# router_term_fifo

$ cat config.mk
export PLATFORM = sky130hd
export DESIGN_NAME = router_term_fifo
export DESIGN_NICKNAME = d
export VERILOG_FILES = /design/src/rtl/router_term_fifo.sv
export SDC_FILE = /design/constraint.sdc
export NUM_CORES = 1
export LEC_CHECK = 0
export ABC_AREA = 1
export CAP_MARGIN = 20
export CORE_MARGIN = 10
export CORE_UTILIZATION = 46
export CTS_CLUSTER_DIAMETER = 40
export DETAILED_ROUTE_END_ITERATION = 10
export GPL_TIMING_DRIVEN = 0
export PLACE_DENSITY = 0.73
export SLEW_MARGIN = 20
export SYNTH_ARGS = -nofsm -noshare
export SYNTH_HDL_FRONTEND = slang
export SYNTH_SLANG_ARGS = --single-unit
$ cat constraint.sdc
create_clock -name clk -period 5.6 [get_ports clk]
set_clock_uncertainty 0.15 [all_clocks]
set_input_delay 0.84 -clock clk [delete_from_list [all_inputs] [get_ports clk]]
set_output_delay 0.84 -clock clk [all_outputs]
set_load 0.01 [all_outputs]
$ cat src/rtl/router_term_fifo.sv
// Per-terminal ingress FIFO feeding a mesh router input port.
// Show-ahead head register view, count-based full/empty, sticky error flags.
module router_term_fifo #(
    parameter int unsigned PCK_SZ = 40,
    parameter int unsigned DEPTH  = 16,
    parameter int unsigned CNT_W  = $clog2(DEPTH + 1)
) (
    input  logic              clk,
    input  logic              reset,
    input  logic              push,
    input  logic [PCK_SZ-1:0] data_in,
    output logic              full,
    output logic [PCK_SZ-1:0] data_out_i_in,
    output logic              pndng_i_in,
    input  logic              popin,
    output logic [CNT_W-1:0]  count,
    output logic [CNT_W-1:0]  drop_cnt,
    output logic              overflow,
    output logic              underflow
);

    localparam int unsigned      PTR_W   = $clog2(DEPTH);
    localparam logic [CNT_W-1:0] DEPTH_C = CNT_W'(DEPTH);
    localparam logic [CNT_W-1:0] CNT_MAX = '1;

    logic [PCK_SZ-1:0] r_mem [DEPTH];
    logic [PTR_W-1:0]  r_rd_ptr;
    logic [PTR_W-1:0]  r_wr_ptr;
    logic [CNT_W-1:0]  r_count;
    logic [CNT_W-1:0]  r_drop_cnt;
    logic              r_overflow;
    logic              r_underflow;

    logic              w_empty;
    logic              w_full;
    logic              w_pop_ok;
    logic              w_push_ok;
    logic              w_drop;
    logic [CNT_W-1:0]  w_count_nxt;
    logic [CNT_W-1:0]  w_drop_nxt;

    assign w_empty   = (r_count == '0);
    assign w_full    = (r_count == DEPTH_C);
    assign w_pop_ok  = popin & ~w_empty;
    // When full, a concurrent accepted pop frees the slot the push lands in.
    assign w_push_ok = push & (~w_full | w_pop_ok);
    assign w_drop    = push & ~w_push_ok;

    always_comb begin
        w_count_nxt = r_count;
        unique case ({w_push_ok, w_pop_ok})
            2'b10:   w_count_nxt = r_count + CNT_W'(1);
            2'b01:   w_count_nxt = r_count - CNT_W'(1);
            default: w_count_nxt = r_count;
        endcase
    end

    always_comb begin
        w_drop_nxt = r_drop_cnt;
        if (w_drop && (r_drop_cnt != CNT_MAX)) begin
            w_drop_nxt = r_drop_cnt + CNT_W'(1);
        end
    end

    always_ff @(posedge clk or posedge reset) begin
        if (reset) begin
            r_rd_ptr    <= '0;
            r_wr_ptr    <= '0;
            r_count     <= '0;
            r_drop_cnt  <= '0;
            r_overflow  <= 1'b0;
            r_underflow <= 1'b0;
        end else begin
            if (w_pop_ok) begin
                r_rd_ptr <= r_rd_ptr + PTR_W'(1);
            end
            if (w_push_ok) begin
                r_wr_ptr <= r_wr_ptr + PTR_W'(1);
            end
            r_count    <= w_count_nxt;
            r_drop_cnt <= w_drop_nxt;
            if (w_drop) begin
                r_overflow <= 1'b1;
            end
            if (popin && w_empty) begin
                r_underflow <= 1'b1;
            end
        end
    end

    // Storage is deliberately not reset; validity is tracked by r_count.
    always_ff @(posedge clk) begin
        if (w_push_ok) begin
            r_mem[r_wr_ptr] <= data_in;
        end
    end

    assign full          = w_full;
    assign pndng_i_in    = ~w_empty;
    assign data_out_i_in = w_empty ? '0 : r_mem[r_rd_ptr];
    assign count         = r_count;
    assign drop_cnt      = r_drop_cnt;
    assign overflow      = r_overflow;
    assign underflow     = r_underflow;

endmodule

==> run summary <==
The synthesis and PnR run went through. Synthesis produced a netlist whose cell count is 2237. Number of slew-limit violations in the final report landed at 0. Final hold violation count landed at 0. For reference, simple AND, OR, NAND and NOR cells occupy 21.3% of the area reported after synthesis.

With fillers left out, the area of the finished cells amounts to 0.0321 sq mm. After routing, the total negative slack on setup checks comes to 0 ns. Tally of unique sky130hd cells used after synthesis landed at 26. Number of OpenROAD warnings landed at 29.

The critical path's slowest stage uses the library cell sky130_fd_sc_hd__clkdlybuf4s50_1. In this run the worst hold path is classified as reg2reg. Transition at the pin with the smallest max-transition slack landed at 0.937 ns. Per the layout report, the design carries 102 clock buffers. Area share of the leading cell type in the synthesized netlist landed at 71.8%. Delay of the slowest cell on the worst path landed at 0.62 ns. The report counts max-capacitance violations totalling 0.

After synthesis, the largest family of logic cells by area is simple AND/OR/NAND/NOR gates. Sequential fraction of total cell area landed at 61.5%. Met3 track demand over resource in global routing landed at 4.04%.

For this run, the script counts the antenna cells in the layout as 0. The synthesis run shows the most used standard cells to be sky130_fd_sc_hd__nand2_1 (831), sky130_fd_sc_hd__edfxtp_1 (640), sky130_fd_sc_hd__nand3_1 (490). The flow ran to the end, and the final reports show no timing, DRC or antenna violations. Power density normalized to cell area landed at 563 mW/mm^2. The cell type that accounts for the most area after synthesis is sky130_fd_sc_hd__edfxtp_1. During placement, the flow inserted port buffers numbering 97. The final critical path takes up 79.8% of the cycle.

Total power of the final layout landed at 18.0 mW. Global-route met1 utilization landed at 27.0%. In this run, post-CTS repair resized a total of 0 instances.
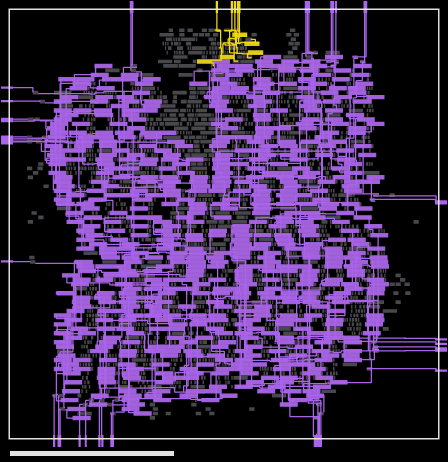
**Above:** router_term_fifo (nets reached from selected ports).
The bar under the picture is 100 microns long.
colour	port	bits	direction	edge	end cells	buffers	wire
purple	`data_in`	40	input	14 bottom, 10 top, 9 left, 7 right	640	40	11700 microns
yellow	`count`	5	output	top	5	5	255 microns

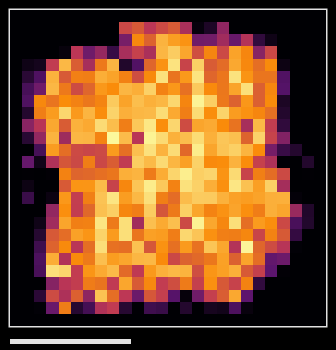
**Above:** router_term_fifo (cell density map).
The bar under the picture is 100 microns long. 26 x 26 tiles, from black (low) to pale yellow (high), 0 to 100% covered.
densest ninth of the die	middle
tiles over 75% full	30%
fullest tile	99%
nearly empty tiles	30%
core utilization of the finished layout: 55.6%
core area: 0.0577 sq mm
initial standard-cell utilization of the core: 46.4%


# uart_tx_arb

**uart_tx_arb: supply network**

The bar under the picture is 20 microns long. Pins as bars on the die edge.
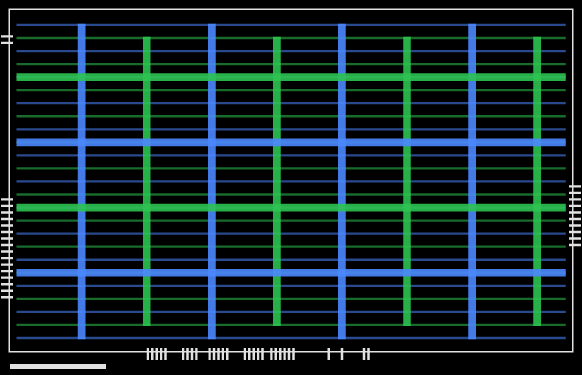
**uart_tx_arb: cell density map**

The bar under the picture is 20 microns long. 12 x 7 tiles, from black (low) to pale yellow (high), 0 to 100% covered.
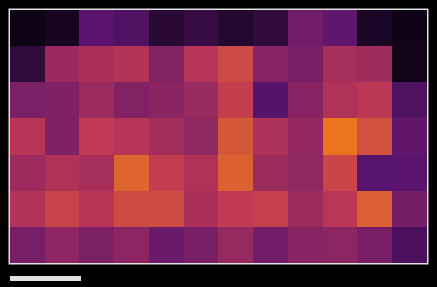
<file path="src/rtl/uart_tx_arb.sv">
// Round-robin arbiter that shares one uart transmitter between NReq byte
// requesters and sequences the send/txbusy handshake with an idle gap.
module uart_tx_arb #(
  parameter int NReq         = 4,
  parameter int Gap          = 2,
  parameter int StartTimeout = 255
) (
  input  logic              clk,
  input  logic              reset,
  input  logic [NReq-1:0]   req,
  input  logic [8*NReq-1:0] data,
  output logic [NReq-1:0]   ack,
  output logic              err,
  output logic [2:0]        grant,
  output logic              active,
  output logic [7:0]        tx_din,
  output logic              tx_send,
  input  logic              tx_busy
);

  localparam int CntW = 16;

  typedef enum logic [1:0] {IDLE, START, BUSY, GAP} state_t;

  state_t          state_q, state_d;
  logic [2:0]      ptr_q, ptr_d;
  logic [CntW-1:0] cnt_q, cnt_d;
  logic [2:0]      grant_d, pick;
  logic [7:0]      din_d, pick_din;
  logic            send_d, err_d, found;
  logic [NReq-1:0] ack_d;

  assign active = (state_q != IDLE);

  // Scan ptr+NReq down to ptr+1 so the requester closest after ptr wins.
  always_comb begin
    found    = 1'b0;
    pick     = '0;
    pick_din = '0;
    for (int i = NReq; i >= 1; i--) begin
      if (req[(int'(ptr_q) + i) % NReq]) begin
        found = 1'b1;
        pick  = 3'((int'(ptr_q) + i) % NReq);
      end
    end
    for (int j = 0; j < NReq; j++) begin
      if (pick == 3'(j)) pick_din = data[8*j +: 8];
    end
  end

  always_comb begin
    state_d = state_q;
    ptr_d   = ptr_q;
    cnt_d   = cnt_q;
    grant_d = grant;
    din_d   = tx_din;
    send_d  = tx_send;
    err_d   = 1'b0;
    ack_d   = '0;
    case (state_q)
      IDLE: begin
        if (found && !tx_busy) begin
          grant_d = pick;
          din_d   = pick_din;
          send_d  = 1'b1;
          cnt_d   = '0;
          state_d = START;
        end
      end
      START: begin
        // A uart response on the timeout edge still counts as accepted.
        if (tx_busy) begin
          send_d = 1'b0;
          for (int j = 0; j < NReq; j++) begin
            if (grant == 3'(j)) ack_d[j] = 1'b1;
          end
          ptr_d   = grant;
          state_d = BUSY;
        end else if (cnt_q == CntW'(StartTimeout - 1)) begin
          send_d  = 1'b0;
          err_d   = 1'b1;
          ptr_d   = grant;
          state_d = IDLE;
        end else begin
          cnt_d = cnt_q + 1'b1;
        end
      end
      BUSY: begin
        if (!tx_busy) begin
          if (Gap == 0) begin
            state_d = IDLE;
          end else begin
            cnt_d   = CntW'(Gap - 1);
            state_d = GAP;
          end
        end
      end
      GAP: begin
        if (cnt_q == '0) state_d = IDLE;
        else             cnt_d   = cnt_q - 1'b1;
      end
      default: state_d = IDLE;
    endcase
  end

  always_ff @(posedge clk) begin
    if (!reset) begin
      state_q <= IDLE;
      ptr_q   <= 3'(NReq - 1);
      cnt_q   <= '0;
      grant   <= '0;
      tx_din  <= '0;
      tx_send <= 1'b0;
      ack     <= '0;
      err     <= 1'b0;
    end else begin
      state_q <= state_d;
      ptr_q   <= ptr_d;
      cnt_q   <= cnt_d;
      grant   <= grant_d;
      tx_din  <= din_d;
      tx_send <= send_d;
      ack     <= ack_d;
      err     <= err_d;
    end
  end

endmodule

</file>
<file path="config.mk">
export PLATFORM = sky130hd
export DESIGN_NAME = uart_tx_arb
export DESIGN_NICKNAME = d
export VERILOG_FILES = /design/src/rtl/uart_tx_arb.sv
export SDC_FILE = /design/constraint.sdc
export NUM_CORES = 1
export LEC_CHECK = 0
export CELL_PAD_IN_SITES_DETAIL_PLACEMENT = 2
export CELL_PAD_IN_SITES_GLOBAL_PLACEMENT = 2
export CORE_ASPECT_RATIO = 0.6
export CORE_UTILIZATION = 31
export CTS_CLUSTER_DIAMETER = 40
export DETAILED_ROUTE_END_ITERATION = 12
export GPL_ROUTABILITY_DRIVEN = 0
export PLACE_DENSITY = 0.85
export SETUP_SLACK_MARGIN = 0.3
export SLEW_MARGIN = 20
export SYNTH_ARGS = -nofsm -noshare
export SYNTH_HDL_FRONTEND = slang
export SYNTH_SLANG_ARGS = --single-unit
</file>
<file path="constraint.sdc">
create_clock -name clk -period 7.2 [get_ports clk]
set_input_delay 0.72 -clock clk [delete_from_list [all_inputs] [get_ports clk]]
set_output_delay 0.72 -clock clk [all_outputs]
set_load 0.02 [all_outputs]
</file>
==> run summary <==
The synthesis and PnR run went through. The run finished with clean final reports. Routing resource usage on met3 recorded by global route was 5.40%. Worst setup slack before clock tree synthesis landed at 3.64 ns. For the worst setup path, the data required time is 7.38 ns. On the final layout, the worst hold slack is 0.477 ns. CTS placed an instance of sky130_fd_sc_hd__clkbuf_16 at the clock tree root. The synthesized design contains 0 enable-type register cells. Summing over every cut layer, the via total after detailed routing is 2562. By instance count after routing, the leading logic cell type is sky130_fd_sc_hd__clkdlybuf4s50_1. Pin count of the biggest net entering global routing landed at 25. Combinational group power landed at 0.122 mW. Looking at the group totals, the largest power group turns out to be the clock network. In the final layout, flip-flops and latches occupy 721 sq um. In this run the biggest area consumer among cell types represents 29.2% of the synthesized area. Per the timing report, the most critical flop-to-flop path finishes at cnt_q[12]$_SDFFE_PN0P_. Area fraction in and, or, nand and nor cells landed at 26.6%.

The critical path ends at cnt_q[12]$_SDFFE_PN0P_. Setup repair after global routing left no endpoint under its margin. Summing the sequential cell areas from Yosys gives 29.2% of the chip area.

Post-synth design cell area landed at 0.00247 sq mm. Per the layout report, the design carries 9 non-clock inverters. Among all cell types in the netlist, the one instantiated most often is sky130_fd_sc_hd__dfxtp_1. The report lists the power per cell area as 204 mW/mm^2. Before antenna repair, the detailed router went through 4 iterations. By area, the combinational part of the netlist is dominated by simple AND/OR/NAND/NOR gates.

The most critical min-delay path falls under reg2reg. Initial standard-cell utilization of the core landed at 33.0%. The script logs the mean routed wire length per placed instance as 21.3 microns. In the synthesis report, Yosys lists the chip area as 0.00247 sq mm.
## Picture notes: 'supply network' of uart_tx_arb
colour	net
green	VDD
blue	VSS
met5 straps	4
met1 rails	25
signal pins	57
met4 straps	8
rows	24

## Picture notes: 'cell density map' of uart_tx_arb
mean over tiles	38%
fullest tile	68%


# board_store

$ cat src/rtl/board_store.sv
// board_store: storage end of the board-change write interface.
// Holds the 64-square chess board (4 bits per square = {color, piece}), commits
// single-square writes, rebuilds the initial position with a 64-cycle sweep, serves a
// registered random read port and exposes the whole board as a flat bus.
//
// Ports:
//   i_clk        clock (only clock)
//   i_reset      synchronous active-high reset
//   i_init_req   pulse: rebuild the initial position
//   i_wr_en      write request, taken only while o_wr_ready=1
//   i_wr_addr    square to write (row*8 + col)
//   i_wr_piece   new square contents
//   o_wr_ready   1 when a write is accepted this cycle (= ~o_busy)
//   i_rd_en      read request
//   i_rd_addr    square to read
//   o_rd_piece   read data, registered
//   o_rd_valid   1 the cycle after i_rd_en
//   o_board      flat board, square i at [4i+3:4i]
//   o_busy       1 while the init sweep runs
//   o_wr_count   accepted writes since the last init, saturating
module board_store #(
  parameter int unsigned NUM_SQ  = 64,
  parameter int unsigned PIECE_W = 4,
  parameter int unsigned CNT_W   = 8
) (
  input  logic                        i_clk,
  input  logic                        i_reset,
  input  logic                        i_init_req,
  input  logic                        i_wr_en,
  input  logic [$clog2(NUM_SQ)-1:0]   i_wr_addr,
  input  logic [PIECE_W-1:0]          i_wr_piece,
  output logic                        o_wr_ready,
  input  logic                        i_rd_en,
  input  logic [$clog2(NUM_SQ)-1:0]   i_rd_addr,
  output logic [PIECE_W-1:0]          o_rd_piece,
  output logic                        o_rd_valid,
  output logic [NUM_SQ*PIECE_W-1:0]   o_board,
  output logic                        o_busy,
  output logic [CNT_W-1:0]            o_wr_count
);

  localparam int unsigned ADDR_W = $clog2(NUM_SQ);

  typedef enum logic {StIdle, StInit} state_e;

  state_e              r_state;
  logic [ADDR_W-1:0]   r_idx;
  logic [CNT_W-1:0]    r_wr_count;
  logic [PIECE_W-1:0]  r_rd_piece;
  logic                r_rd_valid;
  logic [PIECE_W-1:0]  r_mem [NUM_SQ];

  logic w_sweep_we;
  logic w_wr_accept;

  // Starting contents of a square: row 0 black back rank, row 1 black pawns,
  // row 6 white pawns, row 7 white back rank, everything else empty.
  function automatic logic [PIECE_W-1:0] init_val(input logic [ADDR_W-1:0] sq);
    logic [2:0] w_back;
    unique case (sq[2:0])
      3'd0, 3'd7: w_back = 3'd4;  // rook
      3'd1, 3'd6: w_back = 3'd2;  // knight
      3'd2, 3'd5: w_back = 3'd3;  // bishop
      3'd3:       w_back = 3'd5;  // queen
      default:    w_back = 3'd6;  // king
    endcase
    unique case (sq[5:3])
      3'd0:    init_val = {1'b1, w_back};
      3'd1:    init_val = 4'h9;
      3'd6:    init_val = 4'h1;
      3'd7:    init_val = {1'b0, w_back};
      default: init_val = 4'h0;
    endcase
  endfunction

  assign w_sweep_we  = (r_state == StInit);
  // INIT_REQ wins over a simultaneous write.
  assign w_wr_accept = (r_state == StIdle) && i_wr_en && !i_init_req;

  always_ff @(posedge i_clk) begin
    if (i_reset) begin
      r_state    <= StInit;
      r_idx      <= '0;
      r_wr_count <= '0;
      r_rd_piece <= '0;
      r_rd_valid <= 1'b0;
    end else begin
      r_rd_valid <= i_rd_en;
      // Nonblocking read of r_mem gives read-first behaviour against a same-edge write.
      if (i_rd_en) begin
        r_rd_piece <= r_mem[i_rd_addr];
      end
      unique case (r_state)
        StInit: begin
          if (i_init_req) begin
            r_idx      <= '0;
            r_wr_count <= '0;
          end else if (r_idx == ADDR_W'(NUM_SQ - 1)) begin
            r_state <= StIdle;
          end else begin
            r_idx <= r_idx + ADDR_W'(1);
          end
        end
        StIdle: begin
          if (i_init_req) begin
            r_state    <= StInit;
            r_idx      <= '0;
            r_wr_count <= '0;
          end else if (w_wr_accept && (r_wr_count != '1)) begin
            r_wr_count <= r_wr_count + CNT_W'(1);
          end
        end
        default: r_state <= StInit;
      endcase
    end
  end

  // Storage has no reset; its contents come from the sweep.
  always_ff @(posedge i_clk) begin
    if (!i_reset) begin
      if (w_sweep_we) begin
        r_mem[r_idx] <= init_val(r_idx);
      end else if (w_wr_accept) begin
        r_mem[i_wr_addr] <= i_wr_piece;
      end
    end
  end

  always_comb begin
    o_board = '0;
    for (int i = 0; i < NUM_SQ; i++) begin
      o_board[i*PIECE_W +: PIECE_W] = r_mem[i];
    end
  end

  assign o_busy     = (r_state == StInit);
  assign o_wr_ready = (r_state == StIdle);
  assign o_rd_piece = r_rd_piece;
  assign o_rd_valid = r_rd_valid;
  assign o_wr_count = r_wr_count;

endmodule

$ cat config.mk
export PLATFORM = sky130hd
export DESIGN_NAME = board_store
export DESIGN_NICKNAME = d
export VERILOG_FILES = /design/src/rtl/board_store.sv
export SDC_FILE = /design/constraint.sdc
export NUM_CORES = 1
export LEC_CHECK = 0
export ABC_AREA = 1
export CORE_AREA = 2 2 155 157
export CTS_BUF_LIST = sky130_fd_sc_hd__clkbuf_2
export DETAILED_ROUTE_END_ITERATION = 8
export DIE_AREA = 0 0 157 159
export PLACE_DENSITY = 0.82
export SLEW_MARGIN = 0
export SYNTH_ARGS = -nofsm -noshare
export SYNTH_HDL_FRONTEND = slang
export SYNTH_SLANG_ARGS = --single-unit
$ cat constraint.sdc
create_clock -name i_clk -period 5.5 [get_ports i_clk]
set_input_delay 1.375 -clock i_clk [delete_from_list [all_inputs] [get_ports i_clk]]
set_output_delay 1.375 -clock i_clk [all_outputs]
set_load 0.03 [all_outputs]
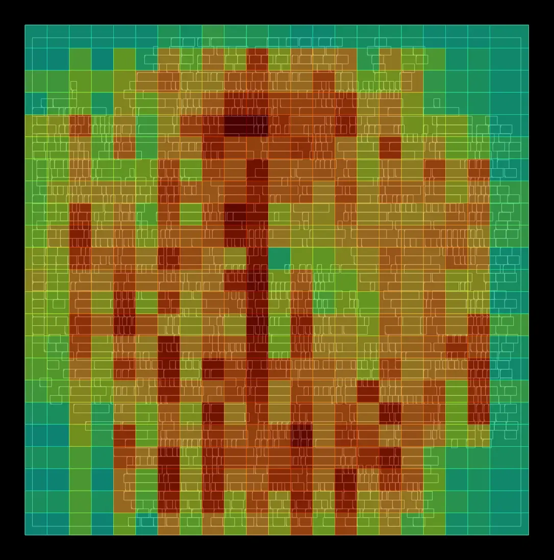
**Above:** board_store (congestion heat map).
Most Used Layer, Global Route: met2
core utilization of the finished layout: 67.0%
total track usage: 28.7%

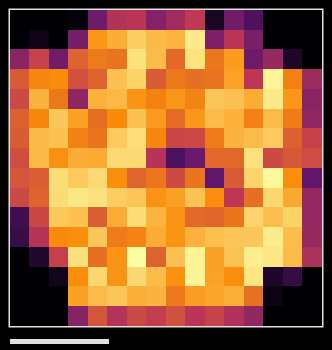
**Above:** board_store (cell density map).
The bar under the picture is 50 microns long. 16 x 16 tiles, from black (low) to pale yellow (high), 0 to 100% covered.
nearly empty tiles	11%
tiles over 75% full	44%
mean over tiles	61%
fullest tile	100%

==> run summary <==
The synthesis and PnR run went through. For this run the top cell type by instance count after synthesis was sky130_fd_sc_hd__nand2_1. After detailed routing, no signal wire sits above met5. Initial antenna violation count landed at 3. Synthesis produced 1096 cells. In the final layout, clock buffers and inverters account for 3.53% of the cell area. Counting along the longest clock path gives a buffer depth of 3. Multi-input combinational cell count landed at 724. Post-layout worst setup margin landed at 1.93 ns. Entering global routing, the biggest net connects 89 pins. Standard-cell row count landed at 56. Via count of the first global-routing pass landed at 9158.

Aggregate negative setup slack landed at 0 ns. Transition at the pin with the smallest max-transition slack landed at 1.21 ns. Met1 wire length landed at 13.4 mm.

Non-clock buffer count in the final layout landed at 301. Area fraction in full adders, half adders and majority gates landed at 0.746%. The most used flip-flop cell after synthesis is sky130_fd_sc_hd__edfxtp_1. The run finished with clean final reports. The pre-antenna-repair detailed-routing pass consisted of 8 iterations. The timing report shows that the slowest cell on the worst path is sky130_fd_sc_hd__nand4_1.

Met3 track demand over resource in global routing landed at 6.51%. Sorting the Yosys area breakdown by cell type puts at the top sky130_fd_sc_hd__edfxtp_1. Post-synthesis share of cell area spent on and-or and or-and gates landed at 1.74%. Post-CTS setup-driven buffer insertion count landed at 0. Register area landed at 0.00809 sq mm. Summing over every cut layer, the via total after detailed routing is 10.0k. DRC marker count from the first detailed-route iteration landed at 1384. Post-route antenna net violation count landed at 0. Core footprint landed at 0.0232 sq mm. In the final layout, the multi-input gates occupy 0.00330 sq mm.

Checking max transition, the worst relative margin is 19.5%. Length in cells of the worst reg-to-reg path landed at 7. Total congestion overflow after global routing landed at 0.

In the hold report, the worst path ends at o_wr_count[1]$_SDFFE_PP0P_. Final hold analysis gives a worst-case slack of 0.512 ns. The critical path crosses 9 cells after its start point. Relative area of non-clock buffer cells in the final design landed at 19.6%. Setup repair after global routing left no endpoint under its margin. Arrival time of the worst setup path landed at 4.07 ns. Total internal power landed at 2.85 mW. OpenROAD emitted warnings numbering 30. As logged by OpenROAD, the buffers inserted on ports number 291. Number of synthesized flops with an enable pin landed at 256.

The final timing summary puts the cycle share of the worst path at 65.0%.

# uart_rx_unit

<file path="src/rtl/uart_rx_unit.sv">
// uart_rx_unit: 8-bit UART receiver with 16x oversampling, optional parity and error flags.
module uart_rx_unit #(
    parameter int CLK_FREQ   = 50_000_000,
    parameter int OVERSAMPLE = 16
) (
    input  logic       clock,
    input  logic       reset_n,
    input  logic [1:0] parity_type,
    input  logic [1:0] baud_rate,
    input  logic       data_rx,
    output logic [7:0] data_out,
    output logic       data_valid,
    output logic       parity_error,
    output logic       framing_error,
    output logic       active_flag,
    output logic       done_flag
);
    typedef enum logic [2:0] {IDLE, START, DATA, PARITY, STOP} state_t;
    localparam int DIV0 = CLK_FREQ / (2400 * OVERSAMPLE);
    localparam int DIV1 = CLK_FREQ / (4800 * OVERSAMPLE);
    localparam int DIV2 = CLK_FREQ / (9600 * OVERSAMPLE);
    localparam int DIV3 = CLK_FREQ / (19200 * OVERSAMPLE);
    localparam int CW   = $clog2(DIV0 + 1);
    localparam logic [CW-1:0] TOP0 = CW'(DIV0 - 1);
    localparam logic [CW-1:0] TOP1 = CW'(DIV1 - 1);
    localparam logic [CW-1:0] TOP2 = CW'(DIV2 - 1);
    localparam logic [CW-1:0] TOP3 = CW'(DIV3 - 1);
    state_t          state_q, state_d;
    logic            sync1_q, sync1_d, sync2_q, sync2_d, prev_q, prev_d;
    logic [CW-1:0]   cnt_q, cnt_d, top;
    logic [3:0]      tcnt_q, tcnt_d;
    logic [2:0]      idx_q, idx_d;
    logic [7:0]      shift_q, shift_d, data_out_q, data_out_d;
    logic            par_q, par_d;
    logic [1:0]      ptype_q, ptype_d, baud_q, baud_d;
    logic            valid_q, valid_d, perr_q, perr_d, ferr_q, ferr_d;
    logic            active_q, active_d, done_q, done_d;
    logic            tick, sample;
    always_comb begin
        sync1_d    = data_rx;
        sync2_d    = sync1_q;
        prev_d     = sync2_q;
        state_d    = state_q;
        cnt_d      = cnt_q;
        tcnt_d     = tcnt_q;
        idx_d      = idx_q;
        shift_d    = shift_q;
        par_d      = par_q;
        ptype_d    = ptype_q;
        baud_d     = baud_q;
        data_out_d = data_out_q;
        valid_d    = 1'b0;
        perr_d     = perr_q;
        ferr_d     = ferr_q;
        active_d   = active_q;
        done_d     = done_q;
        top    = baud_q == 2'd0 ? TOP0 : baud_q == 2'd1 ? TOP1 : baud_q == 2'd2 ? TOP2 : TOP3;
        tick   = cnt_q == top;
        sample = tick && tcnt_q == 4'd7;
        if (state_q != IDLE) begin
            cnt_d  = tick ? '0 : cnt_q + CW'(1);
            tcnt_d = tcnt_q + 4'(tick);
        end
        case (state_q)
            IDLE: if (prev_q && !sync2_q) begin
                state_d  = START;
                cnt_d    = '0;
                tcnt_d   = 4'd0;
                ptype_d  = parity_type;
                baud_d   = baud_rate;
                active_d = 1'b1;
                done_d   = 1'b0;
            end
            START: if (sample) begin
                state_d  = sync2_q ? IDLE : DATA;
                active_d = ~sync2_q;
                idx_d    = 3'd0;
            end
            DATA: if (sample) begin
                shift_d[idx_q] = sync2_q;
                idx_d          = idx_q + 3'd1;
                if (idx_q == 3'd7)
                    state_d = (ptype_q == 2'b01 || ptype_q == 2'b10) ? PARITY : STOP;
            end
            PARITY: if (sample) begin
                par_d   = sync2_q;
                state_d = STOP;
            end
            STOP: if (sample) begin
                state_d    = IDLE;
                data_out_d = shift_q;
                valid_d    = 1'b1;
                perr_d     = ptype_q == 2'b01 ? ~(^shift_q ^ par_q) :
                             ptype_q == 2'b10 ? (^shift_q ^ par_q) : 1'b0;
                ferr_d     = ~sync2_q;
                active_d   = 1'b0;
                done_d     = 1'b1;
            end
            default: state_d = IDLE;
        endcase
    end
    always_ff @(posedge clock or negedge reset_n) begin
        if (!reset_n) begin
            state_q    <= IDLE;
            sync1_q    <= 1'b1;
            sync2_q    <= 1'b1;
            prev_q     <= 1'b1;
            cnt_q      <= '0;
            tcnt_q     <= 4'd0;
            idx_q      <= 3'd0;
            shift_q    <= 8'd0;
            par_q      <= 1'b0;
            ptype_q    <= 2'd0;
            baud_q     <= 2'd0;
            data_out_q <= 8'd0;
            valid_q    <= 1'b0;
            perr_q     <= 1'b0;
            ferr_q     <= 1'b0;
            active_q   <= 1'b0;
            done_q     <= 1'b0;
        end else begin
            state_q    <= state_d;
            sync1_q    <= sync1_d;
            sync2_q    <= sync2_d;
            prev_q     <= prev_d;
            cnt_q      <= cnt_d;
            tcnt_q     <= tcnt_d;
            idx_q      <= idx_d;
            shift_q    <= shift_d;
            par_q      <= par_d;
            ptype_q    <= ptype_d;
            baud_q     <= baud_d;
            data_out_q <= data_out_d;
            valid_q    <= valid_d;
            perr_q     <= perr_d;
            ferr_q     <= ferr_d;
            active_q   <= active_d;
            done_q     <= done_d;
        end
    end
    assign data_out      = data_out_q;
    assign data_valid    = valid_q;
    assign parity_error  = perr_q;
    assign framing_error = ferr_q;
    assign active_flag   = active_q;
    assign done_flag     = done_q;
endmodule

</file>
<file path="config.mk">
export PLATFORM = sky130hd
export DESIGN_NAME = uart_rx_unit
export DESIGN_NICKNAME = d
export VERILOG_FILES = /design/src/rtl/uart_rx_unit.sv
export SDC_FILE = /design/constraint.sdc
export NUM_CORES = 1
export LEC_CHECK = 0
export CELL_PAD_IN_SITES_DETAIL_PLACEMENT = 0
export CELL_PAD_IN_SITES_GLOBAL_PLACEMENT = 1
export CORE_MARGIN = 8
export CORE_UTILIZATION = 46
export CTS_CLUSTER_DIAMETER = 50
export DETAILED_ROUTE_END_ITERATION = 10
export GPL_ROUTABILITY_DRIVEN = 1
export GPL_TIMING_DRIVEN = 0
export PLACE_DENSITY_LB_ADDON = 0.08
export SETUP_SLACK_MARGIN = 0.1
export SYNTH_ARGS = -nofsm -noshare
export SYNTH_HDL_FRONTEND = slang
export SYNTH_SLANG_ARGS = --single-unit
</file>
<file path="constraint.sdc">
create_clock -name clock -period 3.15 [get_ports clock]
set_input_delay 0.7875 -clock clock [delete_from_list [all_inputs] [get_ports clock]]
set_output_delay 0.7875 -clock clock [all_outputs]
set_load 0.05 [all_outputs]
</file>
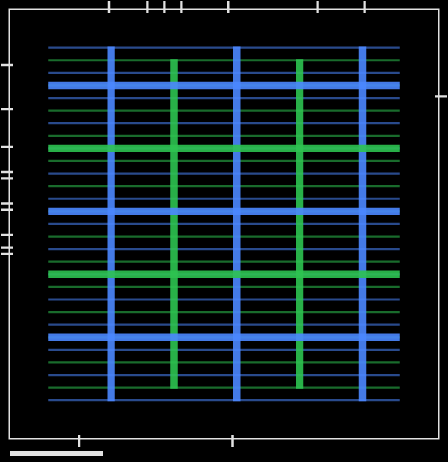
**Above:** uart_rx_unit (supply network).
The bar under the picture is 20 microns long. Pins as bars on the die edge.
colour	net
green	VDD
blue	VSS
rows	28
met4 straps	5
signal pins	20

==> run summary <==
The synthesis and PnR run went through. Summing all non-filler instances in the final layout gives an area of 0.00307 sq mm. Setup repair after global routing left no endpoint under its margin. Final hold violation count landed at 0. Critical path required time landed at 3.35 ns.

The post-synth register bit count is 50. During tapcell insertion the tool placed 75 well taps. Highest clock frequency the design can meet landed at 362 MHz. Number of fill cells in the layout landed at 539. The largest cell class by area is combinational gates. Post-cts repair resize count landed at 0. After layout, the setup clock skew is reported as 0.00731 ns. The run finished with clean final reports. Total internal power landed at 0.996 mW.

Post-synthesis share of cell area spent on and-or and or-and gates landed at 9.26%. The global router reports that the layer with the highest usage is met1. The post-route netlist has 11.2% of its cells at a drive strength greater than 1. Multi-input combinational cell count landed at 178.

Post-synth design cell area landed at 0.00269 sq mm. Per the layout area report, the sequential fraction of cell area is 40.8%. Per the hold report, the tightest min-delay path originates at sync1_q$_DFF_PN1_. Per the final report, max-transition violations number 0. In this run the core area contains 28 standard-cell rows. After detailed routing, no signal wire sits above met4. Measured along the y axis, the die boundary spans 92.5 microns. The count of nets left with antenna violations once routing finished came out at 0. The detailed router finished its first iteration with 112 violations. Clock cells make up 2.81% of the layout cell area. After layout, the design draws a total of 1.46 mW.
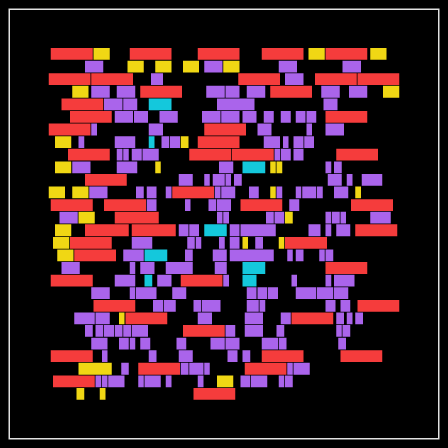
**Above:** uart_rx_unit (cell classes on the final placement).
colour	class	cells
purple	all other logic	187
yellow	other buffers and delay cells	31
red	flip-flops	50
cyan	clock drivers and dummy loads	8


# memory_tank_ctrl

**memory_tank_ctrl: congestion heat map**

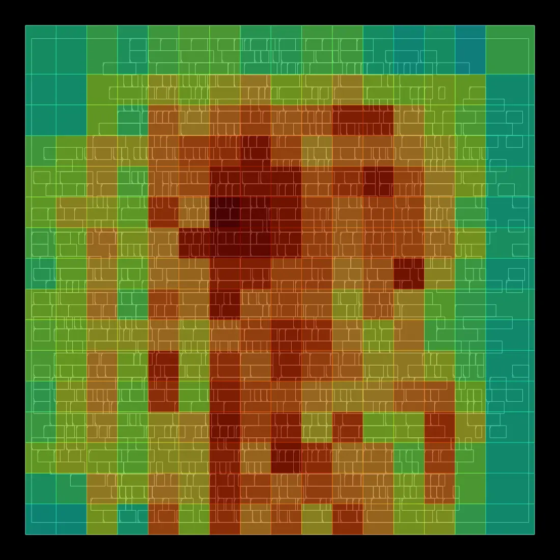
**memory_tank_ctrl: supply network**

The bar under the picture is 20 microns long. Pins as bars on the die edge.
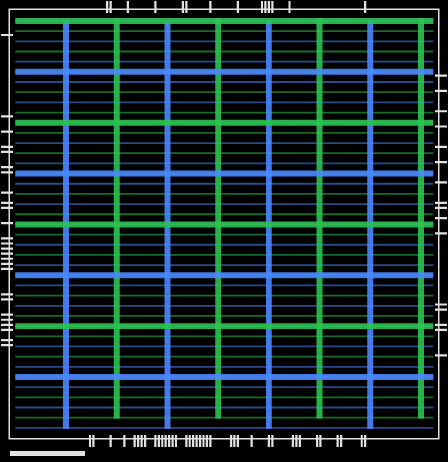
**memory_tank_ctrl: cell classes on the final placement**

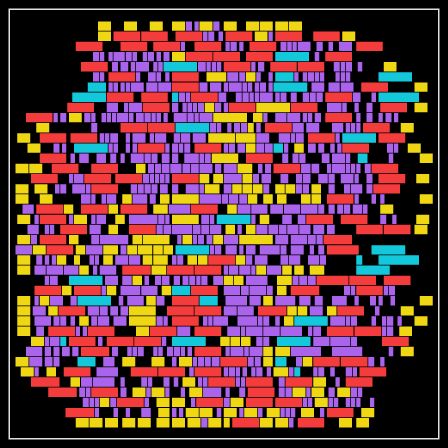
==> src/rtl/memory_tank_pkg.sv <==
// memory_tank_pkg -- shared constants and FSM state type for the memory tank
// controller.
//   N_DIGITS / N_MINORS : default tank geometry (18 digits x 32 minor cycles)
//   SHORT_W / LONG_W    : short and long word widths in bits
//   state_t             : access FSM states
package memory_tank_pkg;

  localparam int N_DIGITS = 18;  // 17 data digits + 1 gap digit
  localparam int N_MINORS = 32;  // minor cycles per circulation
  localparam int SHORT_W  = 17;
  localparam int LONG_W   = 35;
  localparam int XCNT_W   = 6;   // wide enough to count LONG_W digits

  typedef enum logic [1:0] {
    IDLE = 2'd0,
    WAIT = 2'd1,
    XFER = 2'd2,
    DONE = 2'd3
  } state_t;

endpackage

==> src/rtl/memory_tank_timing.sv <==
// memory_tank_timing -- digit / minor-cycle position generator for the tank.
// Ports:
//   f2_clk    : digit-period clock
//   f2_rst    : synchronous active-high reset (both counters to 0)
//   digit_cnt : current digit, 0..DIGITS_PER_MINOR-1
//   minor_cnt : current minor cycle, 0..MINORS_PER_MAJOR-1
module memory_tank_timing #(
  parameter int DIGITS_PER_MINOR = memory_tank_pkg::N_DIGITS,
  parameter int MINORS_PER_MAJOR = memory_tank_pkg::N_MINORS
) (
  input  logic       f2_clk,
  input  logic       f2_rst,
  output logic [4:0] digit_cnt,
  output logic [4:0] minor_cnt
);

  localparam logic [4:0] D_LAST = 5'(DIGITS_PER_MINOR - 1);
  localparam logic [4:0] M_LAST = 5'(MINORS_PER_MAJOR - 1);

  always_ff @(posedge f2_clk) begin
    if (f2_rst) begin
      digit_cnt <= 5'd0;
      minor_cnt <= 5'd0;
    end else if (digit_cnt == D_LAST) begin
      digit_cnt <= 5'd0;
      minor_cnt <= (minor_cnt == M_LAST) ? 5'd0 : minor_cnt + 5'd1;
    end else begin
      digit_cnt <= digit_cnt + 5'd1;
    end
  end

endmodule

==> src/rtl/memory_tank_ctrl.sv <==
// memory_tank_ctrl -- serial access controller for a recirculating delay-line
// memory tank. A request waits for its minor cycle to come round, then shifts
// 17 (short) or 35 (long) bits into or out of the line, LSB first.
// Optional build macro MEMORY_TANK_MONITOR_EN adds the monitor and
// major_strobe outputs.
// Ports:
//   f2_clk, f2_rst     : digit clock, synchronous active-high reset
//   req/we/long_wd     : request, direction, word size (captured in IDLE)
//   addr, wdata        : short-word address, write data
//   ack, busy, rdata   : completion pulse, busy flag, read result
//   tank_mob, tank_mib : line output bit, line input bit
//   digit_cnt, minor_cnt : current tank position
//   monitor, major_strobe : (MEMORY_TANK_MONITOR_EN only) delayed tank_mob,
//                           last-digit-of-circulation strobe
module memory_tank_ctrl #(
  parameter int DIGITS_PER_MINOR = memory_tank_pkg::N_DIGITS,
  parameter int MINORS_PER_MAJOR = memory_tank_pkg::N_MINORS
) (
`ifdef MEMORY_TANK_MONITOR_EN
  output logic        monitor,
  output logic        major_strobe,
`endif
  input  logic        f2_clk,
  input  logic        f2_rst,
  input  logic        req,
  input  logic        we,
  input  logic        long_wd,
  input  logic [4:0]  addr,
  input  logic [34:0] wdata,
  output logic        ack,
  output logic        busy,
  output logic [34:0] rdata,
  input  logic        tank_mob,
  output logic        tank_mib,
  output logic [4:0]  digit_cnt,
  output logic [4:0]  minor_cnt
);

  import memory_tank_pkg::*;

  state_t              state, state_n;
  logic                we_r, long_r;
  logic [34:0]         wdata_r;
  logic [4:0]          tgt_r;
  logic [XCNT_W-1:0]   xcnt;
  logic [XCNT_W-1:0]   k;
  logic [34:0]         rbuf, rbuf_nxt;
  logic                hit, xfer_first, xfer_on, last;

  memory_tank_timing #(
    .DIGITS_PER_MINOR (DIGITS_PER_MINOR),
    .MINORS_PER_MAJOR (MINORS_PER_MAJOR)
  ) u_timing (
    .f2_clk    (f2_clk),
    .f2_rst    (f2_rst),
    .digit_cnt (digit_cnt),
    .minor_cnt (minor_cnt)
  );

  // Transfer digit 0 must line up with digit 0 of the target minor cycle, so
  // the WAIT cycle that sees the slot arrive is itself the first transfer
  // digit. A long word then runs straight on through the gap digit (bit 17)
  // into the next minor cycle.
  assign hit        = (minor_cnt == tgt_r) && (digit_cnt == 5'd0);
  assign xfer_first = (state == WAIT) && hit;
  assign xfer_on    = xfer_first || (state == XFER);
  assign k          = xfer_first ? '0 : xcnt;
  assign last       = (state == XFER) &&
                      (xcnt == (long_r ? XCNT_W'(LONG_W - 1) : XCNT_W'(SHORT_W - 1)));

  // Recirculate unless writing; reset forces recirculation so an aborted
  // write leaves already-written digits in place and the rest untouched.
  assign tank_mib = (xfer_on && we_r && !f2_rst) ? wdata_r[k] : tank_mob;

  // Read assembly buffer; cleared on the first digit so a short read leaves
  // the upper bits zero.
  always_comb begin
    rbuf_nxt = rbuf;
    if (xfer_first) rbuf_nxt = '0;
    if (xfer_on && !we_r) rbuf_nxt[k] = tank_mob;
  end

  always_comb begin
    state_n = state;
    ack     = 1'b0;
    busy    = 1'b0;
    case (state)
      IDLE: if (req) state_n = WAIT;
      WAIT: begin
        busy = 1'b1;
        if (hit) state_n = XFER;
      end
      XFER: begin
        busy = 1'b1;
        if (last) state_n = DONE;
      end
      DONE: begin
        busy    = 1'b1;
        ack     = 1'b1;
        state_n = IDLE;
      end
      default: state_n = IDLE;
    endcase
    if (f2_rst) begin
      ack  = 1'b0;
      busy = 1'b0;
    end
  end

  always_ff @(posedge f2_clk) begin
    if (f2_rst) begin
      state   <= IDLE;
      we_r    <= 1'b0;
      long_r  <= 1'b0;
      wdata_r <= '0;
      tgt_r   <= '0;
      xcnt    <= '0;
      rbuf    <= '0;
      rdata   <= '0;
    end else begin
      state <= state_n;
      if (state == IDLE && req) begin
        we_r    <= we;
        long_r  <= long_wd;
        wdata_r <= wdata;
        tgt_r   <= long_wd ? {addr[4:1], 1'b0} : addr;
      end
      if (xfer_first)          xcnt <= XCNT_W'(1);
      else if (state == XFER)  xcnt <= xcnt + XCNT_W'(1);
      if (xfer_on && !we_r)    rbuf <= rbuf_nxt;
      // rdata only changes at the end of a read, so it stays valid until
      // the next read completes.
      if (last && !we_r)       rdata <= rbuf_nxt;
    end
  end

`ifdef MEMORY_TANK_MONITOR_EN
  always_ff @(posedge f2_clk) begin
    if (f2_rst) monitor <= 1'b0;
    else        monitor <= tank_mob;
  end

  assign major_strobe = (minor_cnt == 5'(MINORS_PER_MAJOR - 1)) &&
                        (digit_cnt == 5'(DIGITS_PER_MINOR - 1));
`endif

endmodule

==> config.mk <==
export PLATFORM = sky130hd
export DESIGN_NAME = memory_tank_ctrl
export DESIGN_NICKNAME = d
export VERILOG_FILES = /design/src/rtl/memory_tank_pkg.sv /design/src/rtl/memory_tank_timing.sv /design/src/rtl/memory_tank_ctrl.sv
export SDC_FILE = /design/constraint.sdc
export NUM_CORES = 1
export LEC_CHECK = 0
export CORE_UTILIZATION = 49
export CTS_CLUSTER_DIAMETER = 200
export DETAILED_ROUTE_END_ITERATION = 6
export PLACE_DENSITY = 0.79
export SLEW_MARGIN = 20
export SYNTH_ARGS = -nofsm -noshare
export SYNTH_HDL_FRONTEND = slang
export SYNTH_HIERARCHICAL = 1
export SYNTH_SLANG_ARGS = --single-unit
==> constraint.sdc <==
create_clock -name f2_clk -period 2.1 [get_ports f2_clk]
set_clock_uncertainty 0.15 [all_clocks]
set_input_delay 0.42 -clock f2_clk [delete_from_list [all_inputs] [get_ports f2_clk]]
set_output_delay 0.42 -clock f2_clk [all_outputs]
set_load 0.01 [all_outputs]
==> run summary <==
The synthesis and PnR run went through. Hold analysis lists the worst path endpoint as state[0]$_SDFFE_PP0P_. The first global-routing pass estimated 26.5 mm of wire. Ratio of routed vias to standard cells landed at 5.62. TritonCTS built the clock tree. Per the OpenROAD timing report, the critical path contains 8 cells. Total die size landed at 0.0131 sq mm. In this run, the synthesized area fraction spent on AND-OR/OR-AND gates is recorded as 14.9%. The flow ran to the end, but the final reports show violations. Registers represent a cell area share of 30.0%.

Die height landed at 114 microns. The registers reported with the highest flop counts are rbuf x35, rdata x35, wdata_r x35. The detailed router reported a total wirelength of 18.0 mm. In the final report, the number of endpoints failing setup comes to 27. Cells with a size suffix above 1 make up 22.2% of the layout. The final reports fail on negative setup slack. 94 I/O pins were placed.

Once routing completed, OpenROAD measured the worst setup slack at -0.701 ns. Number of synthesized flops with an enable pin landed at 0. Non-clock buffers make up 20.9% of the layout cell area. Per the timing report, the achievable frequency comes out to 357 MHz. The critical path's slowest stage uses the library cell sky130_fd_sc_hd__dfxtp_4. Clock buffers in the final layout number 22.
About 'congestion heat map' of memory_tank_ctrl:
total track usage: 25.8%
global routing met3 resource utilization: 6.19%
met1 usage in global routing: 32.6%
WL per Instance: 16.3 microns

About 'supply network' of memory_tank_ctrl:
colour	net
green	VDD
blue	VSS
met4 straps	8
signal pins	94
met1 rails	41

About 'cell classes on the final placement' of memory_tank_ctrl:
colour	class	cells
yellow	other buffers and delay cells	189
red	flip-flops	130
cyan	clock drivers and dummy loads	31
purple	all other logic	584


# i2c_target_regfile

<file path="src/rtl/i2c_pkg.sv">
// Shared types and constants for the I2C target register file.
// Holds the FSM state encoding, ACK/NAK line levels and a clog2 helper.
package i2c_pkg;

  typedef enum logic [3:0] {
    IDLE,
    ADDR,
    ADDR_ACK,
    SUB,
    SUB_ACK,
    WR_BYTE,
    WR_ACK,
    RD_BYTE,
    RD_MACK,
    IGNORE
  } i2c_state_e;

  // SDA line levels seen during an acknowledge slot
  localparam logic ACK_BIT = 1'b0;
  localparam logic NAK_BIT = 1'b1;

  localparam logic [6:0] GENERAL_CALL = 7'h00;

  function automatic int clog2(input int n);
    int r;
    r = 0;
    for (int v = n - 1; v > 0; v = v >> 1) begin
      r++;
    end
    return r;
  endfunction

endpackage

</file>
<file path="src/rtl/i2c_bus_cond.sv">
// SCL/SDA input conditioning: multi-flop synchronisers followed by
// single-cycle pulses for SCL edges and START/STOP conditions.
module i2c_bus_cond #(
  parameter int SYNC_STAGES = 2
) (
  input  logic clk,
  input  logic rst_n,
  input  logic scl_i,
  input  logic sda_i,
  output logic sda_o,
  output logic scl_rise_o,
  output logic scl_fall_o,
  output logic start_o,
  output logic stop_o
);

  logic [SYNC_STAGES-1:0] scl_sync_q;
  logic [SYNC_STAGES-1:0] sda_sync_q;
  logic                   scl_prev_q;
  logic                   sda_prev_q;
  logic                   scl_s;
  logic                   sda_s;

  // Idle bus level is high, so reset to 1 to avoid a spurious edge on release
  always_ff @(posedge clk or negedge rst_n) begin
    if (!rst_n) begin
      scl_sync_q <= '1;
      sda_sync_q <= '1;
      scl_prev_q <= 1'b1;
      sda_prev_q <= 1'b1;
    end else begin
      scl_sync_q <= {scl_sync_q[SYNC_STAGES-2:0], scl_i};
      sda_sync_q <= {sda_sync_q[SYNC_STAGES-2:0], sda_i};
      scl_prev_q <= scl_s;
      sda_prev_q <= sda_s;
    end
  end

  assign scl_s = scl_sync_q[SYNC_STAGES-1];
  assign sda_s = sda_sync_q[SYNC_STAGES-1];

  assign sda_o      = sda_s;
  assign scl_rise_o = scl_s & ~scl_prev_q;
  assign scl_fall_o = ~scl_s & scl_prev_q;
  assign start_o    = scl_s & scl_prev_q & sda_prev_q & ~sda_s;
  assign stop_o     = scl_s & scl_prev_q & ~sda_prev_q & sda_s;

endmodule

</file>
<file path="src/rtl/i2c_target_regfile.sv">
// I2C target with a byte-wide register file: sub-addressed writes and reads,
// repeated START, pointer auto-increment with wrap, NAK on bad sub-addresses.
module i2c_target_regfile
  import i2c_pkg::*;
#(
  parameter logic [6:0] I2C_ADDR    = 7'h70,
  parameter int         NUM_REGS    = 16,
  parameter int         SYNC_STAGES = 2,
  parameter logic [7:0] RESET_VAL   = 8'h00,
  localparam int        PTR_W       = clog2(NUM_REGS)
) (
  input  logic                  clk,
  input  logic                  rst_n,
  input  logic                  scl_in,
  input  logic                  sda_in,
  output logic                  sda_oe,
  output logic [8*NUM_REGS-1:0] regs_flat,
  output logic                  wr_strobe,
  output logic [PTR_W-1:0]      wr_ptr,
  output logic                  busy
);

  localparam logic [PTR_W-1:0] LAST_IDX   = PTR_W'(NUM_REGS - 1);
  localparam logic [8:0]       NUM_REGS_W = 9'(NUM_REGS);

  logic sda_s;
  logic scl_rise;
  logic scl_fall;
  logic start_det;
  logic stop_det;

  i2c_bus_cond #(
    .SYNC_STAGES (SYNC_STAGES)
  ) u_bus_cond (
    .clk        (clk),
    .rst_n      (rst_n),
    .scl_i      (scl_in),
    .sda_i      (sda_in),
    .sda_o      (sda_s),
    .scl_rise_o (scl_rise),
    .scl_fall_o (scl_fall),
    .start_o    (start_det),
    .stop_o     (stop_det)
  );

  i2c_state_e       state_q,     state_d;
  logic [2:0]       bit_cnt_q,   bit_cnt_d;
  logic [7:0]       shift_q,     shift_d;
  logic [7:0]       rd_byte_q,   rd_byte_d;
  logic [PTR_W-1:0] ptr_q,       ptr_d;
  logic             ack_hi_q,    ack_hi_d;
  logic             rw_q,        rw_d;
  logic             sda_oe_q,    sda_oe_d;
  logic             busy_q,      busy_d;
  logic             wr_strobe_q, wr_strobe_d;
  logic [PTR_W-1:0] wr_ptr_q,    wr_ptr_d;

  logic [7:0]       regs_q [NUM_REGS];
  logic             reg_we;
  logic [7:0]       reg_wdata;

  logic [7:0]       shift_in;
  logic [PTR_W-1:0] ptr_inc;
  logic [7:0]       cur_reg;

  assign shift_in = {shift_q[6:0], sda_s};
  assign ptr_inc  = (ptr_q == LAST_IDX) ? '0 : ptr_q + 1'b1;
  assign cur_reg  = regs_q[ptr_q];

  always_comb begin
    state_d     = state_q;
    bit_cnt_d   = bit_cnt_q;
    shift_d     = shift_q;
    rd_byte_d   = rd_byte_q;
    ptr_d       = ptr_q;
    ack_hi_d    = ack_hi_q;
    rw_d        = rw_q;
    sda_oe_d    = sda_oe_q;
    busy_d      = busy_q;
    wr_strobe_d = 1'b0;
    wr_ptr_d    = wr_ptr_q;
    reg_we      = 1'b0;
    reg_wdata   = shift_in;

    if (stop_det) begin
      state_d   = IDLE;
      sda_oe_d  = 1'b0;
      busy_d    = 1'b0;
      bit_cnt_d = '0;
      ack_hi_d  = 1'b0;
    end else if (start_det) begin
      // Repeated START keeps the pointer so a sub-address write can precede a read
      state_d   = ADDR;
      sda_oe_d  = 1'b0;
      bit_cnt_d = '0;
      ack_hi_d  = 1'b0;
    end else begin
      case (state_q)
        ADDR: begin
          if (scl_rise) begin
            shift_d   = shift_in;
            bit_cnt_d = bit_cnt_q + 3'd1;
            if (bit_cnt_q == 3'd7) begin
              if (shift_q[6:0] == I2C_ADDR && I2C_ADDR != GENERAL_CALL) begin
                state_d  = ADDR_ACK;
                rw_d     = sda_s;
                busy_d   = 1'b1;
                ack_hi_d = 1'b0;
              end else begin
                state_d = IGNORE;
                busy_d  = 1'b0;
              end
            end
          end
        end

        SUB: begin
          if (scl_rise) begin
            shift_d   = shift_in;
            bit_cnt_d = bit_cnt_q + 3'd1;
            if (bit_cnt_q == 3'd7) begin
              if ({1'b0, shift_in} < NUM_REGS_W) begin
                ptr_d    = shift_in[PTR_W-1:0];
                state_d  = SUB_ACK;
                ack_hi_d = 1'b0;
              end else begin
                state_d = IGNORE;
                busy_d  = 1'b0;
              end
            end
          end
        end

        WR_BYTE: begin
          if (scl_rise) begin
            shift_d   = shift_in;
            bit_cnt_d = bit_cnt_q + 3'd1;
            if (bit_cnt_q == 3'd7) begin
              reg_we      = 1'b1;
              wr_strobe_d = 1'b1;
              wr_ptr_d    = ptr_q;
              ptr_d       = ptr_inc;
              state_d     = WR_ACK;
              ack_hi_d    = 1'b0;
            end
          end
        end

        // First falling edge starts the ACK, the one after the ACK clock ends it
        ADDR_ACK, SUB_ACK, WR_ACK: begin
          if (scl_rise) begin
            ack_hi_d = 1'b1;
          end else if (scl_fall) begin
            if (!ack_hi_q) begin
              sda_oe_d = ~ACK_BIT;
            end else begin
              ack_hi_d  = 1'b0;
              sda_oe_d  = 1'b0;
              bit_cnt_d = '0;
              if (state_q == ADDR_ACK && !rw_q) begin
                state_d = SUB;
              end else if (state_q == ADDR_ACK) begin
                state_d   = RD_BYTE;
                rd_byte_d = cur_reg;
                sda_oe_d  = ~cur_reg[7];
                ptr_d     = ptr_inc;
              end else begin
                state_d = WR_BYTE;
              end
            end
          end
        end

        RD_BYTE: begin
          if (scl_rise) begin
            bit_cnt_d = bit_cnt_q + 3'd1;
            if (bit_cnt_q == 3'd7) begin
              state_d  = RD_MACK;
              ack_hi_d = 1'b0;
            end
          end else if (scl_fall) begin
            sda_oe_d = ~rd_byte_q[3'd7 - bit_cnt_q];
          end
        end

        RD_MACK: begin
          if (scl_rise) begin
            if (sda_s == NAK_BIT) begin
              state_d = IGNORE;
              busy_d  = 1'b0;
            end else begin
              ack_hi_d = 1'b1;
            end
          end else if (scl_fall) begin
            if (!ack_hi_q) begin
              sda_oe_d = 1'b0;
            end else begin
              ack_hi_d  = 1'b0;
              bit_cnt_d = '0;
              state_d   = RD_BYTE;
              rd_byte_d = cur_reg;
              sda_oe_d  = ~cur_reg[7];
              ptr_d     = ptr_inc;
            end
          end
        end

        default: begin
          // IDLE and IGNORE only leave on START/STOP
        end
      endcase
    end
  end

  always_ff @(posedge clk or negedge rst_n) begin
    if (!rst_n) begin
      state_q     <= IDLE;
      bit_cnt_q   <= '0;
      shift_q     <= '0;
      rd_byte_q   <= '0;
      ptr_q       <= '0;
      ack_hi_q    <= 1'b0;
      rw_q        <= 1'b0;
      sda_oe_q    <= 1'b0;
      busy_q      <= 1'b0;
      wr_strobe_q <= 1'b0;
      wr_ptr_q    <= '0;
    end else begin
      state_q     <= state_d;
      bit_cnt_q   <= bit_cnt_d;
      shift_q     <= shift_d;
      rd_byte_q   <= rd_byte_d;
      ptr_q       <= ptr_d;
      ack_hi_q    <= ack_hi_d;
      rw_q        <= rw_d;
      sda_oe_q    <= sda_oe_d;
      busy_q      <= busy_d;
      wr_strobe_q <= wr_strobe_d;
      wr_ptr_q    <= wr_ptr_d;
    end
  end

  always_ff @(posedge clk or negedge rst_n) begin
    if (!rst_n) begin
      for (int i = 0; i < NUM_REGS; i++) begin
        regs_q[i] <= RESET_VAL;
      end
    end else if (reg_we) begin
      regs_q[ptr_q] <= reg_wdata;
    end
  end

  for (genvar gi = 0; gi < NUM_REGS; gi++) begin : g_flat
    assign regs_flat[8*gi +: 8] = regs_q[gi];
  end

  assign sda_oe    = sda_oe_q;
  assign busy      = busy_q;
  assign wr_strobe = wr_strobe_q;
  assign wr_ptr    = wr_ptr_q;

endmodule

</file>
<file path="config.mk">
export PLATFORM = sky130hd
export DESIGN_NAME = i2c_target_regfile
export DESIGN_NICKNAME = d
export VERILOG_FILES = /design/src/rtl/i2c_pkg.sv /design/src/rtl/i2c_bus_cond.sv /design/src/rtl/i2c_target_regfile.sv
export SDC_FILE = /design/constraint.sdc
export NUM_CORES = 1
export LEC_CHECK = 0
export CORE_MARGIN = 5
export CORE_UTILIZATION = 45
export DETAILED_ROUTE_END_ITERATION = 8
export DONT_BUFFER_PORTS = 1
export PLACE_DENSITY = 0.6
export SETUP_SLACK_MARGIN = 0.1
export SLEW_MARGIN = 30
export SYNTH_ARGS = -nofsm -noshare
export SYNTH_HDL_FRONTEND = slang
export SYNTH_SLANG_ARGS = --single-unit
</file>
<file path="constraint.sdc">
create_clock -name clk -period 4.8 [get_ports clk]
set_input_delay 1.44 -clock clk [delete_from_list [all_inputs] [get_ports clk]]
set_output_delay 1.44 -clock clk [all_outputs]
set_load 0.05 [all_outputs]
</file>
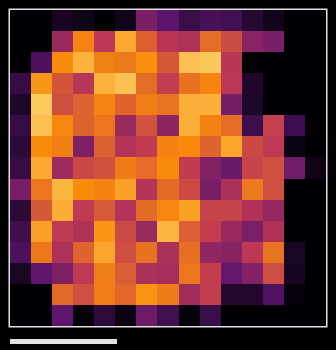
**Above:** i2c_target_regfile (cell density map).
The bar under the picture is 50 microns long. 15 x 15 tiles, from black (low) to pale yellow (high), 0 to 100% covered.
mean over tiles	41%
emptiest ninth of the die	top right
tiles over 75% full	11%
nearly empty tiles	19%
fullest tile	88%
initial standard-cell utilization of the core: 45.5%
core area: 0.0186 sq mm
core utilization of the finished layout: 49.0%

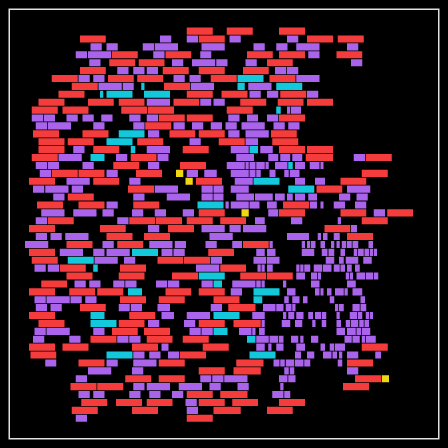
**Above:** i2c_target_regfile (cell classes on the final placement).
colour	class	cells
purple	all other logic	383
red	flip-flops	169
cyan	clock drivers and dummy loads	32
yellow	other buffers and delay cells	4
area of all placed cells without fillers: 0.00914 sq mm
number of standard-cell rows in the floorplan: 50

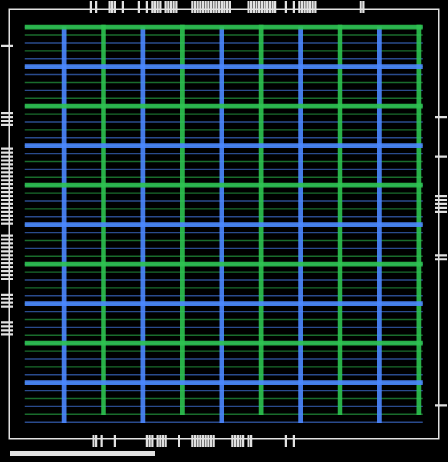
**Above:** i2c_target_regfile (supply network).
The bar under the picture is 50 microns long. Pins as bars on the die edge.
colour	net
green	VDD
blue	VSS
signal pins	139
met4 straps	10
rows	50
met5 straps	10
met1 rails	51
Horiz. Die Dim: 147 microns
Die Ht: 147 microns
IR Drop Worst-Case VDD: 0.262 mV

==> run summary <==
The synthesis and PnR run went through. Sequential area share after synthesis landed at 49.9%. Post-route period utilization is reported as 64.0%. Per the synth stats, the flop cell with the highest instance count is sky130_fd_sc_hd__dfrtp_1.

The script parses the final routing iteration and logs DRC violations as 0. Between clock sinks in the finished design, the worst skew comes to 0.00742 ns. Total die size landed at 0.0217 sq mm.

Post-cts repair resize count landed at 0. The run finished with clean final reports. The most critical hold endpoint after final layout shows a slack of 0.367 ns. Power density normalized to cell area landed at 413 mW/mm^2. Area share of the leading cell type in the synthesized netlist landed at 48.0%. Yosys instantiated no cell more often than sky130_fd_sc_hd__dfrtp_1. The flow reports power dissipated in combinational cells as 0.693 mW. Worst slew margin relative to its limit landed at 36.8%.

Met3 track demand over resource in global routing landed at 7.09%. Per the layout area report, the combinational fraction of cell area is 43.5%. At the worst endpoint, the arrival time is 3.38 ns.

# alarm_sequencer

$ cat src/rtl/alarm_sequencer.sv
// Alarm ring/snooze sequencer: compares running time against the alarm time and
// steps through ring, snooze and timeout on the 1 Hz tick.
module alarm_sequencer #(
  parameter  int unsigned SNOOZE_SEC = 300,
  parameter  int unsigned RING_SEC   = 60,
  parameter  int unsigned MAX_SNOOZE = 3,
  localparam int unsigned TW = $clog2(((SNOOZE_SEC > RING_SEC) ? SNOOZE_SEC : RING_SEC) + 1),
  localparam int unsigned CW = (MAX_SNOOZE == 0) ? 1 : $clog2(MAX_SNOOZE + 1)
) (
  input  logic          clk,
  input  logic          rst_n,
  input  logic          tick_1hz,
  input  logic [4:0]    cur_h,
  input  logic [5:0]    cur_m,
  input  logic [5:0]    cur_s,
  input  logic [4:0]    al_h,
  input  logic [5:0]    al_m,
  input  logic          alarm_en,
  input  logic          snooze_btn,
  input  logic          stop_btn,
  output logic          ring,
  output logic          snoozing,
  output logic [CW-1:0] snooze_cnt,
  output logic          missed,
  output logic [TW-1:0] remain_s
);

  typedef enum logic [1:0] {
    DISARMED,
    ARMED,
    RINGING,
    SNOOZE
  } state_t;

  state_t        state, state_nx;
  logic [TW-1:0] timer, timer_nx;
  logic [CW-1:0] cnt, cnt_nx;
  logic          missed_q, missed_nx;
  logic          snooze_q, stop_q;
  logic          snooze_press, stop_press, match, can_snooze, timer_more;

  assign snooze_press = snooze_btn & ~snooze_q;
  assign stop_press   = stop_btn & ~stop_q;
  assign match        = tick_1hz & (cur_h == al_h) & (cur_m == al_m) & (cur_s == '0);
  assign can_snooze   = 32'(cnt) < MAX_SNOOZE;
  assign timer_more   = timer > TW'(1);

  always_ff @(posedge clk) begin
    if (!rst_n) begin
      state    <= DISARMED;
      timer    <= '0;
      cnt      <= '0;
      missed_q <= 1'b0;
      snooze_q <= 1'b0;
      stop_q   <= 1'b0;
    end else begin
      state    <= state_nx;
      timer    <= timer_nx;
      cnt      <= cnt_nx;
      missed_q <= missed_nx;
      snooze_q <= snooze_btn;
      stop_q   <= stop_btn;
    end
  end

  // Disarm overrides everything; within RINGING the order is stop, snooze, tick.
  always_comb begin
    state_nx  = state;
    timer_nx  = timer;
    cnt_nx    = cnt;
    missed_nx = 1'b0;
    if (!alarm_en) begin
      state_nx = DISARMED;
      timer_nx = '0;
      cnt_nx   = '0;
    end else begin
      case (state)
        DISARMED: state_nx = ARMED;
        ARMED: begin
          if (match) begin
            state_nx = RINGING;
            timer_nx = TW'(RING_SEC);
            cnt_nx   = '0;
          end
        end
        RINGING: begin
          if (stop_press) begin
            state_nx = ARMED;
            timer_nx = '0;
            cnt_nx   = '0;
          end else if (snooze_press && can_snooze) begin
            state_nx = SNOOZE;
            timer_nx = TW'(SNOOZE_SEC);
            cnt_nx   = cnt + CW'(1);
          end else if (tick_1hz) begin
            if (timer_more) begin
              timer_nx = timer - TW'(1);
            end else begin
              state_nx  = ARMED;
              timer_nx  = '0;
              cnt_nx    = '0;
              missed_nx = 1'b1;
            end
          end
        end
        SNOOZE: begin
          if (stop_press) begin
            state_nx = ARMED;
            timer_nx = '0;
            cnt_nx   = '0;
          end else if (tick_1hz) begin
            if (timer_more) begin
              timer_nx = timer - TW'(1);
            end else begin
              state_nx = RINGING;
              timer_nx = TW'(RING_SEC);
            end
          end
        end
        default: begin
          state_nx = DISARMED;
          timer_nx = '0;
          cnt_nx   = '0;
        end
      endcase
    end
  end

  assign ring       = (state == RINGING);
  assign snoozing   = (state == SNOOZE);
  assign snooze_cnt = cnt;
  assign missed     = missed_q;
  assign remain_s   = (ring | snoozing) ? timer : '0;

endmodule

$ cat config.mk
export PLATFORM = sky130hd
export DESIGN_NAME = alarm_sequencer
export DESIGN_NICKNAME = d
export VERILOG_FILES = /design/src/rtl/alarm_sequencer.sv
export SDC_FILE = /design/constraint.sdc
export NUM_CORES = 1
export LEC_CHECK = 0
export ABC_AREA = 1
export ABC_CLOCK_PERIOD_IN_PS = 4300
export CAP_MARGIN = 10
export CORE_AREA = 2 2 58 60
export CTS_CLUSTER_DIAMETER = 200
export DETAILED_ROUTE_END_ITERATION = 8
export DIE_AREA = 0 0 60 62
export GPL_TIMING_DRIVEN = 0
export PLACE_DENSITY = 0.83
export SYNTH_ARGS = -nofsm -noshare
export SYNTH_HDL_FRONTEND = slang
export SYNTH_SLANG_ARGS = --single-unit
$ cat constraint.sdc
create_clock -name clk -period 4.3 [get_ports clk]
set_input_delay 1.29 -clock clk [delete_from_list [all_inputs] [get_ports clk]]
set_output_delay 1.29 -clock clk [all_outputs]
set_load 0.005 [all_outputs]
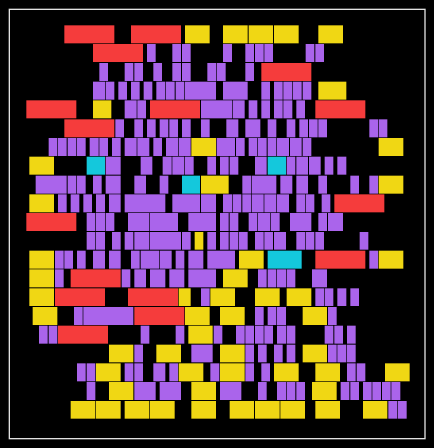
**Above:** alarm_sequencer (cell classes on the final placement).
colour	class	cells
purple	all other logic	239
red	flip-flops	16
cyan	clock drivers and dummy loads	4
yellow	other buffers and delay cells	52

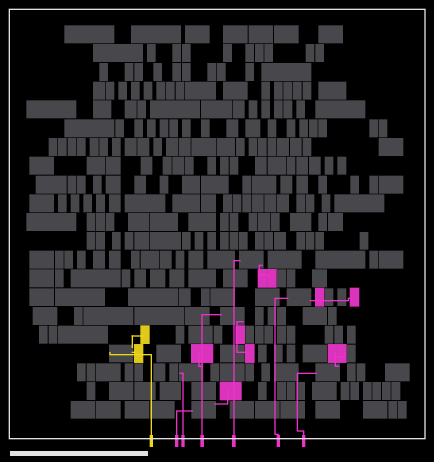
**Above:** alarm_sequencer (nets reached from selected ports).
The bar under the picture is 20 microns long.
colour	port	bits	direction	edge	end cells	buffers	wire
yellow	`tick_1hz`	1	input	bottom	2	1	21.8 microns
magenta	`al_m`	6	input	bottom	10	6	126 microns
boundary pin count: 48
Port-buffer cells: 47

==> run summary <==
The synthesis and PnR run went through. The flow ran to the end, and the final reports show no timing, DRC or antenna violations. The number of hold buffers added after CTS was 0. Initial standard-cell utilization of the core landed at 46.2%. The initial antenna violation count is 0. Leaving out the clock tree, the finished layout contains a buffer count of 52.

Clock network power for this build is 0.109 mW. During tapcell insertion the tool placed 46 well taps. The flow reports an fmax of 320 MHz. After detailed routing, the number of remaining DRC violations is 0. For reference, the top cells by area after synthesis are sky130_fd_sc_hd__dfxtp_1 (22%), sky130_fd_sc_hd__nand2_1 (19%), sky130_fd_sc_hd__inv_1 (14%). According to the floorplan log, the row count is 21. Area fraction in xor and xnor cells landed at 2.98%. In the final report, the number of hold violations comes to 0. Cell count listed in synth_stat.txt landed at 260. Sequential area share after synthesis landed at 21.8%. For reference, simple AND, OR, NAND and NOR cells occupy 46.8% of the area reported after synthesis. Total die size landed at 0.00372 sq mm. Cell area after placement landed at 0.00200 sq mm.
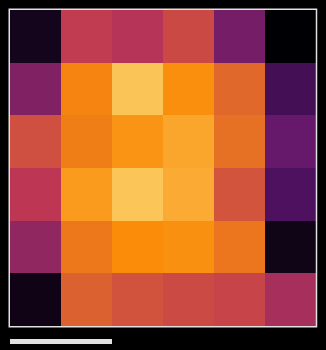
**Above:** alarm_sequencer (cell density map).
The bar under the picture is 20 microns long. 6 x 6 tiles, from black (low) to pale yellow (high), 0 to 100% covered.
mean over tiles	53%
tiles over 75% full	22%
fullest tile	87%
nearly empty tiles	2.8%
densest ninth of the die	middle
emptiest ninth of the die	top right



==> screenshots <==
Congestion heat map.
Plate I
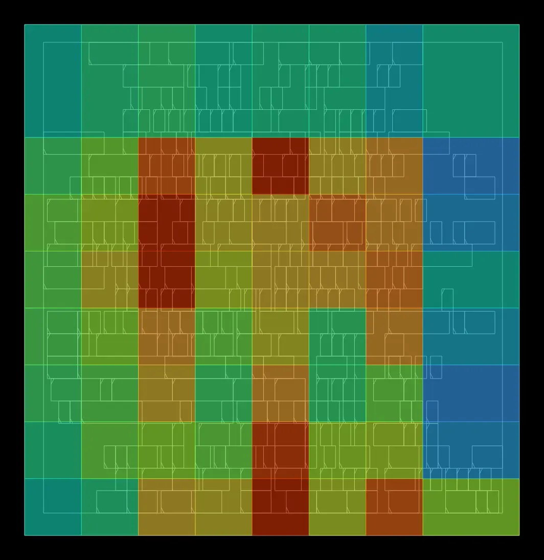
Plate II
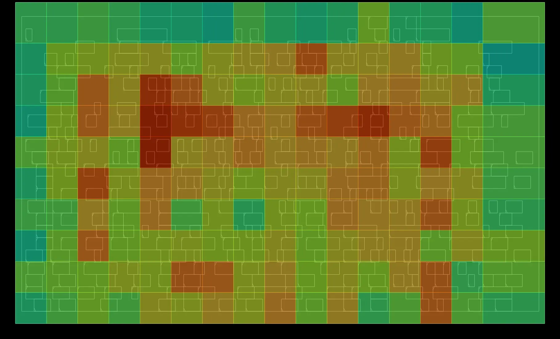
Plate III
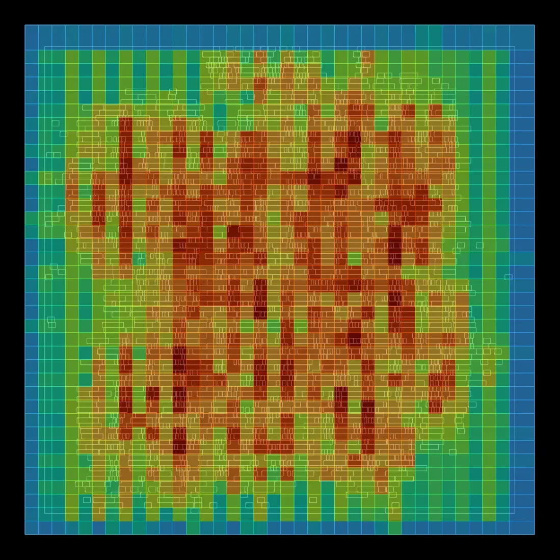
Plate IV
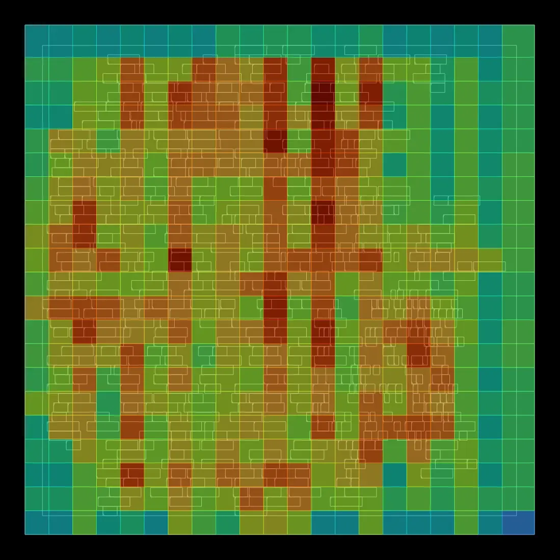
Plate V
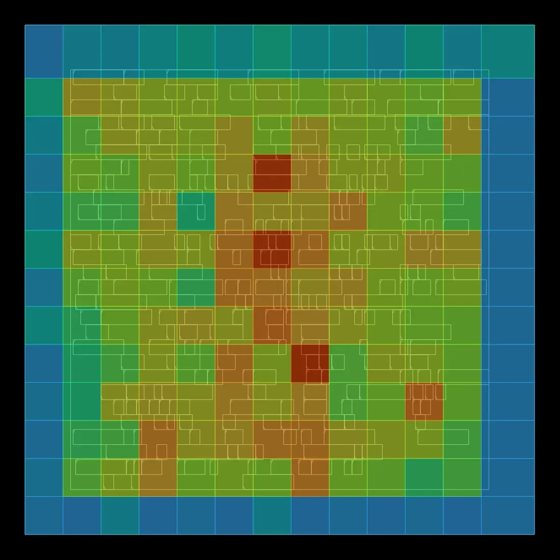
Plate IV is i2c_target_regfile.
Plate I is alarm_sequencer.
Plate V is uart_rx_unit.
Plate II is uart_tx_arb.
Plate III is router_term_fifo.


==> screenshots <==
Supply network.
panel A
The bar under the picture is 50 microns long. Pins as bars on the die edge.
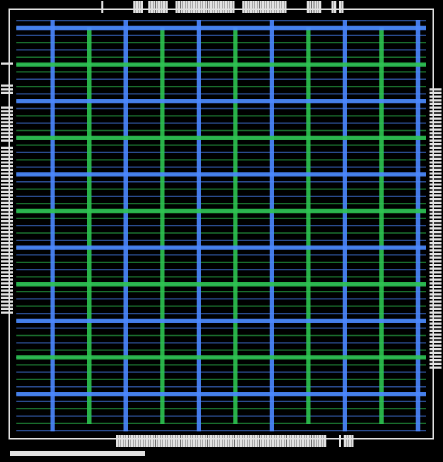
panel B
The bar under the picture is 100 microns long. Pins as bars on the die edge.
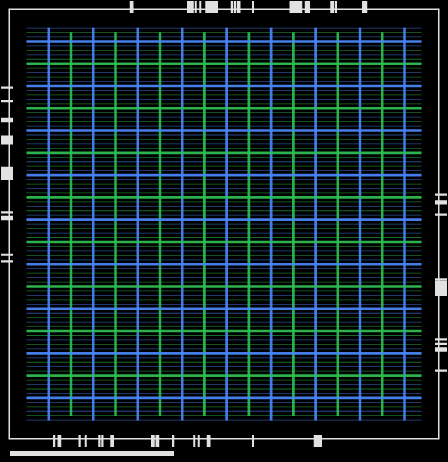
panel C
The bar under the picture is 20 microns long. Pins as bars on the die edge.
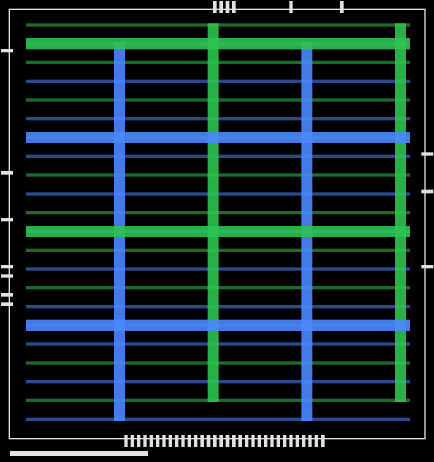
- alarm_sequencer = panel C
- router_term_fifo = panel B
- board_store = panel A
The one with the smallest die is panel C.

Key to panel B:
colour	net
blue	VSS
green	VDD
met5 straps	17
rows	88

Power figures rest on the tool's default switching activity, not on a simulated workload.
